=== design 1 ===
Design 1, cells colored by class:
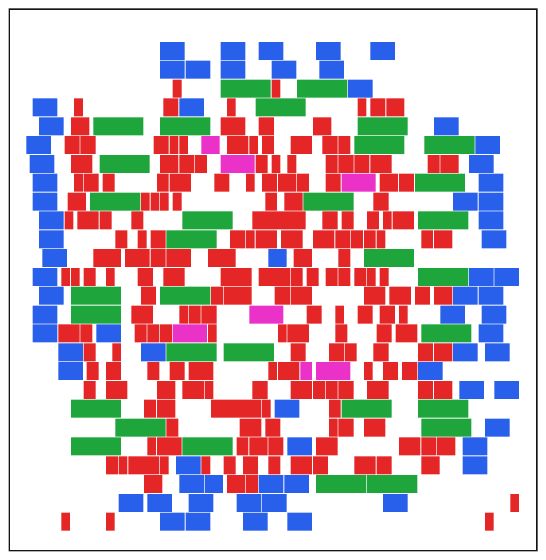
Design 1, clock distribution:
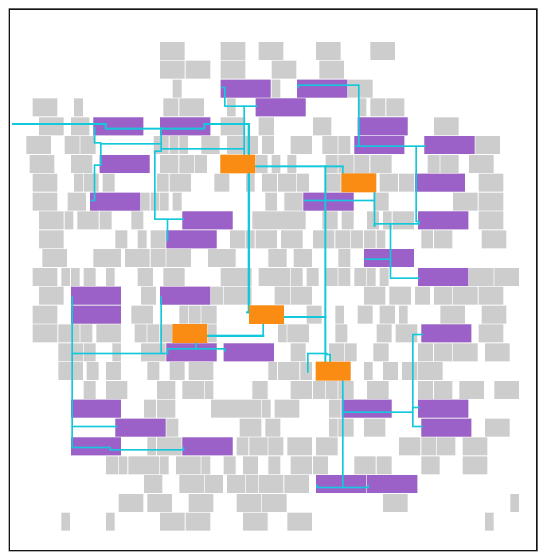
`config.mk`:
```
export PLATFORM = sky130hd
export DESIGN_NAME = pc_unit
export DESIGN_NICKNAME = d
export VERILOG_FILES = /design/src/rtl/pc_pkg.sv /design/src/rtl/pc_ras.sv /design/src/rtl/pc_unit.sv
export SDC_FILE = /design/constraint.sdc
export NUM_CORES = 1
export LEC_CHECK = 0
export CORE_AREA = 2 2 74 76
export CTS_BUF_LIST = sky130_fd_sc_hd__clkbuf_4 sky130_fd_sc_hd__clkbuf_8
export DETAILED_ROUTE_END_ITERATION = 8
export DIE_AREA = 0 0 76 78
export GPL_ROUTABILITY_DRIVEN = 0
export MAX_ROUTING_LAYER = met4
export PLACE_DENSITY = 0.72
export SYNTH_ARGS = -nofsm -noshare
export SYNTH_HDL_FRONTEND = slang
export SYNTH_HIERARCHICAL = 1
export SYNTH_SLANG_ARGS = --single-unit
```
`constraint.sdc`:
```
create_clock -name clk -period 4.4 [get_ports clk]
set_input_delay 0.66 -clock clk [delete_from_list [all_inputs] [get_ports clk]]
set_output_delay 0.66 -clock clk [all_outputs]
set_load 0.05 [all_outputs]
```
`src/rtl/pc_pkg.sv`:
```
// pc_pkg: shared definitions for the program-counter unit.
//   - default WIDTH / INC_STEP / RAS_DEPTH values
//   - action_e: the single action taken on a clock edge, used by the
//     pc_unit priority decode and by the testbench scoreboard.
package pc_pkg;

  localparam int DEF_WIDTH     = 32;
  localparam int DEF_INC_STEP  = 1;
  localparam int DEF_RAS_DEPTH = 4;

  typedef enum logic [2:0] {
    HOLD,
    INC,
    BRANCH,
    CALL,
    RET
  } action_e;

endpackage

```
`src/rtl/pc_ras.sv`:
```
// pc_ras: return-address stack, a circular LIFO.
//   A push onto a full stack overwrites the oldest entry and keeps the
//   count at DEPTH; a pop from an empty stack changes nothing. Both events
//   set sticky flags that clear only on clr. Only built when the pc_unit
//   is compiled with PC_RAS_EN.
// Ports:
//   clk, clr          rising-edge clock, synchronous active-high reset
//   push, pop         one-hot requests (never both in the same cycle)
//   push_data         value written on push
//   top               most recently pushed entry
//   empty, full       decoded from the registered entry count
//   overflow          sticky: push while full
//   underflow         sticky: pop while empty
module pc_ras #(
  parameter int WIDTH = pc_pkg::DEF_WIDTH,
  parameter int DEPTH = pc_pkg::DEF_RAS_DEPTH
) (
  input  logic             clk,
  input  logic             clr,
  input  logic             push,
  input  logic             pop,
  input  logic [WIDTH-1:0] push_data,
  output logic [WIDTH-1:0] top,
  output logic             empty,
  output logic             full,
  output logic             overflow,
  output logic             underflow
);

  localparam int PTR_W = $clog2(DEPTH);
  localparam int CNT_W = PTR_W + 1;
  localparam logic [PTR_W-1:0] PTR_ONE = PTR_W'(1);
  localparam logic [CNT_W-1:0] CNT_ONE = CNT_W'(1);
  localparam logic [CNT_W-1:0] CNT_MAX = CNT_W'(DEPTH);

  logic [WIDTH-1:0] mem [DEPTH];
  logic [PTR_W-1:0] wr_ptr;   // next slot to write; wraps, so it also marks the oldest entry when full
  logic [PTR_W-1:0] rd_ptr;
  logic [CNT_W-1:0] count;

  assign rd_ptr = wr_ptr - PTR_ONE;
  assign top    = mem[rd_ptr];
  assign empty  = (count == '0);
  assign full   = (count == CNT_MAX);

  // NOTE: storage has no reset; the count alone says which entries are valid,
  // so clearing the array would only cost reset routing.
  always_ff @(posedge clk) begin
    if (push) mem[wr_ptr] <= push_data;
  end

  // NOTE: state registers use non-blocking assignments so every flop samples
  // pre-edge values regardless of statement order.
  always_ff @(posedge clk) begin
    if (clr) begin
      wr_ptr    <= '0;
      count     <= '0;
      overflow  <= 1'b0;
      underflow <= 1'b0;
    end else if (push) begin
      wr_ptr <= wr_ptr + PTR_ONE;
      if (full) overflow <= 1'b1;
      else      count    <= count + CNT_ONE;
    end else if (pop) begin
      if (empty) begin
        underflow <= 1'b1;
      end else begin
        wr_ptr <= rd_ptr;
        count  <= count - CNT_ONE;
      end
    end
  end

endmodule

```
`src/rtl/pc_unit.sv`:
```
// pc_unit: parametrised program counter with stall, branch load and an
//   optional return-address stack.
//   One action per edge, priority: clr > stall > ret > IncPC > con_out.
//   Build option: define PC_RAS_EN to build the RAS and honour call/ret;
//   without it call/ret are ignored and the RAS outputs are constants.
// Ports:
//   clk, clr          rising-edge clock, synchronous active-high reset
//   PC_enable         0 stalls every state update
//   IncPC             advance by INC_STEP
//   con_out, MuxOut   branch-taken condition and target
//   call, ret         push return address on a taken branch / pop into PC
//   PC_data_out       registered PC
//   ras_empty, ras_full, ras_overflow, ras_underflow   RAS status
module pc_unit
  import pc_pkg::*;
#(
  parameter int               WIDTH     = DEF_WIDTH,
  parameter logic [WIDTH-1:0] RESET_VAL = '0,
  parameter int               INC_STEP  = DEF_INC_STEP,
  parameter int               RAS_DEPTH = DEF_RAS_DEPTH
) (
  input  logic             clk,
  input  logic             clr,
  input  logic             PC_enable,
  input  logic             IncPC,
  input  logic             con_out,
  input  logic [WIDTH-1:0] MuxOut,
  input  logic             call,
  input  logic             ret,
  output logic [WIDTH-1:0] PC_data_out,
  output logic             ras_empty,
  output logic             ras_full,
  output logic             ras_overflow,
  output logic             ras_underflow
);

  localparam logic [WIDTH-1:0] STEP = WIDTH'(INC_STEP);

  logic [WIDTH-1:0] pc;
  logic [WIDTH-1:0] pc_inc;
  logic [WIDTH-1:0] pc_next;
  logic [WIDTH-1:0] ras_top;
  logic             call_req;
  logic             ret_req;
  action_e          act;

  assign pc_inc      = pc + STEP;   // wraps modulo 2^WIDTH
  assign PC_data_out = pc;

`ifdef PC_RAS_EN
  assign call_req = call;
  assign ret_req  = ret;

  // Push happens on the same edge as the branch load, so the saved
  // address is the pre-edge PC + INC_STEP.
  pc_ras #(
    .WIDTH (WIDTH),
    .DEPTH (RAS_DEPTH)
  ) u_ras (
    .clk       (clk),
    .clr       (clr),
    .push      (act == CALL),
    .pop       (act == RET),
    .push_data (pc_inc),
    .top       (ras_top),
    .empty     (ras_empty),
    .full      (ras_full),
    .overflow  (ras_overflow),
    .underflow (ras_underflow)
  );
`else
  logic unused_ras_inputs;
  assign unused_ras_inputs = call ^ ret;
  assign call_req      = 1'b0;
  assign ret_req       = 1'b0;
  assign ras_top       = '0;
  assign ras_empty     = 1'b1;
  assign ras_full      = 1'b0;
  assign ras_overflow  = 1'b0;
  assign ras_underflow = 1'b0;
`endif

  // Priority decode. clr is folded in so the RAS sees no push/pop on a
  // reset edge.
  always_comb begin
    // NOTE: every combinational output gets a default first so no path
    // through the block leaves it unassigned and infers a latch.
    act = HOLD;
    if (clr || !PC_enable) act = HOLD;
    else if (ret_req)      act = RET;
    else if (IncPC)        act = INC;
    else if (con_out)      act = call_req ? CALL : BRANCH;
  end

  always_comb begin
    pc_next = pc;
    case (act)
      INC:         pc_next = pc_inc;
      BRANCH,
      CALL:        pc_next = MuxOut;
      RET:         pc_next = ras_empty ? pc_inc : ras_top;
      default:     pc_next = pc;
    endcase
  end

  always_ff @(posedge clk) begin
    if (clr) pc <= RESET_VAL;
    else     pc <= pc_next;
  end

endmodule

```
==> results.ini <==
[final_timing]
tightest_slew_ns = 1.109
holdWs_ns = 0.5067
period_used_pct = 65.04
finalHoldViolations = 0
max_freq_mhz = 349.4
slew_headroom_pct = 26.05
period_minus_slack_ns = 2.862

[cts]
cts_sinks = 32
cts-root-buf = clkbuf_8
cts_tree = done
clockBufferDepth = 2
postCtsSetupBuffers = 0
ctsResizeCount = 0
cts_hold_repair.buffers = 0

[worst_setup_path]
max_stage_delay_ns = 0.50
cp-endpoint = PC_data_out[29]$_SDFFE_PP0P_
worst_setup_path_end_kind = flip-flop
r2r-end = PC_data_out[14]$_SDFFE_PP0P_
r2r_slack_ns = 2.53
cp_top_family = AND-OR/OR-AND gates
path_cells = clkdlybuf4s50_1, buf_4, and2b_1, and2_1, a22o_1, a221oi_1, o41ai_1
cp_data_required_time_ns = 4.56
r2r-start = PC_data_out[0]$_SDFFE_PP0P_
crit_arrival_ns = 3.02
crit_path_max_fanout = 34
cp.depth = 7

[power_and_ir_drop]
power_frac_comb_pct = 19.3
intPower_uw = 467.3
total_power_uw = 654.3
netSwitchingPower_uw = 187.0
seqPwrFrac_pct = 47.3
p_seq_uw = 310
ir_drop_mv = 0.1403
maxPowerGroup = sequential cells

[yosys]
synth_area_mm2 = 0.002013
flop_cell = dfxtp_1
synth_cell_types = 51
synth-warning-count = 6
area_leaders = dfxtp_1, nand2_1, nand3_1
edf_count = 0
synth.largest_area_cell = dfxtp_1
synth_stat.cells = 252
synth_chip_area_mm2 = 0.002013

[global_route]
gr-usage-all-layers_pct = 20.42
overflow = 0
antenna_found_initial = 0
grt_pass1_vias = 2055

[routing]
wl_met2_um = 2778
met3_length_um = 389
route.detailed.drc = 0
ant_nets = 0
firstDrtPassIters = 5
wl_per_cell_um = 15.03
wl_um = 5742
drt_iter0_markers = 197

[place]
place_area_mm2 = 0.002703
dp_cells = 375
portBuffers = 68
post-dp-hpwl_um = 4036
place_ws_ns = 1.200

[finish]
drive_above_1_share_pct = 6.410
nets = 352
syn_to_final_growth_pct = 38.28
num-fill-cells = 513
largest_reg_flops = 32

[run_status]
status = finished clean

[hold_path]
whs_path_depth = 2
hold_path_end = PC_data_out[1]$_SDFFE_PP0P_

[die]
initial_core_util_pct = 39.93

## Picture notes: 'cells colored by class' of design 1
- clock drivers and dummy loads: magenta (cells 7; share of their area 3.0%)
- combinational and other logic: red (cells 203; share of their area 47%)
- remaining buffers and delay cells: blue (cells 70; share of their area 26%)
- sequential cells: green (cells 32; share of their area 24%)
core area: 0.005042 mm^2
final instance area: 0.002784 mm^2

## Picture notes: 'clock distribution' of design 1
- clock wires: cyan (length 434 um)
- flip-flops: purple (count 32)
- clock drivers: orange (count 5)
- routed clock nets: 6
clock latency (worst-skew pair): 0.28 ns
Clock Power: 218 uW
clk_skew: 0.004964 ns
Clock power frac: 33.4%

-- synthesized netlist by cell type, drive strengths merged (5+ instances only) --
master	count
dfxtp	32
nand2	27
nand3	17
a21oi	15
buf	11
nand4	11
nor2	11
a22oi	10
o21ai	10
a31oi	9
o22ai	9
xor2	9
clkbuf	8
nor3	8
nor4	8
and3	5
and4	5
inv	5
-- cell type report --
class                           instances  share of cell area, %
Clock buffer                            6                  2.742
Tap cell                               70                  3.146
Inverter                                5                 0.6742
Multi-Input combinational cell        198                  45.26
Clock inverter                          1                 0.1798
Sequential cell                        32                  23.01
Timing Repair Buffer                   70                  24.99
-- logic make-up (layout without fill, tap and decap cells) --
kind of cell / Yosys count / in the layout / synth area share (%)
simple gates: 108 / 108 / 31.57
compound gates: 72 / 72 / 23.68
flops: 32 / 32 / 31.82
buf+inv: 24 / 82 / 6.153
xor+xnor: 12 / 12 / 5.221
other cells: 2 / 4 / 0.3730
fa+ha+maj: 1 / 1 / 0.6214
mux: 1 / 1 / 0.5593
-- per-layer routing --
layer | track usage (%) | up-vias
met5 | - | -
met4 | 5.818 | 0
met3 | 5.000 | 7
met2 | 33.66 | 77
met1 | 25.02 | 1032
li1 | - | 1082

=== design 2 ===
File: src/rtl/oam_dma_pkg.sv
// Shared state encodings, address map and decode helpers for the OAM DMA arbiter.
package oam_dma_pkg;

   typedef enum logic [1:0] {IDLE, START, XFER} dma_state_t;
   typedef enum logic [1:0] {MAIN, HRAM, REG, BLOCKED} rd_sel_t;

   localparam logic [15:0] DMA_REG_ADDR = 16'hFF46;
   localparam logic [15:0] HRAM_LO      = 16'hFF80;
   localparam logic [15:0] HRAM_HI      = 16'hFFFE;
   localparam logic [7:0]  DMA_SRC_MAX  = 8'hDF;

   function automatic logic is_hram(input logic [15:0] addr);
      return (addr >= HRAM_LO) && (addr <= HRAM_HI);
   endfunction

   // E0-FF sources fold onto the C0-DF echo mirror
   function automatic logic [7:0] map_src(input logic [7:0] src);
      return (src <= DMA_SRC_MAX) ? src : src - 8'h20;
   endfunction

endpackage

File: src/rtl/oam_dma_engine.sv
// OAM DMA engine: FSM, M-cycle/byte counters and the copy byte register.
// OAM_DMA_STATUS_EN adds the done pulse and byte index outputs.
module oam_dma_engine
   import oam_dma_pkg::*;
#(
   parameter int unsigned T_PER_M = 4,
   parameter int unsigned DMA_LEN = 160,
   parameter logic [15:0] DMA_DST = 16'hFE00
) (
   input  logic        i_clk,
   input  logic        i_rst,
   input  logic        i_trig,
   input  logic [7:0]  i_trig_data,
   input  logic [7:0]  i_mem_rd_data,
   output logic        o_active,
   output logic [7:0]  o_src,
   output logic [15:0] o_rd_addr,
   output logic        o_wr_en,
   output logic [15:0] o_wr_addr,
   output logic [7:0]  o_wr_data
`ifdef OAM_DMA_STATUS_EN
  ,output logic        o_done,
   output logic [7:0]  o_idx
`endif
);

   localparam int unsigned TW = (T_PER_M > 1) ? $clog2(T_PER_M) : 1;

   dma_state_t    state_q, state_d;
   logic [TW-1:0] t_q;
   logic [7:0]    idx_q, src_q, byte_q;
   logic          last_t, last_byte;

   always_comb begin
      last_t    = (t_q == TW'(T_PER_M - 1));
      last_byte = (idx_q == 8'(DMA_LEN - 1));
      state_d   = state_q;
      unique case (state_q)
         IDLE:    if (i_trig) state_d = START;
         START:   if (i_trig) state_d = START;
                  else if (last_t) state_d = XFER;
         XFER:    if (i_trig) state_d = START;
                  else if (last_t && last_byte) state_d = IDLE;
         default: state_d = IDLE;
      endcase
   end

   always_ff @(posedge i_clk) begin
      if (i_rst) begin
         state_q <= IDLE;
         src_q   <= 8'hFF;
         idx_q   <= '0;
         t_q     <= '0;
         byte_q  <= '0;
      end else begin
         state_q <= state_d;
         if (i_trig) src_q <= i_trig_data;
         if (i_trig || state_q == IDLE) begin
            t_q   <= '0;
            idx_q <= '0;
         end else begin
            t_q <= last_t ? '0 : t_q + TW'(1);
            if (state_q == XFER && last_t && !last_byte) idx_q <= idx_q + 8'd1;
            // read address is held across the M-cycle, so t=2 data is stable
            if (state_q == XFER && t_q == TW'(2)) byte_q <= i_mem_rd_data;
         end
      end
   end

   always_comb begin
      o_active  = (state_q != IDLE);
      o_src     = src_q;
      o_rd_addr = {map_src(src_q), idx_q};
      o_wr_en   = (state_q == XFER) && last_t;
      o_wr_addr = DMA_DST + {8'h00, idx_q};
      o_wr_data = byte_q;
   end

`ifdef OAM_DMA_STATUS_EN
   logic done_q;

   always_ff @(posedge i_clk) begin
      if (i_rst) done_q <= 1'b0;
      else       done_q <= (state_q == XFER) && (state_d == IDLE);
   end

   always_comb begin
      o_done = done_q;
      o_idx  = (state_q == IDLE) ? 8'h00 : idx_q;
   end
`endif

endmodule

File: src/rtl/oam_dma_arbiter.sv
// CPU memory bus owner: address decode, bus muxing, CPU blocking and the FF46 OAM DMA.
// OAM_DMA_STATUS_EN exposes o_dma_done and o_dma_idx.
module oam_dma_arbiter
   import oam_dma_pkg::*;
#(
   parameter int unsigned T_PER_M = 4,
   parameter int unsigned DMA_LEN = 160,
   parameter logic [15:0] DMA_DST = 16'hFE00
) (
   input  logic        i_clk,
   input  logic        i_rst,
   input  logic [15:0] i_cpu_rd_addr,
   output logic [7:0]  o_cpu_rd_data,
   input  logic        i_cpu_wr_en,
   input  logic [15:0] i_cpu_wr_addr,
   input  logic [7:0]  i_cpu_wr_data,
   output logic [15:0] o_mem_rd_addr,
   input  logic [7:0]  i_mem_rd_data,
   output logic        o_mem_wr_en,
   output logic [15:0] o_mem_wr_addr,
   output logic [7:0]  o_mem_wr_data,
   output logic [6:0]  o_hram_rd_addr,
   input  logic [7:0]  i_hram_rd_data,
   output logic        o_hram_wr_en,
   output logic [6:0]  o_hram_wr_addr,
   output logic [7:0]  o_hram_wr_data,
   output logic        o_dma_active
`ifdef OAM_DMA_STATUS_EN
  ,output logic        o_dma_done,
   output logic [7:0]  o_dma_idx
`endif
);

   logic        wr_hram, wr_reg, wr_main;
   logic        dma_active, eng_wr_en;
   logic [7:0]  dma_src, eng_wr_data;
   logic [15:0] eng_rd_addr, eng_wr_addr;
   rd_sel_t     rd_sel_d, rd_sel_q;

   oam_dma_engine #(
      .T_PER_M (T_PER_M),
      .DMA_LEN (DMA_LEN),
      .DMA_DST (DMA_DST)
   ) u_engine (
      .i_clk         (i_clk),
      .i_rst         (i_rst),
      .i_trig        (wr_reg),
      .i_trig_data   (i_cpu_wr_data),
      .i_mem_rd_data (i_mem_rd_data),
      .o_active      (dma_active),
      .o_src         (dma_src),
      .o_rd_addr     (eng_rd_addr),
      .o_wr_en       (eng_wr_en),
      .o_wr_addr     (eng_wr_addr),
      .o_wr_data     (eng_wr_data)
`ifdef OAM_DMA_STATUS_EN
     ,.o_done        (o_dma_done),
      .o_idx         (o_dma_idx)
`endif
   );

   always_comb begin
      wr_hram = i_cpu_wr_en && is_hram(i_cpu_wr_addr);
      wr_reg  = i_cpu_wr_en && (i_cpu_wr_addr == DMA_REG_ADDR);
      wr_main = i_cpu_wr_en && !is_hram(i_cpu_wr_addr) && (i_cpu_wr_addr != DMA_REG_ADDR);

      o_dma_active   = dma_active;
      o_hram_rd_addr = i_cpu_rd_addr[6:0];
      o_hram_wr_en   = wr_hram;
      o_hram_wr_addr = i_cpu_wr_addr[6:0];
      o_hram_wr_data = i_cpu_wr_data;

      // main bus belongs to the engine for the whole active window; CPU main writes are dropped
      if (dma_active) begin
         o_mem_rd_addr = eng_rd_addr;
         o_mem_wr_en   = eng_wr_en;
         o_mem_wr_addr = eng_wr_addr;
         o_mem_wr_data = eng_wr_data;
      end else begin
         o_mem_rd_addr = i_cpu_rd_addr;
         o_mem_wr_en   = wr_main;
         o_mem_wr_addr = i_cpu_wr_addr;
         o_mem_wr_data = i_cpu_wr_data;
      end

      if (is_hram(i_cpu_rd_addr))              rd_sel_d = HRAM;
      else if (i_cpu_rd_addr == DMA_REG_ADDR)  rd_sel_d = REG;
      else if (dma_active)                     rd_sel_d = BLOCKED;
      else                                     rd_sel_d = MAIN;

      unique case (rd_sel_q)
         HRAM:    o_cpu_rd_data = i_hram_rd_data;
         REG:     o_cpu_rd_data = dma_src;
         BLOCKED: o_cpu_rd_data = 8'hFF;
         default: o_cpu_rd_data = i_mem_rd_data;
      endcase
   end

   always_ff @(posedge i_clk) begin
      if (i_rst) rd_sel_q <= MAIN;
      else       rd_sel_q <= rd_sel_d;
   end

endmodule

File: config.mk
export PLATFORM = sky130hd
export DESIGN_NAME = oam_dma_arbiter
export DESIGN_NICKNAME = d
export VERILOG_FILES = /design/src/rtl/oam_dma_pkg.sv /design/src/rtl/oam_dma_engine.sv /design/src/rtl/oam_dma_arbiter.sv
export SDC_FILE = /design/constraint.sdc
export NUM_CORES = 1
export LEC_CHECK = 0
export CAP_MARGIN = 20
export CORE_MARGIN = 10
export CORE_UTILIZATION = 42
export CTS_CLUSTER_DIAMETER = 30
export DETAILED_ROUTE_END_ITERATION = 12
export PLACE_DENSITY = 0.84
export SYNTH_ARGS = -nofsm -noshare
export SYNTH_HDL_FRONTEND = slang
export SYNTH_HIERARCHICAL = 1
export SYNTH_SLANG_ARGS = --single-unit
File: constraint.sdc
create_clock -name i_clk -period 4 [get_ports i_clk]
set_input_delay 0.6 -clock i_clk [delete_from_list [all_inputs] [get_ports i_clk]]
set_output_delay 0.6 -clock i_clk [all_outputs]
set_load 0.02 [all_outputs]
Design 2, sizing map:
The bar under the picture is 20 um long.
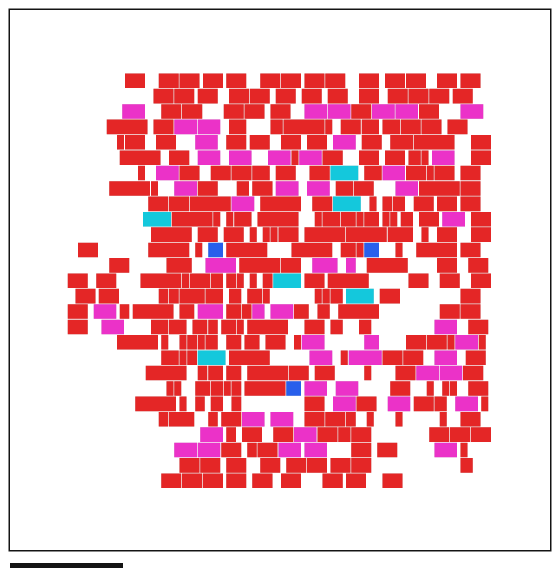
- _6 and larger: cyan (cells 6)
- _2 cells: magenta (cells 54)
- _0 and _1 cells: red (cells 293)
- _3 and _4 cells: blue (cells 3)
Non-clk bufs: 134
post-route setup slack: 0.8035 ns
final instance area: 0.003528 mm^2
area grow syn2layout: 47.49%

-- per-layer routing --
metal | global-route usage (%) | vias up
li1 | - | 1090
met4 | 5.160 | 0
met3 | 4.006 | 8
met1 | 18.78 | 1077
met2 | 30.80 | 81
met5 | 0 | -
-- final cells by class --
class | count | area (um^2)
multi-input cells | 172 | 1368
clock buffers | 7 | 86.33
well taps | 72 | 90.09
inverters | 12 | 45.04
clock inverters | 1 | 5.005
fillers | 459 | 1978
repair buffers | 134 | 1334
flip-flops and latches | 30 | 600.6
-- state kept, by name (all words and copies together), names as in the netlist --
name	count
rd_sel_q	2
u_engine/idx_q	8
u_engine/o_src	8
u_engine/o_wr_data	8
u_engine/state_q	2
u_engine/t_q	2
-- report_power, final --
| group | leakage (nW) | switching, mW | internal, mW |
|---|---|---|---|
| logic | 0.991 | 0.103 | 0.134 |
| clock network | 0.0482 | 0.112 | 0.138 |
| registers | 0.242 | 0.0000330 | 0.299 |
| total | 1.28 | 0.216 | 0.572 |
==> results.ini <==
[yosys]
ys_sh_simple_pct = 13.76
synth_stat.cells = 264
aoi_share_pct = 11.04
synth_cell_types = 42
synth_area_mm2 = 0.002392
synthAdderAreaFrac_pct = 2.092
netlist_top_cells_count = buf_4, mux2_2, dfxtp_1, nand2_1
mux_share_pct = 28.03
synth.largest_area_cell = dfxtp_1
synthXorXnorAreaFrac_pct = 0.7322
synth-warning-count = 6

[worst_setup_path]
cp.depth = 5
r2r_slack_ns = 2.12
path_cells = nor2_2, clkinv_1, buf_4, mux2_2, clkdlybuf4s50_1
crit_path_max_fanout = 20
ff2ff_path_depth = 5
max_stage_delay_ns = 0.61
crit_path_start = u_engine/state_q[0]$_SDFFE_PP0P_
cp_slowest_cell = clkdlybuf4s50_1

[finish]
stdcell_count = 428
fin_util_pct = 64.08
drive_above_1_share_pct = 17.70
most-common-layout-cells = clkdlybuf4s50_1, mux2_2, dfxtp_1, nand2_1

[final_timing]
max_freq_mhz = 312.8
slew_headroom_pct = 55.19
period_minus_slack_ns = 3.196
slew_violations = 0
period_used_pct = 79.91
fin_skew_ns = 0.007152
tightest_slew_ns = 0.6721

[hold_path]
hold_path_class = flip-flop to flip-flop
whs_path_depth = 1
hold_path_end = u_engine/t_q[0]$_SDFF_PP0_

[global_route]
grt_pass1_wl_um = 12160
antenna_found_initial = 0
gr-usage-all-layers_pct = 16.84
grt_pass1_vias = 2284

[die]
chipArea_mm2 = 0.009115
initial_core_util_pct = 43.44
dieHeight_um = 95.47
coreArea_mm2 = 0.005507

[routing]
firstDrtPassIters = 5
ant_nets = 0
met3_length_um = 559
wl_um = 8077
wl_met2_um = 4364
via_per_inst = 5.271
m1WireLength_um = 3061

[place]
place_ws_ns = 0.9297
dp_cells = 420
place_area_mm2 = 0.003437

[cts]
cts_sinks = 30
clockBufferDepth = 2
cts_hold_repair.buffers = 0
cts-root-buf = clkbuf_8

[run_status]
status = finished clean

[run]
warning_count = 27

[power_and_ir_drop]
total_power_uw = 787.4
ir_drop_mv = 0.1667


=== design 3 ===
Design 3, cells colored by class:
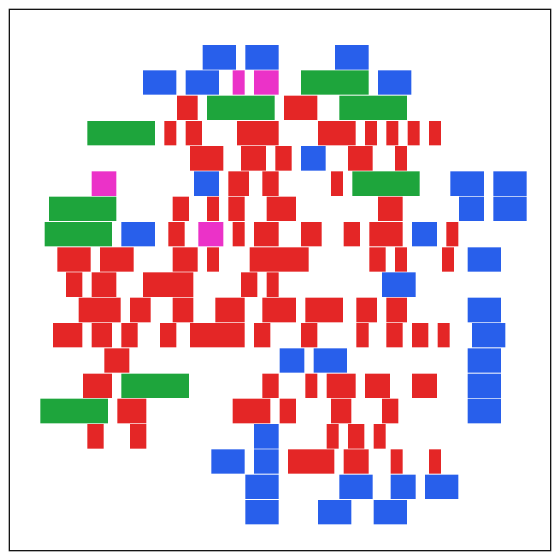
Design 3, sequential cells grouped by signal name:
The bar under the picture is 20 um long. Other cells in gray.
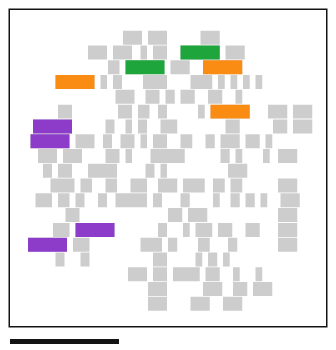
Design 3, the clock network:
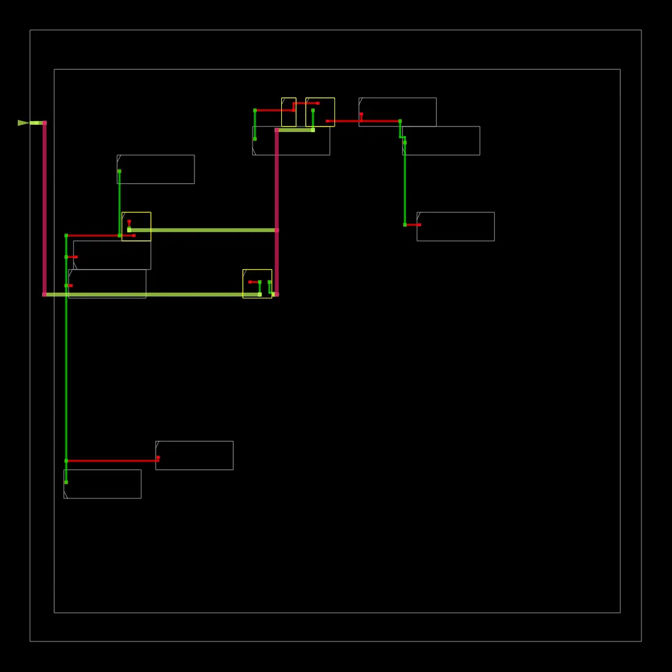
## config.mk

```make
export PLATFORM = sky130hd
export DESIGN_NAME = risc_seq_ctrl_flat
export DESIGN_NICKNAME = d
export VERILOG_FILES = /design/src/rtl/risc_seq_ctrl_if.sv /design/src/rtl/risc_seq_ctrl.sv /design/src/flat_wrapper.sv
export SDC_FILE = /design/constraint.sdc
export NUM_CORES = 1
export LEC_CHECK = 0
export CELL_PAD_IN_SITES_DETAIL_PLACEMENT = 1
export CELL_PAD_IN_SITES_GLOBAL_PLACEMENT = 2
export CORE_MARGIN = 2
export CORE_UTILIZATION = 26
export CTS_CLUSTER_DIAMETER = 30
export CTS_CLUSTER_SIZE = 10
export DETAILED_ROUTE_END_ITERATION = 8
export PLACE_DENSITY_LB_ADDON = 0.25
export SYNTH_ARGS = -nofsm -noshare
export SYNTH_HDL_FRONTEND = slang
export SYNTH_SLANG_ARGS = --single-unit
```

## constraint.sdc

```tcl
create_clock -name clk -period 3.04 [get_ports clk]
set_clock_uncertainty 0.05 [all_clocks]
set_input_delay 0.456 -clock clk [delete_from_list [all_inputs] [get_ports clk]]
set_output_delay 0.456 -clock clk [all_outputs]
set_load 0.02 [all_outputs]
```

## src/rtl/risc_seq_ctrl_if.sv

```systemverilog
// Control bundle between the multi-cycle sequencer and the 16-bit RISC datapath.
// The datapath/memory side (master) drives opcode, flags and acks; the sequencer (slave) drives enables.
interface risc_seq_ctrl_if;
  logic [3:0] opcode;
  logic       alu_zero;
  logic       imem_ack;
  logic       dmem_ack;
  logic       imem_req;
  logic       ir_we;
  logic       pc_we;
  logic [1:0] pc_src;
  logic [1:0] alu_op;
  logic       alu_src;
  logic       dmem_req;
  logic       dmem_we;
  logic       reg_we;
  logic       mem_to_reg;
  logic [2:0] state;
  logic [1:0] err_code;

  // A request (imem_req/dmem_req) is held high until the matching ack is seen
  // in a cycle; the transfer completes in exactly that cycle.
  modport master (
    output opcode, alu_zero, imem_ack, dmem_ack,
    input  imem_req, ir_we, pc_we, pc_src, alu_op, alu_src,
           dmem_req, dmem_we, reg_we, mem_to_reg, state, err_code
  );

  modport slave (
    input  opcode, alu_zero, imem_ack, dmem_ack,
    output imem_req, ir_we, pc_we, pc_src, alu_op, alu_src,
           dmem_req, dmem_we, reg_we, mem_to_reg, state, err_code
  );
endinterface

```

## src/rtl/risc_seq_ctrl.sv

```systemverilog
// Multi-cycle control FSM for the 16-bit RISC core: fetch, decode, execute,
// memory and write-back, with a sticky error state for illegal opcodes and memory timeouts.
module risc_seq_ctrl #(
  parameter int MEM_TIMEOUT = 15,
  parameter int TO_W        = 4
) (
  input  logic            clk,
  input  logic            rst_n,
  risc_seq_ctrl_if.slave  bus
);

  typedef enum logic [2:0] {
    S_FETCH  = 3'd0,
    S_DECODE = 3'd1,
    S_EXEC   = 3'd2,
    S_MEM    = 3'd3,
    S_WB     = 3'd4,
    S_ERROR  = 3'd7
  } state_t;

  localparam logic [1:0] PC_SEQ    = 2'b00;
  localparam logic [1:0] PC_BRANCH = 2'b01;
  localparam logic [1:0] PC_JUMP   = 2'b10;
  localparam logic [1:0] ALU_FUNC  = 2'b00;
  localparam logic [1:0] ALU_SUB   = 2'b01;
  localparam logic [1:0] ALU_ADD   = 2'b10;
  localparam logic [1:0] ERR_NONE  = 2'b00;
  localparam logic [1:0] ERR_ILL   = 2'b01;
  localparam logic [1:0] ERR_IMEM  = 2'b10;
  localparam logic [1:0] ERR_DMEM  = 2'b11;

  state_t          r_state;
  logic [TO_W-1:0] r_cnt;
  logic [1:0]      r_err;

  state_t          w_state_nxt;
  logic [TO_W-1:0] w_cnt_nxt;
  logic [1:0]      w_err_nxt;
  logic            w_waiting;
  logic            w_to_hit;

  logic w_is_ld, w_is_st, w_is_rtype, w_is_beq, w_is_bne, w_is_jmp, w_illegal;
  logic w_taken;

  assign w_is_ld    = (bus.opcode == 4'b0000);
  assign w_is_st    = (bus.opcode == 4'b0001);
  assign w_is_rtype = (bus.opcode >= 4'b0010) && (bus.opcode <= 4'b1001);
  assign w_is_beq   = (bus.opcode == 4'b1011);
  assign w_is_bne   = (bus.opcode == 4'b1100);
  assign w_is_jmp   = (bus.opcode == 4'b1101);
  assign w_illegal  = !(w_is_ld || w_is_st || w_is_rtype || w_is_beq || w_is_bne || w_is_jmp);
  assign w_taken    = (w_is_beq && bus.alu_zero) || (w_is_bne && !bus.alu_zero);

  // The ack in the cycle where cnt reaches MEM_TIMEOUT still wins over the timeout.
  assign w_to_hit = (MEM_TIMEOUT != 0) && (r_cnt == TO_W'(MEM_TIMEOUT));

  always_ff @(posedge clk) begin
    if (!rst_n) begin
      r_state <= S_FETCH;
      r_cnt   <= '0;
      r_err   <= ERR_NONE;
    end else begin
      r_state <= w_state_nxt;
      r_cnt   <= w_cnt_nxt;
      r_err   <= w_err_nxt;
    end
  end

  always_comb begin
    w_state_nxt = r_state;
    w_err_nxt   = r_err;
    w_waiting   = 1'b0;
    case (r_state)
      S_FETCH: begin
        if (bus.imem_ack) begin
          w_state_nxt = S_DECODE;
        end else if (w_to_hit) begin
          w_state_nxt = S_ERROR;
          w_err_nxt   = ERR_IMEM;
        end else begin
          w_waiting = 1'b1;
        end
      end
      S_DECODE: begin
        if (w_illegal) begin
          w_state_nxt = S_ERROR;
          w_err_nxt   = ERR_ILL;
        end else begin
          w_state_nxt = S_EXEC;
        end
      end
      S_EXEC: begin
        if (w_is_ld || w_is_st) begin
          w_state_nxt = S_MEM;
        end else if (w_is_rtype) begin
          w_state_nxt = S_WB;
        end else begin
          w_state_nxt = S_FETCH;
        end
      end
      S_MEM: begin
        if (bus.dmem_ack) begin
          w_state_nxt = w_is_ld ? S_WB : S_FETCH;
        end else if (w_to_hit) begin
          w_state_nxt = S_ERROR;
          w_err_nxt   = ERR_DMEM;
        end else begin
          w_waiting = 1'b1;
        end
      end
      S_WB:    w_state_nxt = S_FETCH;
      S_ERROR: w_state_nxt = S_ERROR;
      default: w_state_nxt = S_FETCH;
    endcase

    if (w_state_nxt != r_state) begin
      w_cnt_nxt = '0;
    end else if (w_waiting) begin
      w_cnt_nxt = r_cnt + TO_W'(1);
    end else begin
      w_cnt_nxt = r_cnt;
    end
  end

  // Write strobes are masked by rst_n so an instruction abandoned by reset
  // never commits IR, PC, register or memory state on the reset edge.
  always_comb begin
    bus.imem_req   = 1'b0;
    bus.ir_we      = 1'b0;
    bus.pc_we      = 1'b0;
    bus.pc_src     = PC_SEQ;
    bus.alu_op     = ALU_FUNC;
    bus.alu_src    = 1'b0;
    bus.dmem_req   = 1'b0;
    bus.dmem_we    = 1'b0;
    bus.reg_we     = 1'b0;
    bus.mem_to_reg = 1'b0;
    case (r_state)
      S_FETCH: begin
        bus.imem_req = 1'b1;
        bus.ir_we    = bus.imem_ack && rst_n;
      end
      S_EXEC: begin
        if (w_is_ld || w_is_st) begin
          bus.alu_op  = ALU_ADD;
          bus.alu_src = 1'b1;
        end else if (w_is_beq || w_is_bne) begin
          bus.alu_op = ALU_SUB;
          bus.pc_we  = rst_n;
          bus.pc_src = w_taken ? PC_BRANCH : PC_SEQ;
        end else if (w_is_jmp) begin
          bus.pc_we  = rst_n;
          bus.pc_src = PC_JUMP;
        end
      end
      S_MEM: begin
        bus.alu_op   = ALU_ADD;
        bus.alu_src  = 1'b1;
        bus.dmem_req = 1'b1;
        bus.dmem_we  = w_is_st && rst_n;
        bus.pc_we    = w_is_st && bus.dmem_ack && rst_n;
      end
      S_WB: begin
        bus.reg_we     = rst_n;
        bus.mem_to_reg = w_is_ld;
        bus.pc_we      = rst_n;
      end
      default: ;
    endcase
  end

  assign bus.state    = r_state;
  assign bus.err_code = r_err;

endmodule

```

## src/flat_wrapper.sv

```systemverilog
// flat-port wrapper written by rule: the top's interface ports become plain ports
module risc_seq_ctrl_flat 
#(
  parameter int MEM_TIMEOUT = 15,
  parameter int TO_W        = 4
)
  (clk, rst_n, bus_opcode, bus_alu_zero, bus_imem_ack, bus_dmem_ack, bus_imem_req, bus_ir_we, bus_pc_we, bus_pc_src, bus_alu_op, bus_alu_src, bus_dmem_req, bus_dmem_we, bus_reg_we, bus_mem_to_reg, bus_state, bus_err_code);
  risc_seq_ctrl_if bus_i ();
  input  logic clk;
  input  logic rst_n;
  input wire logic [$bits(bus_i.opcode)-1:0] bus_opcode;
  input wire logic [$bits(bus_i.alu_zero)-1:0] bus_alu_zero;
  input wire logic [$bits(bus_i.imem_ack)-1:0] bus_imem_ack;
  input wire logic [$bits(bus_i.dmem_ack)-1:0] bus_dmem_ack;
  output wire logic [$bits(bus_i.imem_req)-1:0] bus_imem_req;
  output wire logic [$bits(bus_i.ir_we)-1:0] bus_ir_we;
  output wire logic [$bits(bus_i.pc_we)-1:0] bus_pc_we;
  output wire logic [$bits(bus_i.pc_src)-1:0] bus_pc_src;
  output wire logic [$bits(bus_i.alu_op)-1:0] bus_alu_op;
  output wire logic [$bits(bus_i.alu_src)-1:0] bus_alu_src;
  output wire logic [$bits(bus_i.dmem_req)-1:0] bus_dmem_req;
  output wire logic [$bits(bus_i.dmem_we)-1:0] bus_dmem_we;
  output wire logic [$bits(bus_i.reg_we)-1:0] bus_reg_we;
  output wire logic [$bits(bus_i.mem_to_reg)-1:0] bus_mem_to_reg;
  output wire logic [$bits(bus_i.state)-1:0] bus_state;
  output wire logic [$bits(bus_i.err_code)-1:0] bus_err_code;
  assign bus_i.opcode = bus_opcode;
  assign bus_i.alu_zero = bus_alu_zero;
  assign bus_i.imem_ack = bus_imem_ack;
  assign bus_i.dmem_ack = bus_dmem_ack;
  assign bus_imem_req = bus_i.imem_req;
  assign bus_ir_we = bus_i.ir_we;
  assign bus_pc_we = bus_i.pc_we;
  assign bus_pc_src = bus_i.pc_src;
  assign bus_alu_op = bus_i.alu_op;
  assign bus_alu_src = bus_i.alu_src;
  assign bus_dmem_req = bus_i.dmem_req;
  assign bus_dmem_we = bus_i.dmem_we;
  assign bus_reg_we = bus_i.reg_we;
  assign bus_mem_to_reg = bus_i.mem_to_reg;
  assign bus_state = bus_i.state;
  assign bus_err_code = bus_i.err_code;
  risc_seq_ctrl #(.MEM_TIMEOUT(MEM_TIMEOUT), .TO_W(TO_W)) u_core (.clk(clk), .rst_n(rst_n), .bus(bus_i));
endmodule
```

==> results.ini <==
[run_status]
status = finished clean

[worst_setup_path]
worst_setup_path_end_kind = output pin
crit_path_max_fanout = 5
cp-start-kind = primary input
cp_data_required_time_ns = 2.53
crit_arrival_ns = 2.32

[die]
nWellTaps = 31
row_count = 19
chipArea_mm2 = 0.003380

[yosys]
synthXorXnorAreaFrac_pct = 3.448
synth.avg_cell_area_um2 = 7.937
aoi_share_pct = 29.89
synth_area_um2 = 762.0
mux_share_pct = 1.314
topCombFamilyByArea = simple AND/OR/NAND/NOR gates
floorplan.nets = 106
synth-warning-count = 0
numSynthFlops = 9

[final_timing]
setup_violations = 0
tightest_slew_ns = 0.3991
max_freq_mhz = 354.3
rsz0062_at_grt = false
holdWs_ns = 0.4582
period_minus_slack_ns = 2.822
finalHoldViolations = 0

[finish]
stdcell_count = 160
comb_area_um2 = 535.5
comb_area_share_pct = 48.25
final-nonclk-buf-share_pct = 27.96
nets = 140
syn_to_final_growth_pct = 45.65
inverters = 5
num-fill-cells = 350
layout_top_cell = clkdlybuf4s50_1

[power_and_ir_drop]
clkPwrFrac_pct = 24.5
leakage_nw = 0.4234
p_per_area_mw_per_mm2 = 339.7
seqPwrFrac_pct = 35.5
ir_drop_mv = 0.2807
maxPowerGroup = combinational logic

[routing]
route.detailed.drc = 0
ant_nets = 0
vias = 856

[cts]
clockBufferDepth = 2
clkSlewWorstSetupHoldPaths_ns = 0.06
postCtsSetupBuffers = 0
clk_latency_ns = 0.26
cts_tree = done
ctsResizeCount = 0

[place]
place_ws_ns = 0.1981
gp_congestion = 0.8076
dp_cells = 156
portBuffers = 25

[global_route]
gr-usage-all-layers_pct = 15.22

[hold_path]
hold_path_class = flip-flop to flip-flop

About 'cells colored by class' of design 3:
- sequential cells: green (cells 9; share of their area 17%)
- combinational and other logic: red (cells 83; share of their area 52%)
- clock drivers and dummy loads: magenta (cells 4; share of their area 2.5%)
- remaining buffers and delay cells: blue (cells 33; share of their area 29%)
Core Util, Final: 39.90%
final instance area: 0.001110 mm^2
Seq/total area: 16.23%

About 'sequential cells grouped by signal name' of design 3:
- u_core.bus.err_code: green (placed flops 2)
- u_core.r_cnt: purple (placed flops 4; where west)
- u_core.bus.state: orange (placed flops 3)
Power Sequential: 134 uW
sequential cell area: 180.2 um^2

About 'the clock network' of design 3:
Clock Power: 92.2 uW
registers: 9
Num CTS Buffers: 3

-- per-layer routing --
metal | up-vias | part of all wire [%] | wire [um] | global-route usage (%)
met3 | 5 | 4.3 | 98 | 3.795
met4 | 0 | 1.3 | 31 | 5.980
met1 | 404 | 45 | 1046 | 18.24
met2 | 17 | 49 | 1123 | 25.97
li1 | 430 | - | - | -
met5 | - | 0 | 0 | 0
-- worst max-delay path, cell delays in order --
cell,delay [ns]
clkdlybuf4s50_1,0.48
or3_4,0.40
a211oi_1,0.32
clkdlybuf4s50_1,0.66
-- final timing paths --
check | start | end | slack, ns | cells after the start
max reg2reg | u_core.bus.state[0]$_SDFF_PN0_ | u_core.r_cnt[1]$_SDFFE_PP0P_ | 1.41 | 5
max | bus_opcode[3] | bus_alu_op[1] | 0.22 | 4
min | u_core.bus.err_code[0]$_SDFFE_PN0P_ | u_core.bus.err_code[0]$_SDFFE_PN0P_ | 0.46 | 1
min reg2reg | u_core.bus.err_code[0]$_SDFFE_PN0P_ | u_core.bus.err_code[0]$_SDFFE_PN0P_ | 0.46 | 1
-- sequential cells by signal, indices dropped and copies added (netlist names) --
| name | flops |
|---|---|
| u_core.bus.err_code | 2 |
| u_core.bus.state | 3 |
| u_core.r_cnt | 4 |

=== design 4 ===
Design 4, the clock network:
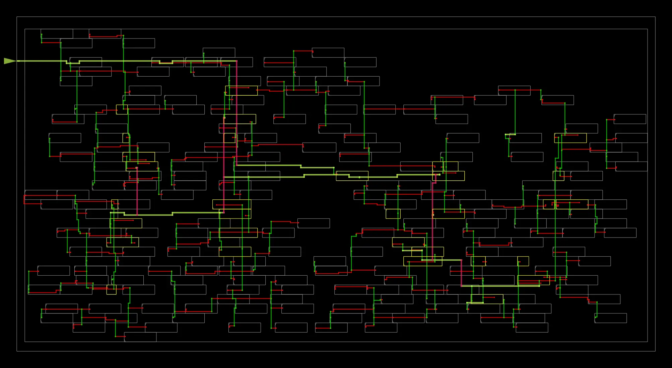
==> config.mk <==
export PLATFORM = sky130hd
export DESIGN_NAME = uart_loader
export DESIGN_NICKNAME = d
export VERILOG_FILES = /design/src/rtl/uart_loader_pkg.sv /design/src/rtl/uart_loader_txser.sv /design/src/rtl/uart_loader.sv
export SDC_FILE = /design/constraint.sdc
export NUM_CORES = 1
export LEC_CHECK = 0
export ABC_AREA = 0
export CAP_MARGIN = 20
export CORE_AREA = 2 2 181 94
export DETAILED_ROUTE_END_ITERATION = 6
export DIE_AREA = 0 0 183 96
export PLACE_DENSITY = 0.8
export SYNTH_ARGS = -nofsm -noshare
export SYNTH_HDL_FRONTEND = slang
export SYNTH_SLANG_ARGS = --single-unit
==> constraint.sdc <==
create_clock -name clk -period 4.09 [get_ports clk]
set_input_delay 1.0225 -clock clk [delete_from_list [all_inputs] [get_ports clk]]
set_output_delay 1.0225 -clock clk [all_outputs]
set_load 0.005 [all_outputs]
==> src/rtl/uart_loader_pkg.sv <==
// Shared types and constants for the UART boot/debug loader.
package uart_loader_pkg;

   typedef enum logic [2:0] {
      ST_IDLE,
      ST_CMD,
      ST_ADDR,
      ST_DATA,
      ST_BUS,
      ST_RESP
   } state_t;

   localparam logic [7:0] CMD_WRITE    = 8'h01;
   localparam logic [7:0] CMD_READ     = 8'h02;
   localparam logic [7:0] CMD_RUN      = 8'h03;
   localparam logic [7:0] RSP_ACK      = 8'h06;
   localparam logic [7:0] RSP_NAK      = 8'h15;
   localparam logic [7:0] SYNC_DEFAULT = 8'h55;

endpackage

==> src/rtl/uart_loader_txser.sv <==
// Response serialiser: sends one status byte, optionally followed by a
// little-endian 32-bit word, over a valid/ready byte handshake.
module uart_loader_txser (
   input  logic        clk,
   input  logic        reset_n,
   input  logic        start,
   input  logic        long_resp,
   input  logic [7:0]  first,
   input  logic [31:0] word,
   output logic [7:0]  tx_data,
   output logic        tx_valid,
   input  logic        tx_ready,
   output logic        done
);

   logic [31:0] shreg;
   logic [2:0]  rem;

   // done marks the handshake of the final byte of the response
   assign done = tx_valid && tx_ready && (rem == 3'd0);

   // load on start; after every accepted byte present the next one, LSB first
   always_ff @(posedge clk or negedge reset_n) begin
      if (!reset_n) begin
         tx_data  <= 8'h00;
         tx_valid <= 1'b0;
         shreg    <= 32'h0;
         rem      <= 3'd0;
      end else if (start) begin
         tx_data  <= first;
         tx_valid <= 1'b1;
         shreg    <= word;
         rem      <= long_resp ? 3'd4 : 3'd0;
      end else if (tx_valid && tx_ready) begin
         if (rem == 3'd0) begin
            tx_valid <= 1'b0;
         end else begin
            tx_data <= shreg[7:0];
            shreg   <= {8'h00, shreg[31:8]};
            rem     <= rem - 3'd1;
         end
      end
   end

endmodule

==> src/rtl/uart_loader.sv <==
// Packet parser and bus master for the UART loader. Holds the CPU in reset
// until a RUN packet has been acknowledged.
module uart_loader
   import uart_loader_pkg::*;
#(
   parameter int         C_TIMEOUT_CYCLES = 5000000,
   parameter logic [7:0] C_SYNC           = SYNC_DEFAULT,
   parameter bit         C_HOLD_AT_RESET  = 1'b1
) (
   input  logic        clk,
   input  logic        reset_n,
   input  logic [7:0]  rx_data,
   input  logic        rx_valid,
   output logic [7:0]  tx_data,
   output logic        tx_valid,
   input  logic        tx_ready,
   output logic [31:0] bus_addr,
   output logic [31:0] bus_wdata,
   output logic [3:0]  bus_wstrb,
   output logic        bus_valid,
   input  logic        bus_ready,
   input  logic [31:0] bus_rdata,
   output logic        cpu_hold
);

   localparam int TW = $clog2(C_TIMEOUT_CYCLES + 1);
   localparam logic [TW-1:0] T_LAST = TW'(C_TIMEOUT_CYCLES - 1);

   state_t      state;
   logic [7:0]  cmd;
   logic [1:0]  idx;
   logic [31:0] addr;
   logic [31:0] wdata;
   logic [TW-1:0] tcnt;

   logic       cmd_known;
   logic       tx_start;
   logic       tx_long;
   logic [7:0] tx_first;
   logic       tx_done;

   assign cmd_known = (rx_data == CMD_WRITE) || (rx_data == CMD_READ) ||
                      (rx_data == CMD_RUN);

   // response kick-off is combinational so the first byte appears the cycle
   // after the bus handshake / RUN address completion / bad command
   always_comb begin
      tx_start = 1'b0;
      tx_long  = 1'b0;
      tx_first = RSP_ACK;
      case (state)
         ST_CMD: if (rx_valid && !cmd_known) begin
            tx_start = 1'b1;
            tx_first = RSP_NAK;
         end
         ST_ADDR: if (rx_valid && idx == 2'd3 && cmd == CMD_RUN)
            tx_start = 1'b1;
         ST_BUS: if (bus_ready) begin
            tx_start = 1'b1;
            tx_long  = (bus_wstrb == 4'h0);
         end
         default: ;
      endcase
   end

   uart_loader_txser u_txser (
      .clk       (clk),
      .reset_n   (reset_n),
      .start     (tx_start),
      .long_resp (tx_long),
      .first     (tx_first),
      .word      (bus_rdata),
      .tx_data   (tx_data),
      .tx_valid  (tx_valid),
      .tx_ready  (tx_ready),
      .done      (tx_done)
   );

   // packet FSM, inter-byte timeout, bus request and CPU hold
   always_ff @(posedge clk or negedge reset_n) begin
      if (!reset_n) begin
         state     <= ST_IDLE;
         cmd       <= 8'h00;
         idx       <= 2'd0;
         addr      <= 32'h0;
         wdata     <= 32'h0;
         tcnt      <= '0;
         bus_valid <= 1'b0;
         bus_addr  <= 32'h0;
         bus_wdata <= 32'h0;
         bus_wstrb <= 4'h0;
         cpu_hold  <= C_HOLD_AT_RESET;
      end else begin
         case (state)
            ST_IDLE: begin
               tcnt <= '0;
               if (rx_valid && rx_data == C_SYNC)
                  state <= ST_CMD;
            end
            ST_CMD, ST_ADDR, ST_DATA: begin
               if (rx_valid) begin
                  // a byte arriving on the expiry cycle still counts
                  tcnt <= '0;
                  case (state)
                     ST_CMD: begin
                        cmd   <= rx_data;
                        idx   <= 2'd0;
                        state <= cmd_known ? ST_ADDR : ST_RESP;
                     end
                     ST_ADDR: begin
                        addr[8*idx +: 8] <= rx_data;
                        idx              <= idx + 2'd1;
                        if (idx == 2'd3) begin
                           if (cmd == CMD_WRITE) begin
                              state <= ST_DATA;
                           end else if (cmd == CMD_READ) begin
                              state     <= ST_BUS;
                              bus_valid <= 1'b1;
                              bus_addr  <= {rx_data, addr[23:2], 2'b00};
                              bus_wstrb <= 4'h0;
                           end else begin
                              state <= ST_RESP;
                           end
                        end
                     end
                     default: begin
                        wdata[8*idx +: 8] <= rx_data;
                        idx               <= idx + 2'd1;
                        if (idx == 2'd3) begin
                           state     <= ST_BUS;
                           bus_valid <= 1'b1;
                           bus_addr  <= {addr[31:2], 2'b00};
                           bus_wdata <= {rx_data, wdata[23:0]};
                           bus_wstrb <= 4'hF;
                        end
                     end
                  endcase
               end else if (tcnt == T_LAST) begin
                  tcnt  <= '0;
                  state <= ST_IDLE;
               end else begin
                  tcnt <= tcnt + 1'b1;
               end
            end
            ST_BUS: begin
               tcnt <= '0;
               if (bus_ready) begin
                  bus_valid <= 1'b0;
                  state     <= ST_RESP;
               end
            end
            ST_RESP: begin
               tcnt <= '0;
               if (tx_done) begin
                  state <= ST_IDLE;
                  if (cmd == CMD_RUN)
                     cpu_hold <= 1'b0;
               end
            end
            default: state <= ST_IDLE;
         endcase
      end
   end

endmodule
==> results.ini <==
[run_status]
status = finished clean

[yosys]
edf_count = 0
netlist_top_cells_count = dfrtp_1, nand2_1, o21ai_0, mux2_2, mux2i_1
numSynthFlops = 199
synth-warning-count = 0
syn_inst = 801
flop_cell = dfrtp_1
synth_cell_types = 53
area_leaders = dfrtp_1, mux2_2, nand2_1
synth.avg_cell_area_um2 = 10.79
top_cell_area_share_pct = 57.32
ys_seq_share_pct = 57.63

[worst_setup_path]
cp_data_required_time_ns = 4.39
cp-start-kind = primary input
cp-endpoint = u_txser.shreg[8]$_DFFE_PN0P_
path_cells = clkdlybuf4s50_1, or3_4, o31ai_4, o211ai_4, buf_12, nand2_1, o21ai_0
crit_arrival_ns = 3.31
crit_path_max_fanout = 37
r2r_slack_ns = 1.51
r2r-end = addr[11]$_DFFE_PN0P_
worst_setup_path_end_kind = flip-flop

[final_timing]
rsz0062_at_grt = false
holdWs_ns = 0.4781
slew_headroom_pct = 21.60
period_used_pct = 73.72
setup_violations = 0
period_minus_slack_ns = 3.015
max_freq_mhz = 331.7

[global_route]
gr-usage-all-layers_pct = 24.96
use_met2_pct = 35.80
met3_usage_pct = 5.638
grt_pass1_wl_um = 33320
grt_max_degree = 104
grt_pass1_vias = 6159
overflow = 0

[die]
chipArea_mm2 = 0.01757
die_x_um = 183
coreArea_mm2 = 0.01602
row_count = 33

[routing]
ant_nets = 0
drt_iter0_markers = 590
m1WireLength_um = 10410
wl_per_cell_um = 18.47
route.detailed.drc = 0
via_per_inst = 5.715

[power_and_ir_drop]
netSwitchingPower_mw = 1.601
p_per_area_mw_per_mm2 = 500.0
sw_frac_of_total_pct = 29.86
seqPwrFrac_pct = 46.2
total_power_mw = 5.360

[finish]
fin_util_pct = 66.92
final_cell_area_mm2 = 0.01072
nets = 961
syn_to_final_growth_pct = 24.03
seq_area_mm2 = 0.004981
layout_top_cell = dfrtp_1

[place]
post-dp-hpwl_um = 14080
place_ws_ns = 0.6367
portBuffers = 121
dp_cells = 1098

[cts]
cts-htree-levels = 4
cts_tree = done
postCtsSetupBuffers = 0
cts_hold_repair.buffers = 0
cts-root-buf = clkbuf_16

[hold_path]
hold_path_class = flip-flop to flip-flop
min_from = cpu_hold$_DFFE_PN1P_
whs_path_depth = 1
hold_path_end = cpu_hold$_DFFE_PN1P_

Notes on 'the clock network' of design 4 above:
clk sink count: 199
CLK BUF: 17

-- power groups by stage --
stage | Sequential (mW) | Clock, mW | Combinational (mW)
5_1_grt | 2.51 | 1.86 | 1.26
2_1_floorplan | 2.42 | 0 | 0.778
3_5_place_dp | 2.50 | 0 | 1.12
4_1_cts | 2.47 | 1.77 | 1.14
3_3_place_gp | 2.49 | 0 | 1.08
6_report | 2.47 | 1.75 | 1.13
-- layout make-up --
cell class                 instances  area share (%)
multi-input combinational        540           31.86
tap                              210           2.451
clock inverter                    15           1.809
inverter                          11          0.3852
timing repair buffer             139           13.06
sequential                       199           46.46
clock buffer                      17           3.968
-- cell families (layout without fill, tap and decap cells) --
kind of cell / count (synthesis) / in the layout / synth area share [%]
AOI/OAI and AO/OA: 167 / 167 / 11.16
adders and majority gates: 8 / 8 / 1.158
xor gates and xnor gates: 2 / 2 / 0.2027
DFF: 199 / 199 / 57.63
buffers and inverters: 63 / 182 / 3.228
muxes: 102 / 102 / 12.80
and+or+nand+nor: 259 / 259 / 13.78
other: 1 / 2 / 0.04339

=== design 5 ===
Design 5, sequential cells grouped by signal name:
The bar under the picture is 100 um long. Other cells in gray.
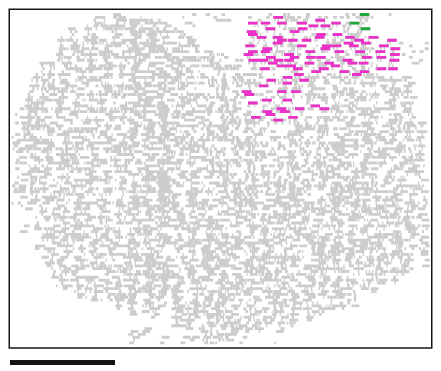
Design 5, the clock network:
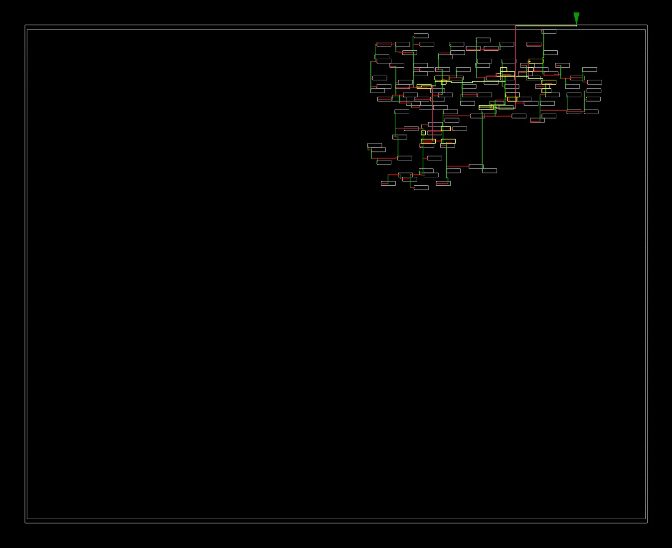
Design 5, cells colored by class:
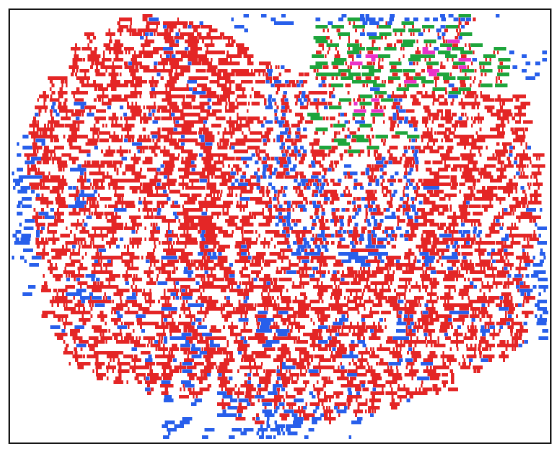
## config.mk

```make
export PLATFORM = sky130hd
export DESIGN_NAME = mul_pipe_unit_flat
export DESIGN_NICKNAME = d
export VERILOG_FILES = /design/src/rtl/mul_pkg.sv /design/src/rtl/mul_pipe_unit_if.sv /design/src/rtl/pipe_stage_slice.sv /design/src/rtl/mul_pipe_unit.sv /design/src/flat_wrapper.sv
export SDC_FILE = /design/constraint.sdc
export NUM_CORES = 2
export LEC_CHECK = 0
export ABC_AREA = 0
export ABC_CLOCK_PERIOD_IN_PS = 3500
export CAP_MARGIN = 20
export CELL_PAD_IN_SITES_DETAIL_PLACEMENT = 0
export CELL_PAD_IN_SITES_GLOBAL_PLACEMENT = 2
export CORE_ASPECT_RATIO = 0.8
export CORE_UTILIZATION = 33
export CTS_CLUSTER_DIAMETER = 80
export CTS_CLUSTER_SIZE = 20
export DETAILED_ROUTE_END_ITERATION = 6
export PLACE_DENSITY = 0.68
export SYNTH_ARGS = -nofsm -noshare
export SYNTH_HDL_FRONTEND = slang
export SYNTH_SLANG_ARGS = --single-unit
export TNS_END_PERCENT = 20
```

## constraint.sdc

```tcl
create_clock -name clk -period 3.5 [get_ports clk]
set_input_delay 0.875 -clock clk [delete_from_list [all_inputs] [get_ports clk]]
set_output_delay 0.875 -clock clk [all_outputs]
set_load 0.01 [all_outputs]
```

## src/rtl/mul_pkg.sv

```systemverilog
// Shared definitions for the pipelined multiply unit.
//   mul_op_e    : RV32M multiply mode carried with each issued op
//   MUL_OP_BW   : width of the mode field
//   MUL_DATA_W  : operand/result width the unit is built for
//   mul_select  : extend both operands, multiply, and pick the low or high
//                 half of the product according to the mode
package mul_pkg;

   localparam int MUL_OP_BW  = 2;
   localparam int MUL_DATA_W = 32;

   typedef enum logic [MUL_OP_BW-1:0] {
      MUL_LO    = 2'd0,
      MUL_HI_SS = 2'd1,
      MUL_HI_SU = 2'd2,
      MUL_HI_UU = 2'd3
   } mul_op_e;

   // One extra bit per operand lets every mode share a single signed
   // multiplier: unsigned operands get a 0 in the extra bit.
   function automatic logic [MUL_DATA_W-1:0] mul_select(
      input mul_op_e                 op,
      input logic [MUL_DATA_W-1:0]   a,
      input logic [MUL_DATA_W-1:0]   b
   );
      logic signed [MUL_DATA_W:0]     a_x;
      logic signed [MUL_DATA_W:0]     b_x;
      logic signed [2*MUL_DATA_W+1:0] prod;
      logic                           a_sgn;
      logic                           b_sgn;
      a_sgn = (op != MUL_HI_UU);
      b_sgn = (op == MUL_LO) || (op == MUL_HI_SS);
      a_x   = signed'({a_sgn & a[MUL_DATA_W-1], a});
      b_x   = signed'({b_sgn & b[MUL_DATA_W-1], b});
      prod  = a_x * b_x;
      if (op == MUL_LO) begin
         return prod[MUL_DATA_W-1:0];
      end
      return prod[2*MUL_DATA_W-1:MUL_DATA_W];
   endfunction

endpackage

```

## src/rtl/mul_pipe_unit_if.sv

```systemverilog
// Issue / result bus of the multiply unit.
//   i_rsv_*  : issue request from the reservation station (valid/ready)
//   i_flush  : kill all in-flight ops
//   o_cdb_*  : result broadcast toward the CDB (valid/ready)
//   o_busy   : any stage holds a valid op
// Modports: master = reservation station / CDB side, slave = the unit.
interface mul_pipe_unit_if #(
   parameter int BW_PROCESSOR_DATA = 32,
   parameter int BW_TAG            = 1
) ();

   logic                           i_rsv_valid;
   logic                           i_rsv_ready;
   logic [BW_TAG-1:0]              i_rsv_tag;
   logic [mul_pkg::MUL_OP_BW-1:0]  i_rsv_op;
   logic [2*BW_PROCESSOR_DATA-1:0] i_rsv_V_flatten;
   logic                           i_flush;
   logic                           o_cdb_valid;
   logic                           o_cdb_ready;
   logic [BW_TAG-1:0]              o_cdb_tag;
   logic [BW_PROCESSOR_DATA-1:0]   o_cdb_wdata;
   logic                           o_busy;

   modport master (
      output i_rsv_valid, i_rsv_tag, i_rsv_op, i_rsv_V_flatten, i_flush, o_cdb_ready,
      input  i_rsv_ready, o_cdb_valid, o_cdb_tag, o_cdb_wdata, o_busy
   );

   modport slave (
      input  i_rsv_valid, i_rsv_tag, i_rsv_op, i_rsv_V_flatten, i_flush, o_cdb_ready,
      output i_rsv_ready, o_cdb_valid, o_cdb_tag, o_cdb_wdata, o_busy
   );

endinterface

```

## src/rtl/pipe_stage_slice.sv

```systemverilog
// One register stage of an elastic pipeline with bubble collapsing.
//   clk, rst_n  : clock, asynchronous active-low reset
//   i_valid     : upstream stage (or issue port) holds an op
//   i_payload   : upstream payload
//   i_adv_next  : downstream stage can take this stage's content
//   i_flush     : drop the content of this stage
//   o_valid     : this stage holds an op
//   o_payload   : this stage's payload
//   o_adv       : this stage loads from upstream at the next edge
module pipe_stage_slice #(
   parameter int PAYLOAD_BW = 33
) (
   input  logic                  clk,
   input  logic                  rst_n,
   input  logic                  i_valid,
   input  logic [PAYLOAD_BW-1:0] i_payload,
   input  logic                  i_adv_next,
   input  logic                  i_flush,
   output logic                  o_valid,
   output logic [PAYLOAD_BW-1:0] o_payload,
   output logic                  o_adv
);

   logic                  valid_q;
   logic                  valid_d;
   logic [PAYLOAD_BW-1:0] payload_q;
   logic [PAYLOAD_BW-1:0] payload_d;

   // An empty stage always accepts, so bubbles are squeezed out even when
   // everything downstream is stalled.
   assign o_adv = !valid_q || i_adv_next;

   always_comb begin
      valid_d   = valid_q;
      payload_d = payload_q;
      if (o_adv) begin
         valid_d   = i_valid;
         payload_d = i_payload;
      end
      if (i_flush) begin
         valid_d = 1'b0;
      end
   end

   // Payload is reset too: the last stage drives the result bus directly
   // and that bus must read zero out of reset.
   always_ff @(posedge clk or negedge rst_n) begin
      if (!rst_n) begin
         valid_q   <= 1'b0;
         payload_q <= '0;
      end else begin
         valid_q   <= valid_d;
         payload_q <= payload_d;
      end
   end

   assign o_valid   = valid_q;
   assign o_payload = payload_q;

endmodule

```

## src/rtl/mul_pipe_unit.sv

```systemverilog
// Pipelined integer multiply functional unit (RV32M MUL/MULH/MULHSU/MULHU).
// The product is formed at issue; the selected W-bit result and the RS tag
// then travel through LATENCY elastic stages, the last of which drives the
// CDB port.
//   clk, rst_n : clock, asynchronous active-low reset
//   bus        : mul_pipe_unit_if.slave (issue port, flush, CDB port, busy)
// Parameters: BW_PROCESSOR_DATA (operand width), BW_TAG (RS tag width),
//             LATENCY (stages from accept to result valid, 1..8).
module mul_pipe_unit
   import mul_pkg::*;
#(
   parameter int BW_PROCESSOR_DATA = MUL_DATA_W,
   parameter int BW_TAG            = 1,
   parameter int LATENCY           = 3
) (
   input  logic          clk,
   input  logic          rst_n,
   mul_pipe_unit_if.slave bus
);

   localparam int W     = BW_PROCESSOR_DATA;
   localparam int PL_BW = BW_TAG + W;

   logic [W-1:0]       issue_rs1;
   logic [W-1:0]       issue_rs2;
   logic [W-1:0]       issue_result;
   logic [LATENCY-1:0] stg_valid;

   assign issue_rs1    = bus.i_rsv_V_flatten[W-1:0];
   assign issue_rs2    = bus.i_rsv_V_flatten[2*W-1:W];
   assign issue_result = mul_select(mul_op_e'(bus.i_rsv_op), issue_rs1, issue_rs2);

   // Each stage keeps its own valid/adv nets so the ready chain is a plain
   // combinational path from o_cdb_ready back to i_rsv_ready.
   for (genvar k = 0; k < LATENCY; k++) begin : g_stage
      logic             in_valid;
      logic [PL_BW-1:0] in_payload;
      logic             adv_next;
      logic             valid;
      logic [PL_BW-1:0] payload;
      logic             adv;

      if (k == 0) begin : g_from_issue
         assign in_valid   = bus.i_rsv_valid;
         assign in_payload = {bus.i_rsv_tag, issue_result};
      end else begin : g_from_stage
         assign in_valid   = g_stage[k-1].valid;
         assign in_payload = g_stage[k-1].payload;
      end

      if (k == LATENCY - 1) begin : g_to_cdb
         assign adv_next = bus.o_cdb_ready;
      end else begin : g_to_stage
         assign adv_next = g_stage[k+1].adv;
      end

      pipe_stage_slice #(
         .PAYLOAD_BW (PL_BW)
      ) u_slice (
         .clk        (clk),
         .rst_n      (rst_n),
         .i_valid    (in_valid),
         .i_payload  (in_payload),
         .i_adv_next (adv_next),
         .i_flush    (bus.i_flush),
         .o_valid    (valid),
         .o_payload  (payload),
         .o_adv      (adv)
      );

      assign stg_valid[k] = valid;
   end

   assign bus.i_rsv_ready                   = g_stage[0].adv;
   assign bus.o_cdb_valid                   = g_stage[LATENCY-1].valid;
   assign {bus.o_cdb_tag, bus.o_cdb_wdata}  = g_stage[LATENCY-1].payload;
   assign bus.o_busy                        = |stg_valid;

endmodule
```

## src/flat_wrapper.sv

```systemverilog
// flat-port wrapper written by rule: the top's interface ports become plain ports
module mul_pipe_unit_flat import mul_pkg::*;
#(
   parameter int BW_PROCESSOR_DATA = MUL_DATA_W,
   parameter int BW_TAG            = 1,
   parameter int LATENCY           = 3
)
  (clk, rst_n, bus_i_rsv_valid, bus_i_rsv_tag, bus_i_rsv_op, bus_i_rsv_V_flatten, bus_i_flush, bus_o_cdb_ready, bus_i_rsv_ready, bus_o_cdb_valid, bus_o_cdb_tag, bus_o_cdb_wdata, bus_o_busy);
  mul_pipe_unit_if #(.BW_PROCESSOR_DATA(BW_PROCESSOR_DATA), .BW_TAG(BW_TAG)) bus_i ();
  input  logic clk;
  input  logic rst_n;
  input wire logic [$bits(bus_i.i_rsv_valid)-1:0] bus_i_rsv_valid;
  input wire logic [$bits(bus_i.i_rsv_tag)-1:0] bus_i_rsv_tag;
  input wire logic [$bits(bus_i.i_rsv_op)-1:0] bus_i_rsv_op;
  input wire logic [$bits(bus_i.i_rsv_V_flatten)-1:0] bus_i_rsv_V_flatten;
  input wire logic [$bits(bus_i.i_flush)-1:0] bus_i_flush;
  input wire logic [$bits(bus_i.o_cdb_ready)-1:0] bus_o_cdb_ready;
  output wire logic [$bits(bus_i.i_rsv_ready)-1:0] bus_i_rsv_ready;
  output wire logic [$bits(bus_i.o_cdb_valid)-1:0] bus_o_cdb_valid;
  output wire logic [$bits(bus_i.o_cdb_tag)-1:0] bus_o_cdb_tag;
  output wire logic [$bits(bus_i.o_cdb_wdata)-1:0] bus_o_cdb_wdata;
  output wire logic [$bits(bus_i.o_busy)-1:0] bus_o_busy;
  assign bus_i.i_rsv_valid = bus_i_rsv_valid;
  assign bus_i.i_rsv_tag = bus_i_rsv_tag;
  assign bus_i.i_rsv_op = bus_i_rsv_op;
  assign bus_i.i_rsv_V_flatten = bus_i_rsv_V_flatten;
  assign bus_i.i_flush = bus_i_flush;
  assign bus_i.o_cdb_ready = bus_o_cdb_ready;
  assign bus_i_rsv_ready = bus_i.i_rsv_ready;
  assign bus_o_cdb_valid = bus_i.o_cdb_valid;
  assign bus_o_cdb_tag = bus_i.o_cdb_tag;
  assign bus_o_cdb_wdata = bus_i.o_cdb_wdata;
  assign bus_o_busy = bus_i.o_busy;
  mul_pipe_unit #(.BW_PROCESSOR_DATA(BW_PROCESSOR_DATA), .BW_TAG(BW_TAG), .LATENCY(LATENCY)) u_core (.clk(clk), .rst_n(rst_n), .bus(bus_i));
endmodule
```

==> results.ini <==
[yosys]
synthAdderAreaFrac_pct = 59.90
async_flop_share_pct = 100.0
synth_chip_area_mm2 = 0.04202
synthXorXnorAreaFrac_pct = 1.438
synth.avg_cell_area_um2 = 9.160

[finish]
comb_area_mm2 = 0.03565
final-nonclk-buf-share_pct = 17.16
stdcell_count = 6885
logic_gates = 3148

[routing]
vias = 31983
via_per_inst = 4.645
met3_length_um = 9183
wl_um = 140700
route.detailed.drc = 0
wl_met2_um = 60780

[worst_setup_path]
cp-endpoint = u_core.g_stage[0].u_slice.o_payload[28]$_DFFE_PN0P_
ff2ff_path_depth = 8
crit_type = primary input to flip-flop

[final_timing]
rsz0062_at_grt = true
setup_violations = 32
fin_ws_ns = -4.509

[run_status]
status = finished, violations left
violations = setup timing

[place]
portBuffers = 107

[global_route]
busiest_layer = met2

[die]
initial_core_util_pct = 33.43
chipArea_mm2 = 0.1288

About 'sequential cells grouped by signal name' of design 5:
- u_core.g_stage.u_slice.o_payload: magenta (placed flops 99)
- u_core.g_stage.u_slice.o_valid: green (placed flops 3)
Core Util, Final: 42.93%
Seq/total area: 4.731%

About 'the clock network' of design 5:
clk sink count: 102
clock latency (worst-skew pair): 0.35 ns

About 'cells colored by class' of design 5:
- clock drivers and dummy loads: magenta (cells 16; share of their area 0.60%)
- remaining buffers and delay cells: blue (cells 875; share of their area 18%)
- sequential cells: green (cells 102; share of their area 4.9%)
- combinational and other logic: red (cells 4,237; share of their area 77%)
core area: 0.1257 mm^2
# rows: 116

worst max-delay path, cell delays in order:
cell and delay, ns:
buf_12 0.11, a21boi_4 0.14, buf_12 0.13, buf_6 0.10
and2_4 0.14, fa_2 0.65, fa_2 0.51, fa_2 0.49
buf_6 0.14, fa_2 0.57, clkinvlp_4 0.12, buf_6 0.13
fa_1 0.50, fa_1 0.53, fa_1 0.53, fa_1 0.56
inv_2 0.05, ha_4 0.27, buf_6 0.11, nand4_1 0.10
or3_4 0.41, a2111oi_4 0.41, nor2_1 0.10, or3_1 0.38
a31oi_1 0.19
sequential cells by signal, summed over array words and instances (netlist names):
signal and cells:
u_core.g_stage.u_slice.o_payload 99, u_core.g_stage.u_slice.o_valid 3
synthesized netlist by cell type (all sizes together) (11+ instances only):
library cell,n
fa,1125
inv,1088
nand2,902
and2,326
clkbuf,238
ha,212
a21oi,107
dfrtp,102
nor2,91
o21ai,61
xnor2,42
mux2,35
a21o,33
xor2,27
nand3,24
nand4,17
a31oi,12
buf,12
nor3,12
and3,11

=== design 6 ===
$ cat config.mk
export PLATFORM = sky130hd
export DESIGN_NAME = gf_serial_ctrl
export DESIGN_NICKNAME = d
export VERILOG_FILES = /design/src/rtl/gf_serial_ctrl.sv
export SDC_FILE = /design/constraint.sdc
export NUM_CORES = 1
export LEC_CHECK = 0
export ABC_AREA = 1
export CORE_UTILIZATION = 47
export DETAILED_ROUTE_END_ITERATION = 12
export PLACE_DENSITY = 0.8
export SLEW_MARGIN = 20
export SYNTH_ARGS = -nofsm -noshare
export SYNTH_HDL_FRONTEND = slang
export SYNTH_SLANG_ARGS = --single-unit
$ cat constraint.sdc
create_clock -name clk -period 1.4 [get_ports clk]
set_input_delay 0.28 -clock clk [delete_from_list [all_inputs] [get_ports clk]]
set_output_delay 0.28 -clock clk [all_outputs]
set_load 0.1 [all_outputs]
$ cat src/rtl/gf_serial_ctrl.sv
// gf_serial_ctrl: bit-serial operand loader, calc wait and result shifter.
// Optional build macro GF_CTRL_MSB_FIRST_EN selects MSB-first bit order.
module gf_serial_ctrl #(
    parameter int DATA_WIDTH   = 32,
    parameter int CALC_LATENCY = 1
) (
    input  logic                  clk,
    input  logic                  resetn,
    input  logic                  start,
    input  logic                  in_serial,
    input  logic                  in_valid,
    input  logic [DATA_WIDTH-1:0] result,
    output logic [DATA_WIDTH-1:0] op_a,
    output logic [DATA_WIDTH-1:0] op_b,
    output logic                  op_valid,
    output logic                  out_serial,
    output logic                  out_valid,
    output logic                  busy,
    output logic                  done
);

    localparam int CW = $clog2(DATA_WIDTH) + 1;
    localparam int IW = $clog2(DATA_WIDTH);
    localparam int WW = $clog2(CALC_LATENCY) + 1;

    localparam logic [CW-1:0] LAST_BIT  = CW'(DATA_WIDTH - 1);
    localparam logic [WW-1:0] WAIT_INIT = WW'(CALC_LATENCY - 1);

    localparam logic [2:0] S_IDLE   = 3'd0;
    localparam logic [2:0] S_LOAD_A = 3'd1;
    localparam logic [2:0] S_LOAD_B = 3'd2;
    localparam logic [2:0] S_CALC   = 3'd3;
    localparam logic [2:0] S_SHIFT  = 3'd4;
    localparam logic [2:0] S_DONE   = 3'd5;

    logic [2:0]            state_q, state_d;
    logic [CW-1:0]         bit_cnt_q, bit_cnt_d;
    logic [WW-1:0]         wait_cnt_q, wait_cnt_d;
    logic [DATA_WIDTH-1:0] op_a_q, op_a_d;
    logic [DATA_WIDTH-1:0] op_b_q, op_b_d;
    logic [DATA_WIDTH-1:0] sreg_q, sreg_d;
    logic [IW-1:0]         idx;
    logic                  sreg_bit;
    logic [DATA_WIDTH-1:0] sreg_next;

`ifdef GF_CTRL_MSB_FIRST_EN
    assign idx       = IW'(LAST_BIT - bit_cnt_q);
    assign sreg_bit  = sreg_q[DATA_WIDTH-1];
    assign sreg_next = sreg_q << 1;
`else
    assign idx       = IW'(bit_cnt_q);
    assign sreg_bit  = sreg_q[0];
    assign sreg_next = sreg_q >> 1;
`endif

    // Next-state logic for the sequencer and its datapath registers.
    always_comb begin
        state_d    = state_q;
        bit_cnt_d  = bit_cnt_q;
        wait_cnt_d = wait_cnt_q;
        op_a_d     = op_a_q;
        op_b_d     = op_b_q;
        sreg_d     = sreg_q;
        unique case (state_q)
            S_IDLE: begin
                if (start) begin
                    state_d   = S_LOAD_A;
                    op_a_d    = '0;
                    op_b_d    = '0;
                    bit_cnt_d = '0;
                end
            end
            S_LOAD_A: begin
                if (in_valid) begin
                    op_a_d[idx] = in_serial;
                    bit_cnt_d   = bit_cnt_q + 1'b1;
                    if (bit_cnt_q == LAST_BIT) begin
                        state_d   = S_LOAD_B;
                        bit_cnt_d = '0;
                    end
                end
            end
            S_LOAD_B: begin
                if (in_valid) begin
                    op_b_d[idx] = in_serial;
                    bit_cnt_d   = bit_cnt_q + 1'b1;
                    if (bit_cnt_q == LAST_BIT) begin
                        state_d    = S_CALC;
                        bit_cnt_d  = '0;
                        wait_cnt_d = WAIT_INIT;
                    end
                end
            end
            S_CALC: begin
                if (wait_cnt_q == '0) begin
                    sreg_d    = result;
                    state_d   = S_SHIFT;
                    bit_cnt_d = '0;
                end else begin
                    wait_cnt_d = wait_cnt_q - 1'b1;
                end
            end
            S_SHIFT: begin
                sreg_d    = sreg_next;
                bit_cnt_d = bit_cnt_q + 1'b1;
                if (bit_cnt_q == LAST_BIT) begin
                    state_d   = S_DONE;
                    bit_cnt_d = '0;
                end
            end
            S_DONE: begin
                state_d = S_IDLE;
            end
            default: begin
                state_d = S_IDLE;
            end
        endcase
    end

    // State and datapath registers, cleared asynchronously.
    always_ff @(posedge clk or negedge resetn) begin
        if (!resetn) begin
            state_q    <= S_IDLE;
            bit_cnt_q  <= '0;
            wait_cnt_q <= '0;
            op_a_q     <= '0;
            op_b_q     <= '0;
            sreg_q     <= '0;
        end else begin
            state_q    <= state_d;
            bit_cnt_q  <= bit_cnt_d;
            wait_cnt_q <= wait_cnt_d;
            op_a_q     <= op_a_d;
            op_b_q     <= op_b_d;
            sreg_q     <= sreg_d;
        end
    end

    assign op_a       = op_a_q;
    assign op_b       = op_b_q;
    assign op_valid   = (state_q == S_CALC);
    assign out_valid  = (state_q == S_SHIFT);
    assign out_serial = out_valid & sreg_bit;
    assign busy       = (state_q != S_IDLE);
    assign done       = (state_q == S_DONE);

endmodule

Design 6, cells colored by class:
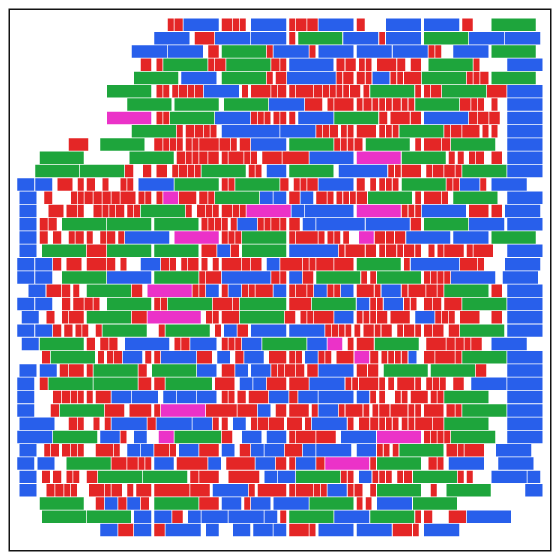
- sequential cells: green (cells 105; share of their area 28%)
- combinational and other logic: red (cells 615; share of their area 35%)
- remaining buffers and delay cells: blue (cells 217; share of their area 34%)
- clock drivers and dummy loads: magenta (cells 15; share of their area 3.1%)
core area: 0.01142 mm^2
final instance area: 0.009738 mm^2
# rows: 39
Seq/total area: 27.02%
Core Util, Final: 85.28%

==> results.ini <==
[final_timing]
rsz0062_at_grt = true
slew_violations = 0
fin_ws_ns = -0.5739
setup_violations = 110

[global_route]
grt_use_met1_pct = 35.33
met3_usage_pct = 6.696

[finish]
inverters = 20
seq_cells = 105

[cts]
cts_buffers = 9

[worst_setup_path]
r2r-end = op_b[23]$_DFFE_PN0P_

[power_and_ir_drop]
total_power_mw = 20.84

[routing]
m1WireLength_um = 8057
via_per_inst = 6.395

[run_status]
violations = setup timing
status = finished, violations left

[yosys]
synth.avg_cell_area_um2 = 7.201

[die]
dieHeight_um = 110.5

Design 6, sizing map:
The bar under the picture is 20 um long.
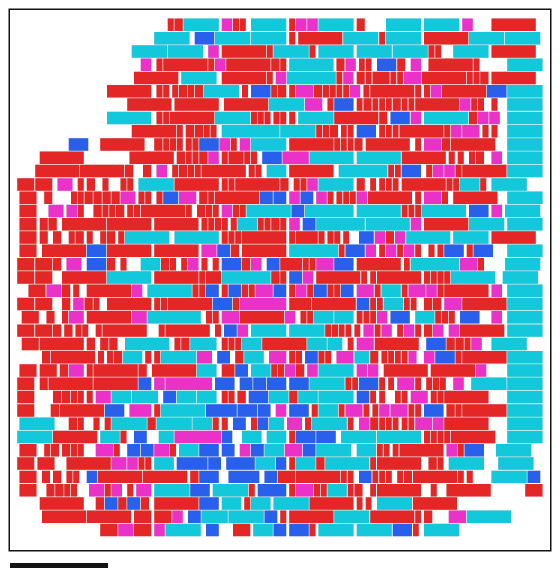
- _0 and _1 cells: red (cells 578)
- _3 and _4 cells: blue (cells 94)
- _6 and larger: cyan (cells 156)
- _2 cells: magenta (cells 124)
post-route setup slack: -0.5739 ns
area grow syn2layout: 76.09%
Non-clk bufs: 217

-- cells in the mapped netlist --
master	count
xor2_1	1
buf_6	6
ha_1	4
o21ai_1	2
nand2_2	4
nand2_1	351
clkbuf_1	11
nand3_2	1
nor3_4	1
dfrtp_1	105
buf_4	13
a21oi_1	34
inv_2	6
o21ai_0	32
buf_2	18
o22ai_1	1
xnor2_1	1
nor2_1	78
nor2_2	2
nor2_4	4
nand3b_1	1
nor3_1	1
nand3_1	77
inv_1	14
-- flip-flops by register name, summed over array words and instances (netlist names) --
name and count:
bit_cnt_q 6, op_a 32, op_b 32, sreg_q 32, state_q 3
-- worst min path at each step --
stage / startpoint / end / slack [ns] / cells past startpoint
2_1_floorplan: resetn / bit_cnt_q[0]$_DFFE_PN0P_ / -0.02 / 0
3_3_place_gp: resetn / op_b[11]$_DFFE_PN0P_ / 0.24 / 1
3_5_place_dp: resetn / op_b[11]$_DFFE_PN0P_ / 0.25 / 1
4_1_cts: resetn / op_b[21]$_DFFE_PN0P_ / 0.42 / 2
5_1_grt: resetn / op_b[11]$_DFFE_PN0P_ / 0.44 / 2
6_report: resetn / op_b[11]$_DFFE_PN0P_ / 0.41 / 2

=== design 7 ===
File: src/rtl/trace_pkg.sv
// Shared types for the retirement trace transmitter: record layout, packet tag,
// serializer states and the word/last selection used by the output stage.
package trace_pkg;

    localparam logic [7:0] TRACE_TAG = 8'hA5;

    typedef struct packed {
        logic [31:0] pc;
        logic [31:0] instr;
        logic        rd_v;
        logic [4:0]  rd_addr;
        logic [31:0] rd_data;
        logic        mem_v;
        logic [31:0] mem_addr;
        logic [31:0] mem_wdata;
        logic [7:0]  seq;
        logic [7:0]  drops;
    } trace_rec_t;

    typedef enum logic [2:0] {
        ST_IDLE,
        ST_HDR,
        ST_PC,
        ST_INSTR,
        ST_RD,
        ST_MADDR,
        ST_MDATA
    } tx_state_e;

    function automatic logic [31:0] pkt_word(input tx_state_e s, input trace_rec_t r);
        logic [31:0] w;
        case (s)
            ST_HDR:   w = {TRACE_TAG, r.seq, r.rd_v, r.mem_v, (r.drops != 8'd0), r.rd_addr, r.drops};
            ST_PC:    w = r.pc;
            ST_INSTR: w = r.instr;
            ST_RD:    w = r.rd_data;
            ST_MADDR: w = r.mem_addr;
            ST_MDATA: w = r.mem_wdata;
            default:  w = 32'd0;
        endcase
        return w;
    endfunction

    function automatic logic pkt_last(input tx_state_e s, input trace_rec_t r);
        logic l;
        case (s)
            ST_INSTR: l = !r.rd_v && !r.mem_v;
            ST_RD:    l = !r.mem_v;
            ST_MDATA: l = 1'b1;
            default:  l = 1'b0;
        endcase
        return l;
    endfunction

endpackage

File: src/rtl/trace_fifo.sv
// Record FIFO with registered count/full/empty; the head record is visible
// combinationally so the serializer can load it in the same cycle it pops.
module trace_fifo
    import trace_pkg::*;
#(
    parameter int DEPTH = 4
) (
    input  logic       i_clk,
    input  logic       i_rst,
    input  logic       i_push,
    input  trace_rec_t i_rec,
    input  logic       i_pop,
    output trace_rec_t o_head,
    output logic       o_full,
    output logic       o_empty
);
    localparam int AW = (DEPTH > 1) ? $clog2(DEPTH) : 1;

    trace_rec_t      mem [DEPTH];
    logic [AW-1:0]   wr_ptr_q, wr_ptr_d, rd_ptr_q, rd_ptr_d;
    logic [AW:0]     count_q, count_d;
    logic            full_q, full_d, empty_q, empty_d;
    logic            push_ok, pop_ok;

    always_comb begin
        push_ok  = i_push && !full_q;
        pop_ok   = i_pop && !empty_q;
        wr_ptr_d = push_ok ? wr_ptr_q + AW'(1) : wr_ptr_q;
        rd_ptr_d = pop_ok ? rd_ptr_q + AW'(1) : rd_ptr_q;
        count_d  = count_q + {{AW{1'b0}}, push_ok} - {{AW{1'b0}}, pop_ok};
        full_d   = (count_d == (AW + 1)'(DEPTH));
        empty_d  = (count_d == '0);
    end

    always_ff @(posedge i_clk or posedge i_rst) begin
        if (i_rst) begin
            wr_ptr_q <= '0;
            rd_ptr_q <= '0;
            count_q  <= '0;
            full_q   <= 1'b0;
            empty_q  <= 1'b1;
        end else begin
            wr_ptr_q <= wr_ptr_d;
            rd_ptr_q <= rd_ptr_d;
            count_q  <= count_d;
            full_q   <= full_d;
            empty_q  <= empty_d;
        end
    end

    // Storage needs no reset; validity is tracked entirely by the pointers.
    always_ff @(posedge i_clk) begin
        if (push_ok) begin
            mem[wr_ptr_q] <= i_rec;
        end
    end

    assign o_head  = mem[rd_ptr_q];
    assign o_full  = full_q;
    assign o_empty = empty_q;

endmodule

File: src/rtl/retire_trace_tx.sv
// Retirement trace transmitter: captures one record per retire and streams it
// as a 3..6 word packet. Define TRACE_STALL_EN to drive o_stall from FIFO full.
module retire_trace_tx
    import trace_pkg::*;
#(
    parameter int DEPTH = 4
) (
    input  logic        i_clk,
    input  logic        i_rst,
    input  logic        i_retire_valid,
    input  logic [31:0] i_pc,
    input  logic [31:0] i_instr,
    input  logic        i_rd_we,
    input  logic [4:0]  i_rd_addr,
    input  logic [31:0] i_rd_data,
    input  logic        i_mem_we,
    input  logic [31:0] i_mem_addr,
    input  logic [31:0] i_mem_wdata,
    output logic        o_tx_valid,
    input  logic        i_tx_ready,
    output logic [31:0] o_tx_data,
    output logic        o_tx_last,
    output logic        o_stall
);
    trace_rec_t  rec_in, fifo_head, hold_q, hold_d;
    logic        fifo_full, fifo_empty, fifo_pop;
    logic [7:0]  seq_q, seq_d, drops_q, drops_d;
    tx_state_e   state_q, state_d;
    logic        tx_valid_q, tx_valid_d, tx_last_q, tx_last_d;
    logic [31:0] tx_data_q, tx_data_d;
    logic        rd_v, dropped, fire, pkt_end;

    always_comb begin
        rd_v   = i_rd_we && (i_rd_addr != 5'd0);
        rec_in = '{pc: i_pc, instr: i_instr, rd_v: rd_v,
                   rd_addr: rd_v ? i_rd_addr : 5'd0, rd_data: i_rd_data,
                   mem_v: i_mem_we, mem_addr: i_mem_addr, mem_wdata: i_mem_wdata,
                   seq: seq_q, drops: drops_q};
        dropped = i_retire_valid && fifo_full;
        seq_d   = i_retire_valid ? seq_q + 8'd1 : seq_q;
        drops_d = drops_q;
        if (dropped) begin
            drops_d = (drops_q == 8'hFF) ? 8'hFF : drops_q + 8'd1;
        end else if (i_retire_valid) begin
            drops_d = 8'd0;
        end
    end

    trace_fifo #(.DEPTH(DEPTH)) u_fifo (
        .i_clk   (i_clk),
        .i_rst   (i_rst),
        .i_push  (i_retire_valid),
        .i_rec   (rec_in),
        .i_pop   (fifo_pop),
        .o_head  (fifo_head),
        .o_full  (fifo_full),
        .o_empty (fifo_empty)
    );

    always_comb begin
        state_d  = state_q;
        hold_d   = hold_q;
        fifo_pop = 1'b0;
        pkt_end  = 1'b0;
        fire     = tx_valid_q && i_tx_ready;
        case (state_q)
            // IDLE shares the end-of-packet path: load the head if one is waiting.
            ST_IDLE:  pkt_end = 1'b1;
            ST_HDR:   if (fire) state_d = ST_PC;
            ST_PC:    if (fire) state_d = ST_INSTR;
            ST_INSTR: if (fire) begin
                if (hold_q.rd_v)       state_d = ST_RD;
                else if (hold_q.mem_v) state_d = ST_MADDR;
                else                   pkt_end = 1'b1;
            end
            ST_RD:    if (fire) begin
                if (hold_q.mem_v) state_d = ST_MADDR;
                else              pkt_end = 1'b1;
            end
            ST_MADDR: if (fire) state_d = ST_MDATA;
            ST_MDATA: if (fire) pkt_end = 1'b1;
            default:  state_d = ST_IDLE;
        endcase
        if (pkt_end) begin
            if (!fifo_empty) begin
                fifo_pop = 1'b1;
                hold_d   = fifo_head;
                state_d  = ST_HDR;
            end else begin
                state_d  = ST_IDLE;
            end
        end
        // Outputs are registered from the next state, so they stay put while stalled.
        tx_valid_d = (state_d != ST_IDLE);
        tx_data_d  = pkt_word(state_d, hold_d);
        tx_last_d  = pkt_last(state_d, hold_d);
    end

    always_ff @(posedge i_clk or posedge i_rst) begin
        if (i_rst) begin
            state_q    <= ST_IDLE;
            hold_q     <= '0;
            seq_q      <= 8'd0;
            drops_q    <= 8'd0;
            tx_valid_q <= 1'b0;
            tx_data_q  <= 32'd0;
            tx_last_q  <= 1'b0;
        end else begin
            state_q    <= state_d;
            hold_q     <= hold_d;
            seq_q      <= seq_d;
            drops_q    <= drops_d;
            tx_valid_q <= tx_valid_d;
            tx_data_q  <= tx_data_d;
            tx_last_q  <= tx_last_d;
        end
    end

    assign o_tx_valid = tx_valid_q;
    assign o_tx_data  = tx_data_q;
    assign o_tx_last  = tx_last_q;

`ifdef TRACE_STALL_EN
    assign o_stall = fifo_full;
`else
    assign o_stall = 1'b0;
`endif

endmodule

File: config.mk
export PLATFORM = sky130hd
export DESIGN_NAME = retire_trace_tx
export DESIGN_NICKNAME = d
export VERILOG_FILES = /design/src/rtl/trace_pkg.sv /design/src/rtl/trace_fifo.sv /design/src/rtl/retire_trace_tx.sv
export SDC_FILE = /design/constraint.sdc
export NUM_CORES = 1
export LEC_CHECK = 0
export ABC_AREA = 0
export CAP_MARGIN = 20
export CORE_ASPECT_RATIO = 1.1
export CORE_MARGIN = 2
export CORE_UTILIZATION = 53
export DETAILED_ROUTE_END_ITERATION = 10
export PLACE_DENSITY = 0.72
export SYNTH_ARGS = -nofsm -noshare
export SYNTH_HDL_FRONTEND = slang
export SYNTH_SLANG_ARGS = --single-unit
export TNS_END_PERCENT = 1
File: constraint.sdc
create_clock -name i_clk -period 11.1 [get_ports i_clk]
set_clock_uncertainty 0.2 [all_clocks]
set_input_delay 2.775 -clock i_clk [delete_from_list [all_inputs] [get_ports i_clk]]
set_output_delay 2.775 -clock i_clk [all_outputs]
set_load 0.02 [all_outputs]
==> results.ini <==
[run_status]
status = finished clean

[worst_setup_path]
ff2ff_path_depth = 9
crit_type = primary input to flip-flop
max_stage_delay_ns = 0.90
path_buffers = 4
crit_path_start = i_tx_ready

[die]
nWellTaps = 927
die_x_um = 255.7
row_count = 101

[power_and_ir_drop]
p_per_area_mw_per_mm2 = 284.4
power_frac_comb_pct = 29.8
powerClk_mw = 3.17

[finish]
drive_above_1_share_pct = 16.30

[routing]
ant_nets = 0
vias = 19580
firstDrtPassIters = 8

[yosys]
synth_chip_area_mm2 = 0.03693
flop_cell = edfxtp_1

[cts]
clkSlewWorstSetupHoldPaths_ns = 0.06
cts_tree = done

[hold_path]
whs_path_depth = 2
min_from = hold_q[9]$_DFF_PP0_

[global_route]
busiest_layer = met2

[final_timing]
slew_violations = 0
max_freq_mhz = 146.6

placed cells by master (no fill, tap or decap), drive strengths merged, types with 4 or more instances in the layout:
cell type	synthesis	layout
clkdlybuf4s50	0	204
edfxtp	732	732
mux2	38	38
mux2i	4	4
and2	12	12
dfrtp	244	244
clkbuf	50	145
clkinv	1	22
nand4	17	17
a21oi	14	14
ha	8	8
o22ai	7	7
nand2	577	577
nand3	11	11
a222oi	30	30
nor4	5	5
inv	15	19
mux4	182	182
nand3b	4	4
o21ai	22	22
xor2	4	4
buf	57	21
o31ai	4	4
o21a	5	5
o211ai	4	4
xnor2	8	8
nor2	22	22
state kept, by name, summed over array words and instances, names as in the netlist:
name,flops
u_fifo.mem,732
drops_q,8
u_fifo.rd_ptr_q,2
o_tx_valid,1
o_tx_last,1
u_fifo.wr_ptr_q,2
seq_q,8
u_fifo.o_empty,1
u_fifo.o_full,1
hold_q,183
u_fifo.count_q,3
state_q,3
o_tx_data,32
cells by family after synthesis:
kind of cell,Yosys count,share of synthesized area (%)
buf+inv,123,1.555
other cells,1,0.01015
compound gates,107,2.199
fa+ha+maj,9,0.3253
mux,224,12.37
xor+xnor,12,0.2846
flops,977,76.13
simple gates,662,7.132
Design 7, sizing map:
The bar under the picture is 100 um long.
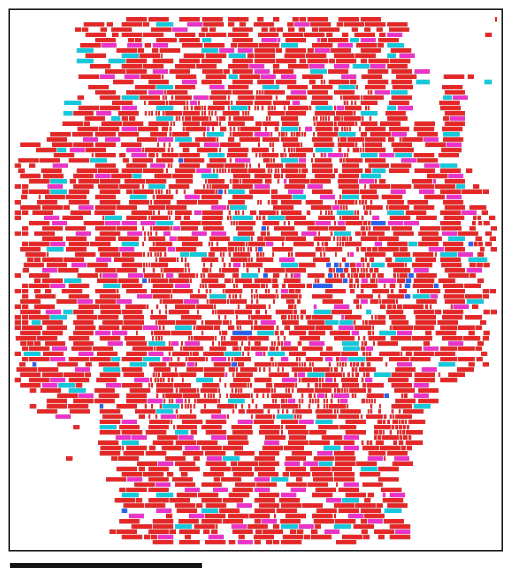
- _2 cells: magenta (cells 234)
- _6 and larger: cyan (cells 132)
- _3 and _4 cells: blue (cells 26)
- _0 and _1 cells: red (cells 2,013)
Non-clk bufs: 225
final instance area: 0.04303 mm^2
area grow syn2layout: 16.51%
post-route setup slack: 4.281 ns

Design 7, sequential cells grouped by signal name:
The bar under the picture is 100 um long. Other sequential cells in the stronger gray, the rest of the logic in the fainter gray.
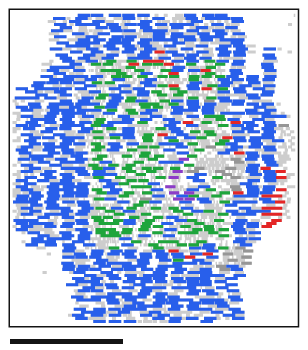
- u_fifo.mem: blue (placed flops 732; where widely spread)
- seq_q: purple (placed flops 8; where center)
- o_tx_data: red (placed flops 32)
- hold_q: green (placed flops 183)
Core Util, Final: 62.36%
Power Sequential: 5.42 mW
Seq/total area: 65.36%
sequential cell area: 0.02812 mm^2


=== design 8 ===
Design 8, clock distribution:
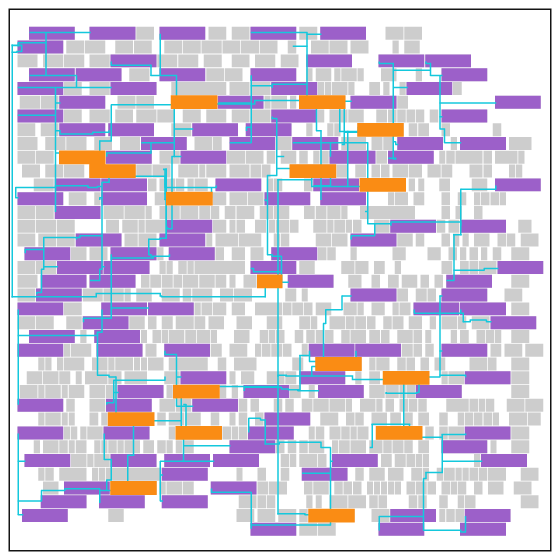
## config.mk

```make
export PLATFORM = sky130hd
export DESIGN_NAME = uart_loader
export DESIGN_NICKNAME = d
export VERILOG_FILES = /design/src/rtl/uart_loader_pkg.sv /design/src/rtl/uart_loader.sv
export SDC_FILE = /design/constraint.sdc
export NUM_CORES = 1
export LEC_CHECK = 0
export CAP_MARGIN = 10
export CORE_UTILIZATION = 59
export CTS_CLUSTER_DIAMETER = 80
export DETAILED_ROUTE_END_ITERATION = 6
export MAX_ROUTING_LAYER = met4
export PLACE_DENSITY = 0.86
export SYNTH_ARGS = -nofsm -noshare
export SYNTH_HDL_FRONTEND = slang
export SYNTH_SLANG_ARGS = --single-unit
```

## constraint.sdc

```tcl
create_clock -name clk -period 3.9 [get_ports clk]
set_input_delay 0.39 -clock clk [delete_from_list [all_inputs] [get_ports clk]]
set_output_delay 0.39 -clock clk [all_outputs]
set_load 0.01 [all_outputs]
```

## src/rtl/uart_loader_pkg.sv

```systemverilog
// uart_loader_pkg: shared state encoding and sizing constants for the serial program loader
package uart_loader_pkg;

  typedef enum logic [2:0] {IDLE, ADDR, LEN, DATA, WRITE, ACK} state_t;

  localparam logic [7:0] HEADER_BYTE_DEF = 8'h57;
  localparam int BCNT_W = 2;
  localparam int TIMEOUT_DEF = 250000;

  function automatic int tmo_w(input int cycles);
    return $clog2(cycles + 1);
  endfunction

endpackage

```

## src/rtl/uart_loader.sv

```systemverilog
// uart_loader: receives a framed byte stream, writes little-endian words onto the dev bus, replies with an XOR checksum
module uart_loader
  import uart_loader_pkg::*;
#(
  parameter int TIMEOUT_CYCLES = TIMEOUT_DEF,
  parameter logic [7:0] HEADER_BYTE = HEADER_BYTE_DEF
) (
  input  logic        clk,
  input  logic        rst_n,
  input  logic        rxdReady_i,
  input  logic [7:0]  rxdData_i,
  input  logic        txdBusy_i,
  output logic        txdStart_o,
  output logic [7:0]  txdData_o,
  output logic        devEnable_o,
  output logic        devWrite_o,
  input  logic        devBusy_i,
  output logic [31:0] devPhysicalAddr_o,
  output logic [31:0] devDataSave_o,
  output logic [3:0]  devByteSelect_o,
  output logic        active_o,
  output logic        done_o,
  output logic        err_o
);

  localparam int TW = tmo_w(TIMEOUT_CYCLES);

  state_t state, state_nx;
  logic [31:0] addr, wdata;
  logic [15:0] len;
  logic [7:0] chk, buf_data;
  logic buf_full, err;
  logic [BCNT_W-1:0] bcnt;
  logic [TW-1:0] tmo;
  logic in_rx, take, hdr, overrun, tmo_hit, abort, wr_done, ack_go;

  // Decode buffer/abort events and choose the next frame state.
  always_comb begin
    in_rx = state inside {ADDR, LEN, DATA};
    take = buf_full && (in_rx || state == IDLE);
    hdr = state == IDLE && take && buf_data == HEADER_BYTE;
    overrun = rxdReady_i && buf_full && state != IDLE && !take;
    tmo_hit = in_rx && tmo == TW'(TIMEOUT_CYCLES);
    abort = overrun || tmo_hit;
    wr_done = state == WRITE && !devBusy_i;
    ack_go = state == ACK && !txdBusy_i && !overrun;
    state_nx = state;
    if (abort) state_nx = IDLE;
    else
      case (state)
        IDLE:  if (hdr) state_nx = ADDR;
        ADDR:  if (take && bcnt == BCNT_W'(3)) state_nx = LEN;
        LEN:   if (take && bcnt == BCNT_W'(1)) state_nx = {buf_data, len[15:8]} == 16'd0 ? ACK : DATA;
        DATA:  if (take && bcnt == BCNT_W'(3)) state_nx = WRITE;
        WRITE: if (wr_done) state_nx = len == 16'd1 ? ACK : DATA;
        ACK:   if (ack_go) state_nx = IDLE;
        default: state_nx = IDLE;
      endcase
  end

  // Frame state register; reset pulls the bus off immediately.
  always_ff @(posedge clk or negedge rst_n)
    if (!rst_n) state <= IDLE;
    else state <= state_nx;

  // Byte buffer, inter-byte timeout, sticky error and the address/length/data shifters.
  always_ff @(posedge clk or negedge rst_n)
    if (!rst_n) begin
      buf_full <= 1'b0;
      buf_data <= '0;
      tmo <= '0;
      err <= 1'b0;
      addr <= '0;
      len <= '0;
      chk <= '0;
      bcnt <= '0;
      wdata <= '0;
    end else begin
      buf_full <= abort ? 1'b0 : rxdReady_i ? 1'b1 : take ? 1'b0 : buf_full;
      if (rxdReady_i) buf_data <= rxdData_i;
      tmo <= (rxdReady_i || !in_rx || abort) ? '0 : buf_full ? tmo : tmo + TW'(1);
      err <= abort ? 1'b1 : hdr ? 1'b0 : err;
      if (hdr) begin
        addr <= '0;
        len <= '0;
        chk <= '0;
        bcnt <= '0;
      end else if (take && in_rx && !abort) begin
        chk <= chk ^ buf_data;
        bcnt <= (state == LEN && bcnt == BCNT_W'(1)) ? '0 : bcnt + BCNT_W'(1);
        if (state == ADDR) addr <= bcnt == BCNT_W'(3) ? {buf_data, addr[31:10], 2'b00} : {buf_data, addr[31:8]};
        if (state == LEN) len <= {buf_data, len[15:8]};
        if (state == DATA) wdata <= {buf_data, wdata[31:8]};
      end else if (wr_done && !abort) begin
        addr <= addr + 32'd4;
        len <= len - 16'd1;
      end
    end

  assign active_o = state != IDLE;
  assign devEnable_o = state == WRITE;
  assign devWrite_o = devEnable_o;
  assign devByteSelect_o = {4{devEnable_o}};
  assign devPhysicalAddr_o = addr;
  assign devDataSave_o = wdata;
  assign txdStart_o = ack_go;
  assign done_o = ack_go;
  assign txdData_o = chk;
  assign err_o = err;

endmodule

```

==> results.ini <==
[run_status]
status = finished clean

[finish]
syn_to_final_growth_pct = 24.40
nets = 774
most-common-layout-cells = dfrtp_1, clkdlybuf4s50_1, nor2_1, o21ai_0, nand2_1

[yosys]
synth_stat.cells = 674
ys_seq_share_pct = 46.90
async_flop_share_pct = 100.0
numSynthFlops = 121

[cts]
cts_tree = done
clkSlewWorstSetupHoldPaths_ns = 0.06
cts-root-buf = clkbuf_8

[worst_setup_path]
crit_path_start = state[0]$_DFFE_PN0P_
path_cells = inv_1, nor4b_1, clkdlybuf4s50_1
worst_setup_path_end_kind = output pin
r2r_slack_ns = 0.93
cp_top_family = buffers and inverters
r2r-end = len[15]$_DFFE_PN0P_
crit_arrival_ns = 2.83

[routing]
m1WireLength_um = 7609
drt_iter0_markers = 547
wl_per_cell_um = 20.44
met3_length_um = 1592
route.detailed.drc = 0
firstDrtPassIters = 7

[hold_path]
whs_path_depth = 2
hold_path_class = primary input to flip-flop
min_from = rxdData_i[3]

[global_route]
grt_max_degree = 61

[die]
ios = 95
chipArea_mm2 = 0.01136
initial_core_util_pct = 61.71

[final_timing]
max_freq_mhz = 310.5
setup_violations = 0
tightest_slew_ns = 0.9945

[place]
post-dp-hpwl_um = 11830
portBuffers = 94
gp_congestion = 0.9230

[power_and_ir_drop]
p_per_area_mw_per_mm2 = 379.7
leakage_nw = 3.218
power_frac_comb_pct = 4.2
intPower_mw = 2.333
pg_comb_uw = 127

## Picture notes: 'clock distribution' of design 8
- clock drivers: orange (count 17)
- clock wires: cyan (length 1,620 um)
- flip-flops: purple (count 121)
- routed clock nets: 18
- flops lie: widely spread
clk_skew: 0.009395 ns
Clock Power: 1.60 mW
Clock power frac: 52.5%
clock latency (worst-skew pair): 0.53 ns

timing repair:
action                                 CTS  global route
setup endpoints to repair                0             0
endpoints found under the hold margin   58             0
hold buffers                             1             0
cell usage after synthesis, types with 6 or more instances:
cell type  instances
dfrtp_1          121
nor2_1            72
o21ai_0           53
nand2_1           48
mux2_2            40
a21oi_1           33
nor3_1            29
nand3_1           24
xor2_1            20
inv_1             17
buf_2             16
nand4_1           15
a31oi_1           14
o21ai_1           14
clkbuf_1          13
nor4_1            11
a32oi_1           10
buf_4              9
and3_1             8
xnor2_1            7
o22ai_1            6
cell type report:
type                    count  area [um^2]
clock inverters            13        170.2
repair buffers            107         1039
inverters                  17        63.81
well taps                 136        170.2
fillers                   729         2431
flip-flops and latches    121         3028
clock buffers              19        431.7
multi-input cells         492         3129
through the flow:
step,cell area [um^2],setup WS (ns),hold WS (ns),utilization (%)
after CTS,8031,0.7369,0.4687,76.76
final,8031,0.6793,0.4764,76.76
after global placement,7420,0.9115,0.4891,70.92
after global routing,8031,0.5833,0.4752,76.76
after detailed placement,7420,0.8363,0.4988,70.92
after floorplan,6456,1.598,0.09441,-

=== design 9 ===
Design 9, clock distribution:
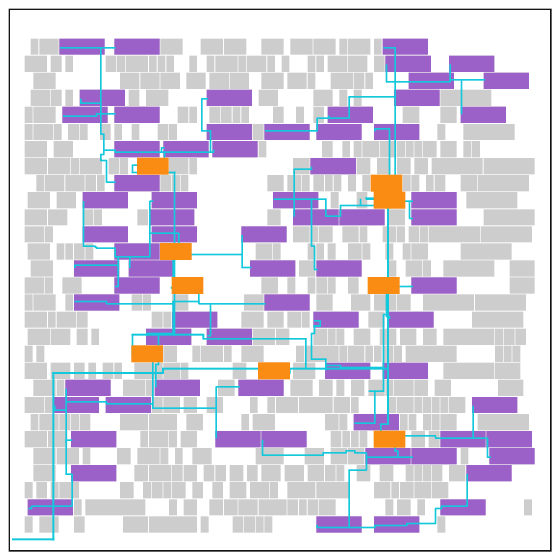
Design 9, sizing map:
The bar under the picture is 20 um long.
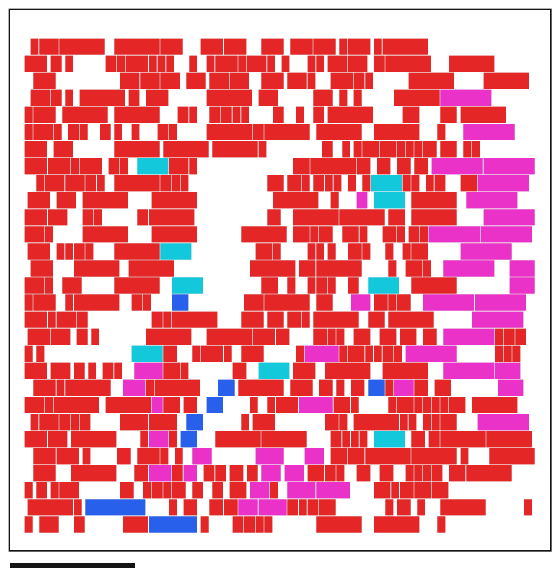
$ cat src/rtl/otter_rf_wb_arbiter_if.sv
// Write-back port bundle between the OTTER write-back producers/issue stage and the arbiter.
// Latency: none (wires only); all timing is defined by otter_rf_wb_arbiter.
// Backpressure: REQ_VALID/REQ_READY per requester; requesters hold VALID/RD/DATA until READY.
//
// Signals (N_REQ requesters, XLEN data width):
//   REQ_VALID/REQ_READY  per-requester handshake, READY is one-hot or zero
//   REQ_RD   5*N_REQ     destination of requester i at [5i+4:5i]
//   REQ_DATA XLEN*N_REQ  data of requester i at [XLEN*i+XLEN-1:XLEN*i]
//   RSV_EN/RSV_RD        issue stage reserving a destination register
//   RS1/RS2, BUSY1/BUSY2 hazard query for the instruction in issue
//   WB_EN/WB_RD/WB_DATA  registered register-file write port
//   PEND                 scoreboard vector (debug)
//   FWD1_*/FWD2_*        same-cycle forwarding, present only with OTTER_WB_BYPASS_EN
// Modports: master = producers + issue stage, slave = arbiter.
interface otter_rf_wb_arbiter_if #(
  parameter int N_REQ = 3,
  parameter int XLEN  = 32
);
  logic [N_REQ-1:0]      REQ_VALID;
  logic [N_REQ-1:0]      REQ_READY;
  logic [5*N_REQ-1:0]    REQ_RD;
  logic [XLEN*N_REQ-1:0] REQ_DATA;
  logic                  RSV_EN;
  logic [4:0]            RSV_RD;
  logic [4:0]            RS1;
  logic [4:0]            RS2;
  logic                  BUSY1;
  logic                  BUSY2;
  logic                  WB_EN;
  logic [4:0]            WB_RD;
  logic [XLEN-1:0]       WB_DATA;
  logic [31:0]           PEND;
`ifdef OTTER_WB_BYPASS_EN
  logic                  FWD1_VALID;
  logic                  FWD2_VALID;
  logic [XLEN-1:0]       FWD1_DATA;
  logic [XLEN-1:0]       FWD2_DATA;
`endif

  modport master (
    output REQ_VALID, REQ_RD, REQ_DATA, RSV_EN, RSV_RD, RS1, RS2,
`ifdef OTTER_WB_BYPASS_EN
    input  FWD1_VALID, FWD2_VALID, FWD1_DATA, FWD2_DATA,
`endif
    input  REQ_READY, BUSY1, BUSY2, WB_EN, WB_RD, WB_DATA, PEND
  );

  modport slave (
    input  REQ_VALID, REQ_RD, REQ_DATA, RSV_EN, RSV_RD, RS1, RS2,
`ifdef OTTER_WB_BYPASS_EN
    output FWD1_VALID, FWD2_VALID, FWD1_DATA, FWD2_DATA,
`endif
    output REQ_READY, BUSY1, BUSY2, WB_EN, WB_RD, WB_DATA, PEND
  );
endinterface

$ cat src/rtl/otter_rf_wb_arbiter.sv
// Round-robin arbiter for the OTTER register-file write port plus a RAW-hazard scoreboard.
// Latency: 1 cycle from acceptance (VALID & READY at posedge) to WB_EN/WB_RD/WB_DATA; one write per cycle.
// Backpressure: at most one requester gets READY per cycle; losers hold their request, READY is 0 in reset.
//
// Ports:
//   CLK  system clock, all state on posedge
//   RST  synchronous active-high reset
//   bus  otter_rf_wb_arbiter_if.slave (requests, reservation, hazard query, write port, PEND)
// Optional feature macro: OTTER_WB_BYPASS_EN adds FWD1_*/FWD2_* forwarding of the value being
// accepted this cycle and masks the matching BUSY output, removing the post-write-back stall.
// The interface instance must be built with the same N_REQ and XLEN as this module.
module otter_rf_wb_arbiter #(
  parameter int N_REQ   = 3,
  parameter int XLEN    = 32,
  parameter int RST_PTR = 0
) (
  input logic                  CLK,
  input logic                  RST,
  otter_rf_wb_arbiter_if.slave bus
);

  localparam int PW = (N_REQ > 1) ? $clog2(N_REQ) : 1;
  typedef logic [PW-1:0] ptr_t;

  // Round-robin state and combinational grant
  ptr_t             ptr_q;
  ptr_t             ptr_nxt;
  ptr_t             grant_idx;
  logic             grant_vld;
  logic             xfer;
  logic [N_REQ-1:0] ready;

  // Payload of the granted requester
  logic [4:0]       sel_rd;
  logic [XLEN-1:0]  sel_data;

  // Registered write port and scoreboard
  logic             wb_en_q;
  logic [4:0]       wb_rd_q;
  logic [XLEN-1:0]  wb_data_q;
  logic [31:0]      pend_q;
  logic [31:0]      pend_nxt;

  // Search from the pointer, wrapping modulo N_REQ; the first valid requester wins.
  always_comb begin
    int idx;
    idx       = 0;
    grant_vld = 1'b0;
    grant_idx = '0;
    for (int k = 0; k < N_REQ; k++) begin
      idx = (int'(ptr_q) + k) % N_REQ;
      if (!grant_vld && bus.REQ_VALID[ptr_t'(idx)]) begin
        grant_vld = 1'b1;
        grant_idx = ptr_t'(idx);
      end
    end
  end

  // READY is suppressed during reset so nothing can be accepted and then lost.
  always_comb begin
    ready = '0;
    if (grant_vld && !RST) begin
      ready[grant_idx] = 1'b1;
    end
  end

  assign xfer          = grant_vld && !RST;
  assign bus.REQ_READY = ready;

  // One-hot mux of the winner's destination and data.
  always_comb begin
    sel_rd   = '0;
    sel_data = '0;
    for (int i = 0; i < N_REQ; i++) begin
      if (ready[i]) begin
        sel_rd   = bus.REQ_RD[5*i +: 5];
        sel_data = bus.REQ_DATA[XLEN*i +: XLEN];
      end
    end
  end

  // The granted requester drops to lowest priority next cycle.
  assign ptr_nxt = (grant_idx == ptr_t'(N_REQ - 1)) ? '0 : grant_idx + ptr_t'(1);

  // Clear first, then set: a reservation in the same cycle as the write-back of the same
  // register belongs to a newer producer and must stay outstanding.
  always_comb begin
    pend_nxt = pend_q;
    if (xfer) begin
      pend_nxt[sel_rd] = 1'b0;
    end
    if (bus.RSV_EN && (bus.RSV_RD != 5'd0)) begin
      pend_nxt[bus.RSV_RD] = 1'b1;
    end
    pend_nxt[0] = 1'b0;
  end

  always_ff @(posedge CLK) begin
    if (RST) begin
      wb_en_q   <= 1'b0;
      wb_rd_q   <= 5'd0;
      wb_data_q <= '0;
      pend_q    <= 32'd0;
      ptr_q     <= ptr_t'(RST_PTR);
    end else begin
      // x0 writes are accepted (they free the requester) but never enable the register file.
      wb_en_q <= xfer && (sel_rd != 5'd0);
      if (xfer) begin
        wb_rd_q   <= sel_rd;
        wb_data_q <= sel_data;
        ptr_q     <= ptr_nxt;
      end
      pend_q <= pend_nxt;
    end
  end

  assign bus.WB_EN   = wb_en_q;
  assign bus.WB_RD   = wb_rd_q;
  assign bus.WB_DATA = wb_data_q;
  assign bus.PEND    = pend_q;

  // BUSY looks at the scoreboard before the current edge; PEND[0] is never set, so x0 is never busy.
`ifdef OTTER_WB_BYPASS_EN
  logic fwd1;
  logic fwd2;

  assign fwd1 = xfer && (bus.RS1 != 5'd0) && (sel_rd == bus.RS1);
  assign fwd2 = xfer && (bus.RS2 != 5'd0) && (sel_rd == bus.RS2);

  assign bus.FWD1_VALID = fwd1;
  assign bus.FWD2_VALID = fwd2;
  assign bus.FWD1_DATA  = sel_data;
  assign bus.FWD2_DATA  = sel_data;

  assign bus.BUSY1 = pend_q[bus.RS1] && !fwd1;
  assign bus.BUSY2 = pend_q[bus.RS2] && !fwd2;
`else
  assign bus.BUSY1 = pend_q[bus.RS1];
  assign bus.BUSY2 = pend_q[bus.RS2];
`endif

endmodule
$ cat src/flat_wrapper.sv
// flat-port wrapper written by rule: the top's interface ports become plain ports
module otter_rf_wb_arbiter_flat 
#(
  parameter int N_REQ   = 3,
  parameter int XLEN    = 32,
  parameter int RST_PTR = 0
)
  (CLK, RST, bus_REQ_VALID, bus_REQ_RD, bus_REQ_DATA, bus_RSV_EN, bus_RSV_RD, bus_RS1, bus_RS2, bus_REQ_READY, bus_BUSY1, bus_BUSY2, bus_WB_EN, bus_WB_RD, bus_WB_DATA, bus_PEND);
  otter_rf_wb_arbiter_if #(.N_REQ(N_REQ), .XLEN(XLEN)) bus_i ();
  input logic CLK;
  input logic RST;
  input wire logic [$bits(bus_i.REQ_VALID)-1:0] bus_REQ_VALID;
  input wire logic [$bits(bus_i.REQ_RD)-1:0] bus_REQ_RD;
  input wire logic [$bits(bus_i.REQ_DATA)-1:0] bus_REQ_DATA;
  input wire logic [$bits(bus_i.RSV_EN)-1:0] bus_RSV_EN;
  input wire logic [$bits(bus_i.RSV_RD)-1:0] bus_RSV_RD;
  input wire logic [$bits(bus_i.RS1)-1:0] bus_RS1;
  input wire logic [$bits(bus_i.RS2)-1:0] bus_RS2;
  output wire logic [$bits(bus_i.REQ_READY)-1:0] bus_REQ_READY;
  output wire logic [$bits(bus_i.BUSY1)-1:0] bus_BUSY1;
  output wire logic [$bits(bus_i.BUSY2)-1:0] bus_BUSY2;
  output wire logic [$bits(bus_i.WB_EN)-1:0] bus_WB_EN;
  output wire logic [$bits(bus_i.WB_RD)-1:0] bus_WB_RD;
  output wire logic [$bits(bus_i.WB_DATA)-1:0] bus_WB_DATA;
  output wire logic [$bits(bus_i.PEND)-1:0] bus_PEND;
  assign bus_i.REQ_VALID = bus_REQ_VALID;
  assign bus_i.REQ_RD = bus_REQ_RD;
  assign bus_i.REQ_DATA = bus_REQ_DATA;
  assign bus_i.RSV_EN = bus_RSV_EN;
  assign bus_i.RSV_RD = bus_RSV_RD;
  assign bus_i.RS1 = bus_RS1;
  assign bus_i.RS2 = bus_RS2;
  assign bus_REQ_READY = bus_i.REQ_READY;
  assign bus_BUSY1 = bus_i.BUSY1;
  assign bus_BUSY2 = bus_i.BUSY2;
  assign bus_WB_EN = bus_i.WB_EN;
  assign bus_WB_RD = bus_i.WB_RD;
  assign bus_WB_DATA = bus_i.WB_DATA;
  assign bus_PEND = bus_i.PEND;
  otter_rf_wb_arbiter #(.N_REQ(N_REQ), .XLEN(XLEN), .RST_PTR(RST_PTR)) u_core (.CLK(CLK), .RST(RST), .bus(bus_i));
endmodule
$ cat config.mk
export PLATFORM = sky130hd
export DESIGN_NAME = otter_rf_wb_arbiter_flat
export DESIGN_NICKNAME = d
export VERILOG_FILES = /design/src/rtl/otter_rf_wb_arbiter_if.sv /design/src/rtl/otter_rf_wb_arbiter.sv /design/src/flat_wrapper.sv
export SDC_FILE = /design/constraint.sdc
export NUM_CORES = 1
export LEC_CHECK = 0
export CAP_MARGIN = 20
export CORE_MARGIN = 2
export CORE_UTILIZATION = 65
export CTS_BUF_LIST = sky130_fd_sc_hd__clkbuf_8
export CTS_CLUSTER_SIZE = 14
export DETAILED_ROUTE_END_ITERATION = 10
export DONT_BUFFER_PORTS = 1
export PLACE_DENSITY = 0.83
export SLEW_MARGIN = 15
export SYNTH_ARGS = -nofsm -noshare
export SYNTH_HDL_FRONTEND = slang
export SYNTH_SLANG_ARGS = --single-unit
$ cat constraint.sdc
create_clock -name CLK -period 4.03 [get_ports CLK]
set_input_delay 0.806 -clock CLK [delete_from_list [all_inputs] [get_ports CLK]]
set_output_delay 0.806 -clock CLK [all_outputs]
set_load 0.02 [all_outputs]
==> results.ini <==
[run_status]
status = finished clean

[worst_setup_path]
crit_arrival_ns = 2.85
worst_setup_path_end_kind = output pin
crit_type = flip-flop to output pin
crit_path_max_fanout = 37
cp.depth = 8
max_stage_delay_ns = 0.66
r2r_slack_ns = 1.19

[cts]
clockBufferDepth = 2
cts_buffers = 9
clkSlewWorstSetupHoldPaths_ns = 0.06

[final_timing]
final.setup.tns_ns = 0

[power_and_ir_drop]
p_seq_mw = 1.14
maxPowerGroup = combinational logic

[place]
place_area_mm2 = 0.004353
portBuffers = 0

[routing]
wl_per_cell_um = 20.64
ant_nets = 0
drt_iter0_markers = 298
vias = 3985
top_layer = met4
firstDrtPassIters = 7

[yosys]
numSynthFlops = 71
syn_inst = 514
top_cell_area_share_pct = 32.45
most_common_cell = nor2_1
netlist_top_cells_count = nor2_1, dfxtp_1, nand2_1, mux2i_1, a21oi_1

[finish]
nets = 624
largest_class = multi-input combinational cells
inverters = 4
drive_above_1_share_pct = 12.17
seq_area_mm2 = 0.001421

[global_route]
use_met2_pct = 52.08
grt_max_degree = 72

[die]
die_x_um = 86.09
chipArea_mm2 = 0.007411

[hold_path]
whs_path_depth = 1
hold_path_class = flip-flop to flip-flop

About 'clock distribution' of design 9:
- flip-flops: purple (count 71)
- clock drivers: orange (count 9)
- clock wires: cyan (length 797 um)
- flops lie: widely spread
Clock power frac: 16.5%
clk_skew: 0.01096 ns
Clock Power: 462 uW
clock latency (worst-skew pair): 0.34 ns

About 'sizing map' of design 9:
- _6 and larger: cyan (cells 9)
- _2 cells: magenta (cells 43)
- _0 and _1 cells: red (cells 433)
- _3 and _4 cells: blue (cells 8)
Non-clk bufs: 4
area grow syn2layout: 2.856%
post-route setup slack: 0.3778 ns
final instance area: 0.004506 mm^2

==> kinds of logic after synthesis <==
kind of cell | count (synthesis) | synth area share (%)
compound gates | 123 | 20.57
fa+ha+maj | 3 | 0.7997
flops | 71 | 32.45
simple gates | 214 | 23.05
buf+inv | 43 | 4.313
other cells | 1 | 0.08561
mux | 59 | 18.74
==> sequential cells by signal, indices dropped and copies added, names as in the netlist <==
register	flops
u_core.bus.PEND	31
u_core.bus.WB_DATA	32
u_core.bus.WB_EN	1
u_core.bus.WB_RD	5
u_core.ptr_q	2
==> placed cells by master (no fill, tap or decap), types with 2 or more instances in the layout <==
cell type   instances
a211o_1            32
a211oi_1           32
a21o_1              2
a21oi_1            33
a21oi_2             3
a31o_2              3
a31oi_1             3
a31oi_2             3
and3_1              2
and4b_1             3
buf_4               4
clkbuf_8            9
clkinv_2            2
clkinvlp_4          2
dfxtp_1            71
ha_1                2
inv_1               5
mux2_2              4
mux2i_1            37
mux4_2             18
nand2_1            40
nand3_1             5
nand3b_1            5
nor2_1            109
nor2b_1             2
nor3_1              9
nor4_1             25
nor4b_2             3
o21ai_0             8
or2_1               2
or3b_2              3


==> layout pictures side by side <==
Clock distribution.
picture 1
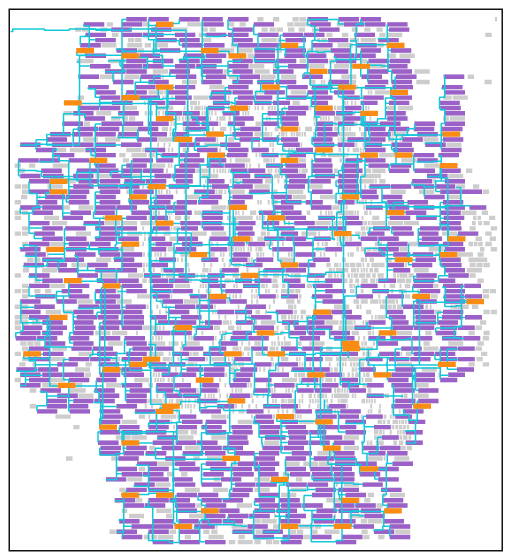
picture 2
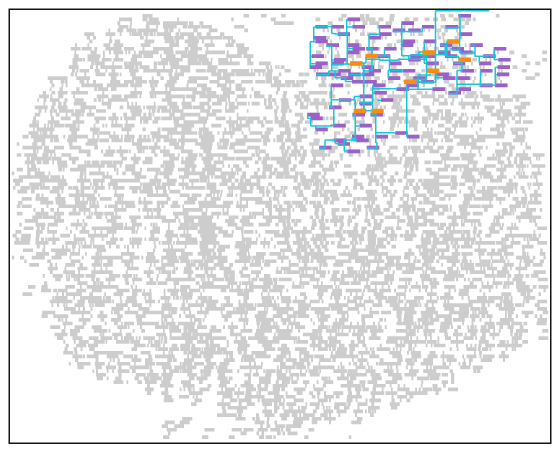
picture 3
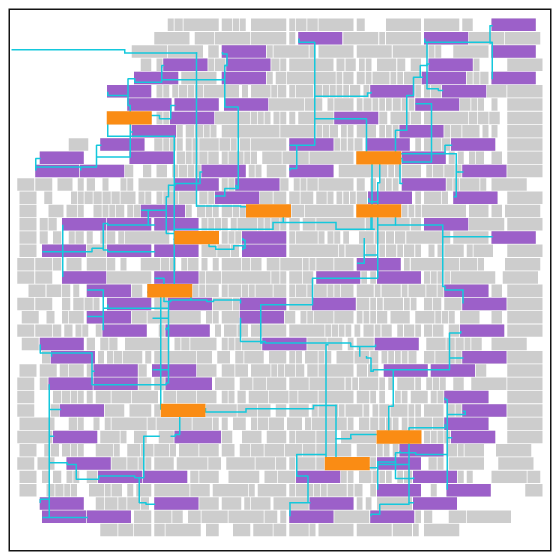
picture 4
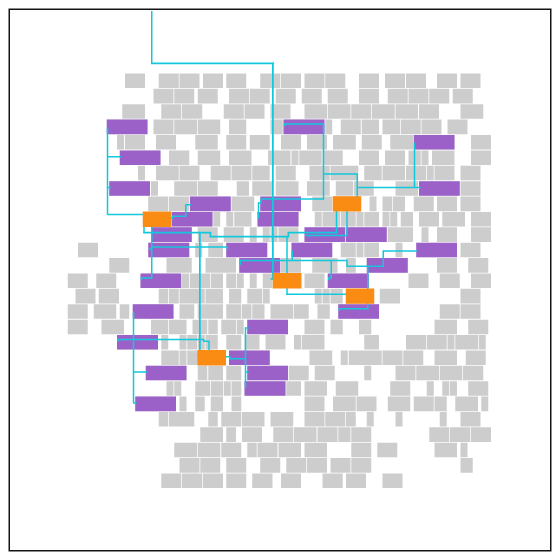
picture 5
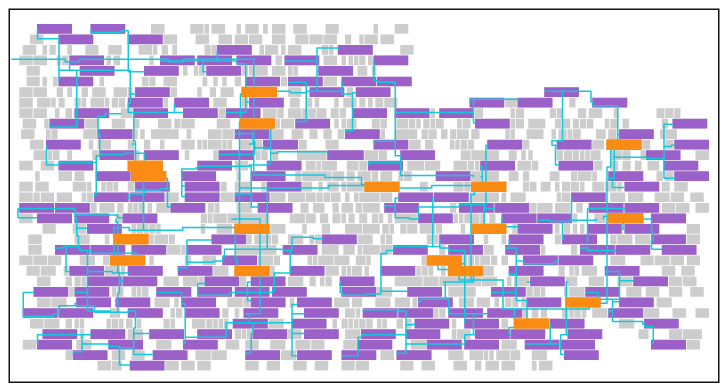
picture 6
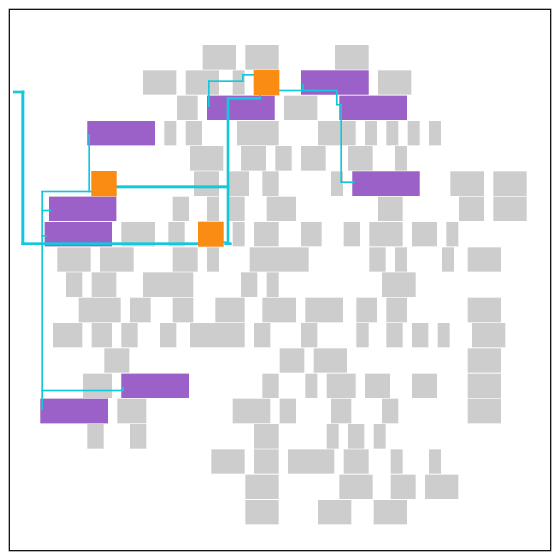
Design 2 is picture 4.
Design 3 is picture 6.
Design 7 is picture 1.
Design 6 is picture 3.
Design 5 is picture 2.
Design 4 is picture 5.
Of these, fewest sequential cells: picture 6

Key to picture 6:
- clock wires: cyan (length 153 um)
- flip-flops: purple (count 9)
- clock drivers: orange (count 3)
- routed clock nets: 4


==> gallery <==
Sequential cells grouped by signal name.
image #1
The bar under the picture is 20 um long. Other sequential cells in the stronger gray, the rest of the logic in the fainter gray.
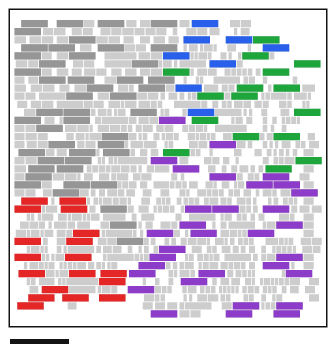
image #2
The bar under the picture is 20 um long. Other sequential cells in the stronger gray, the rest of the logic in the fainter gray.
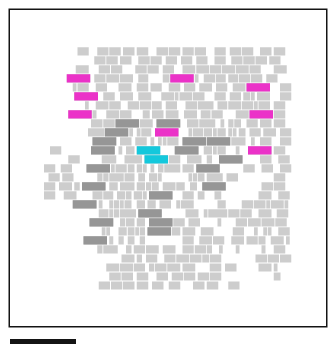
image #3
The bar under the picture is 20 um long. Other sequential cells in the stronger gray, the rest of the logic in the fainter gray.
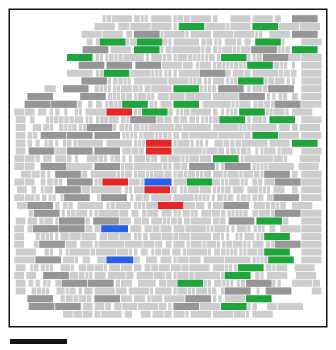
image #4
The bar under the picture is 50 um long. Other sequential cells in the stronger gray, the rest of the logic in the fainter gray.
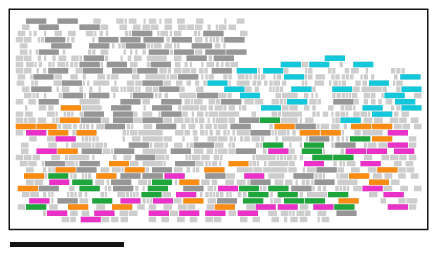
image #5
The bar under the picture is 20 um long. Other sequential cells in the stronger gray, the rest of the logic in the fainter gray.
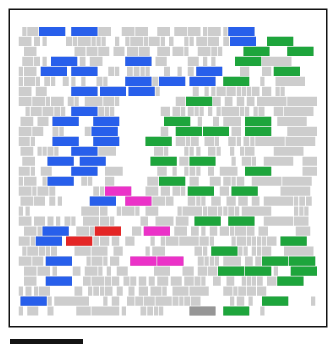
design 9: image #5
design 4: image #4
design 6: image #3
design 8: image #1
design 2: image #2
- fewest cells: image #2
- most sequential cells: image #4

Key to image #1:
- tmo: red (placed flops 18; where south-west)
- devPhysicalAddr_o: purple (placed flops 32)
- txdData_o: blue (placed flops 8; where north)
- len: green (placed flops 16)

Power figures rest on the tool's default switching activity, not on a simulated workload.
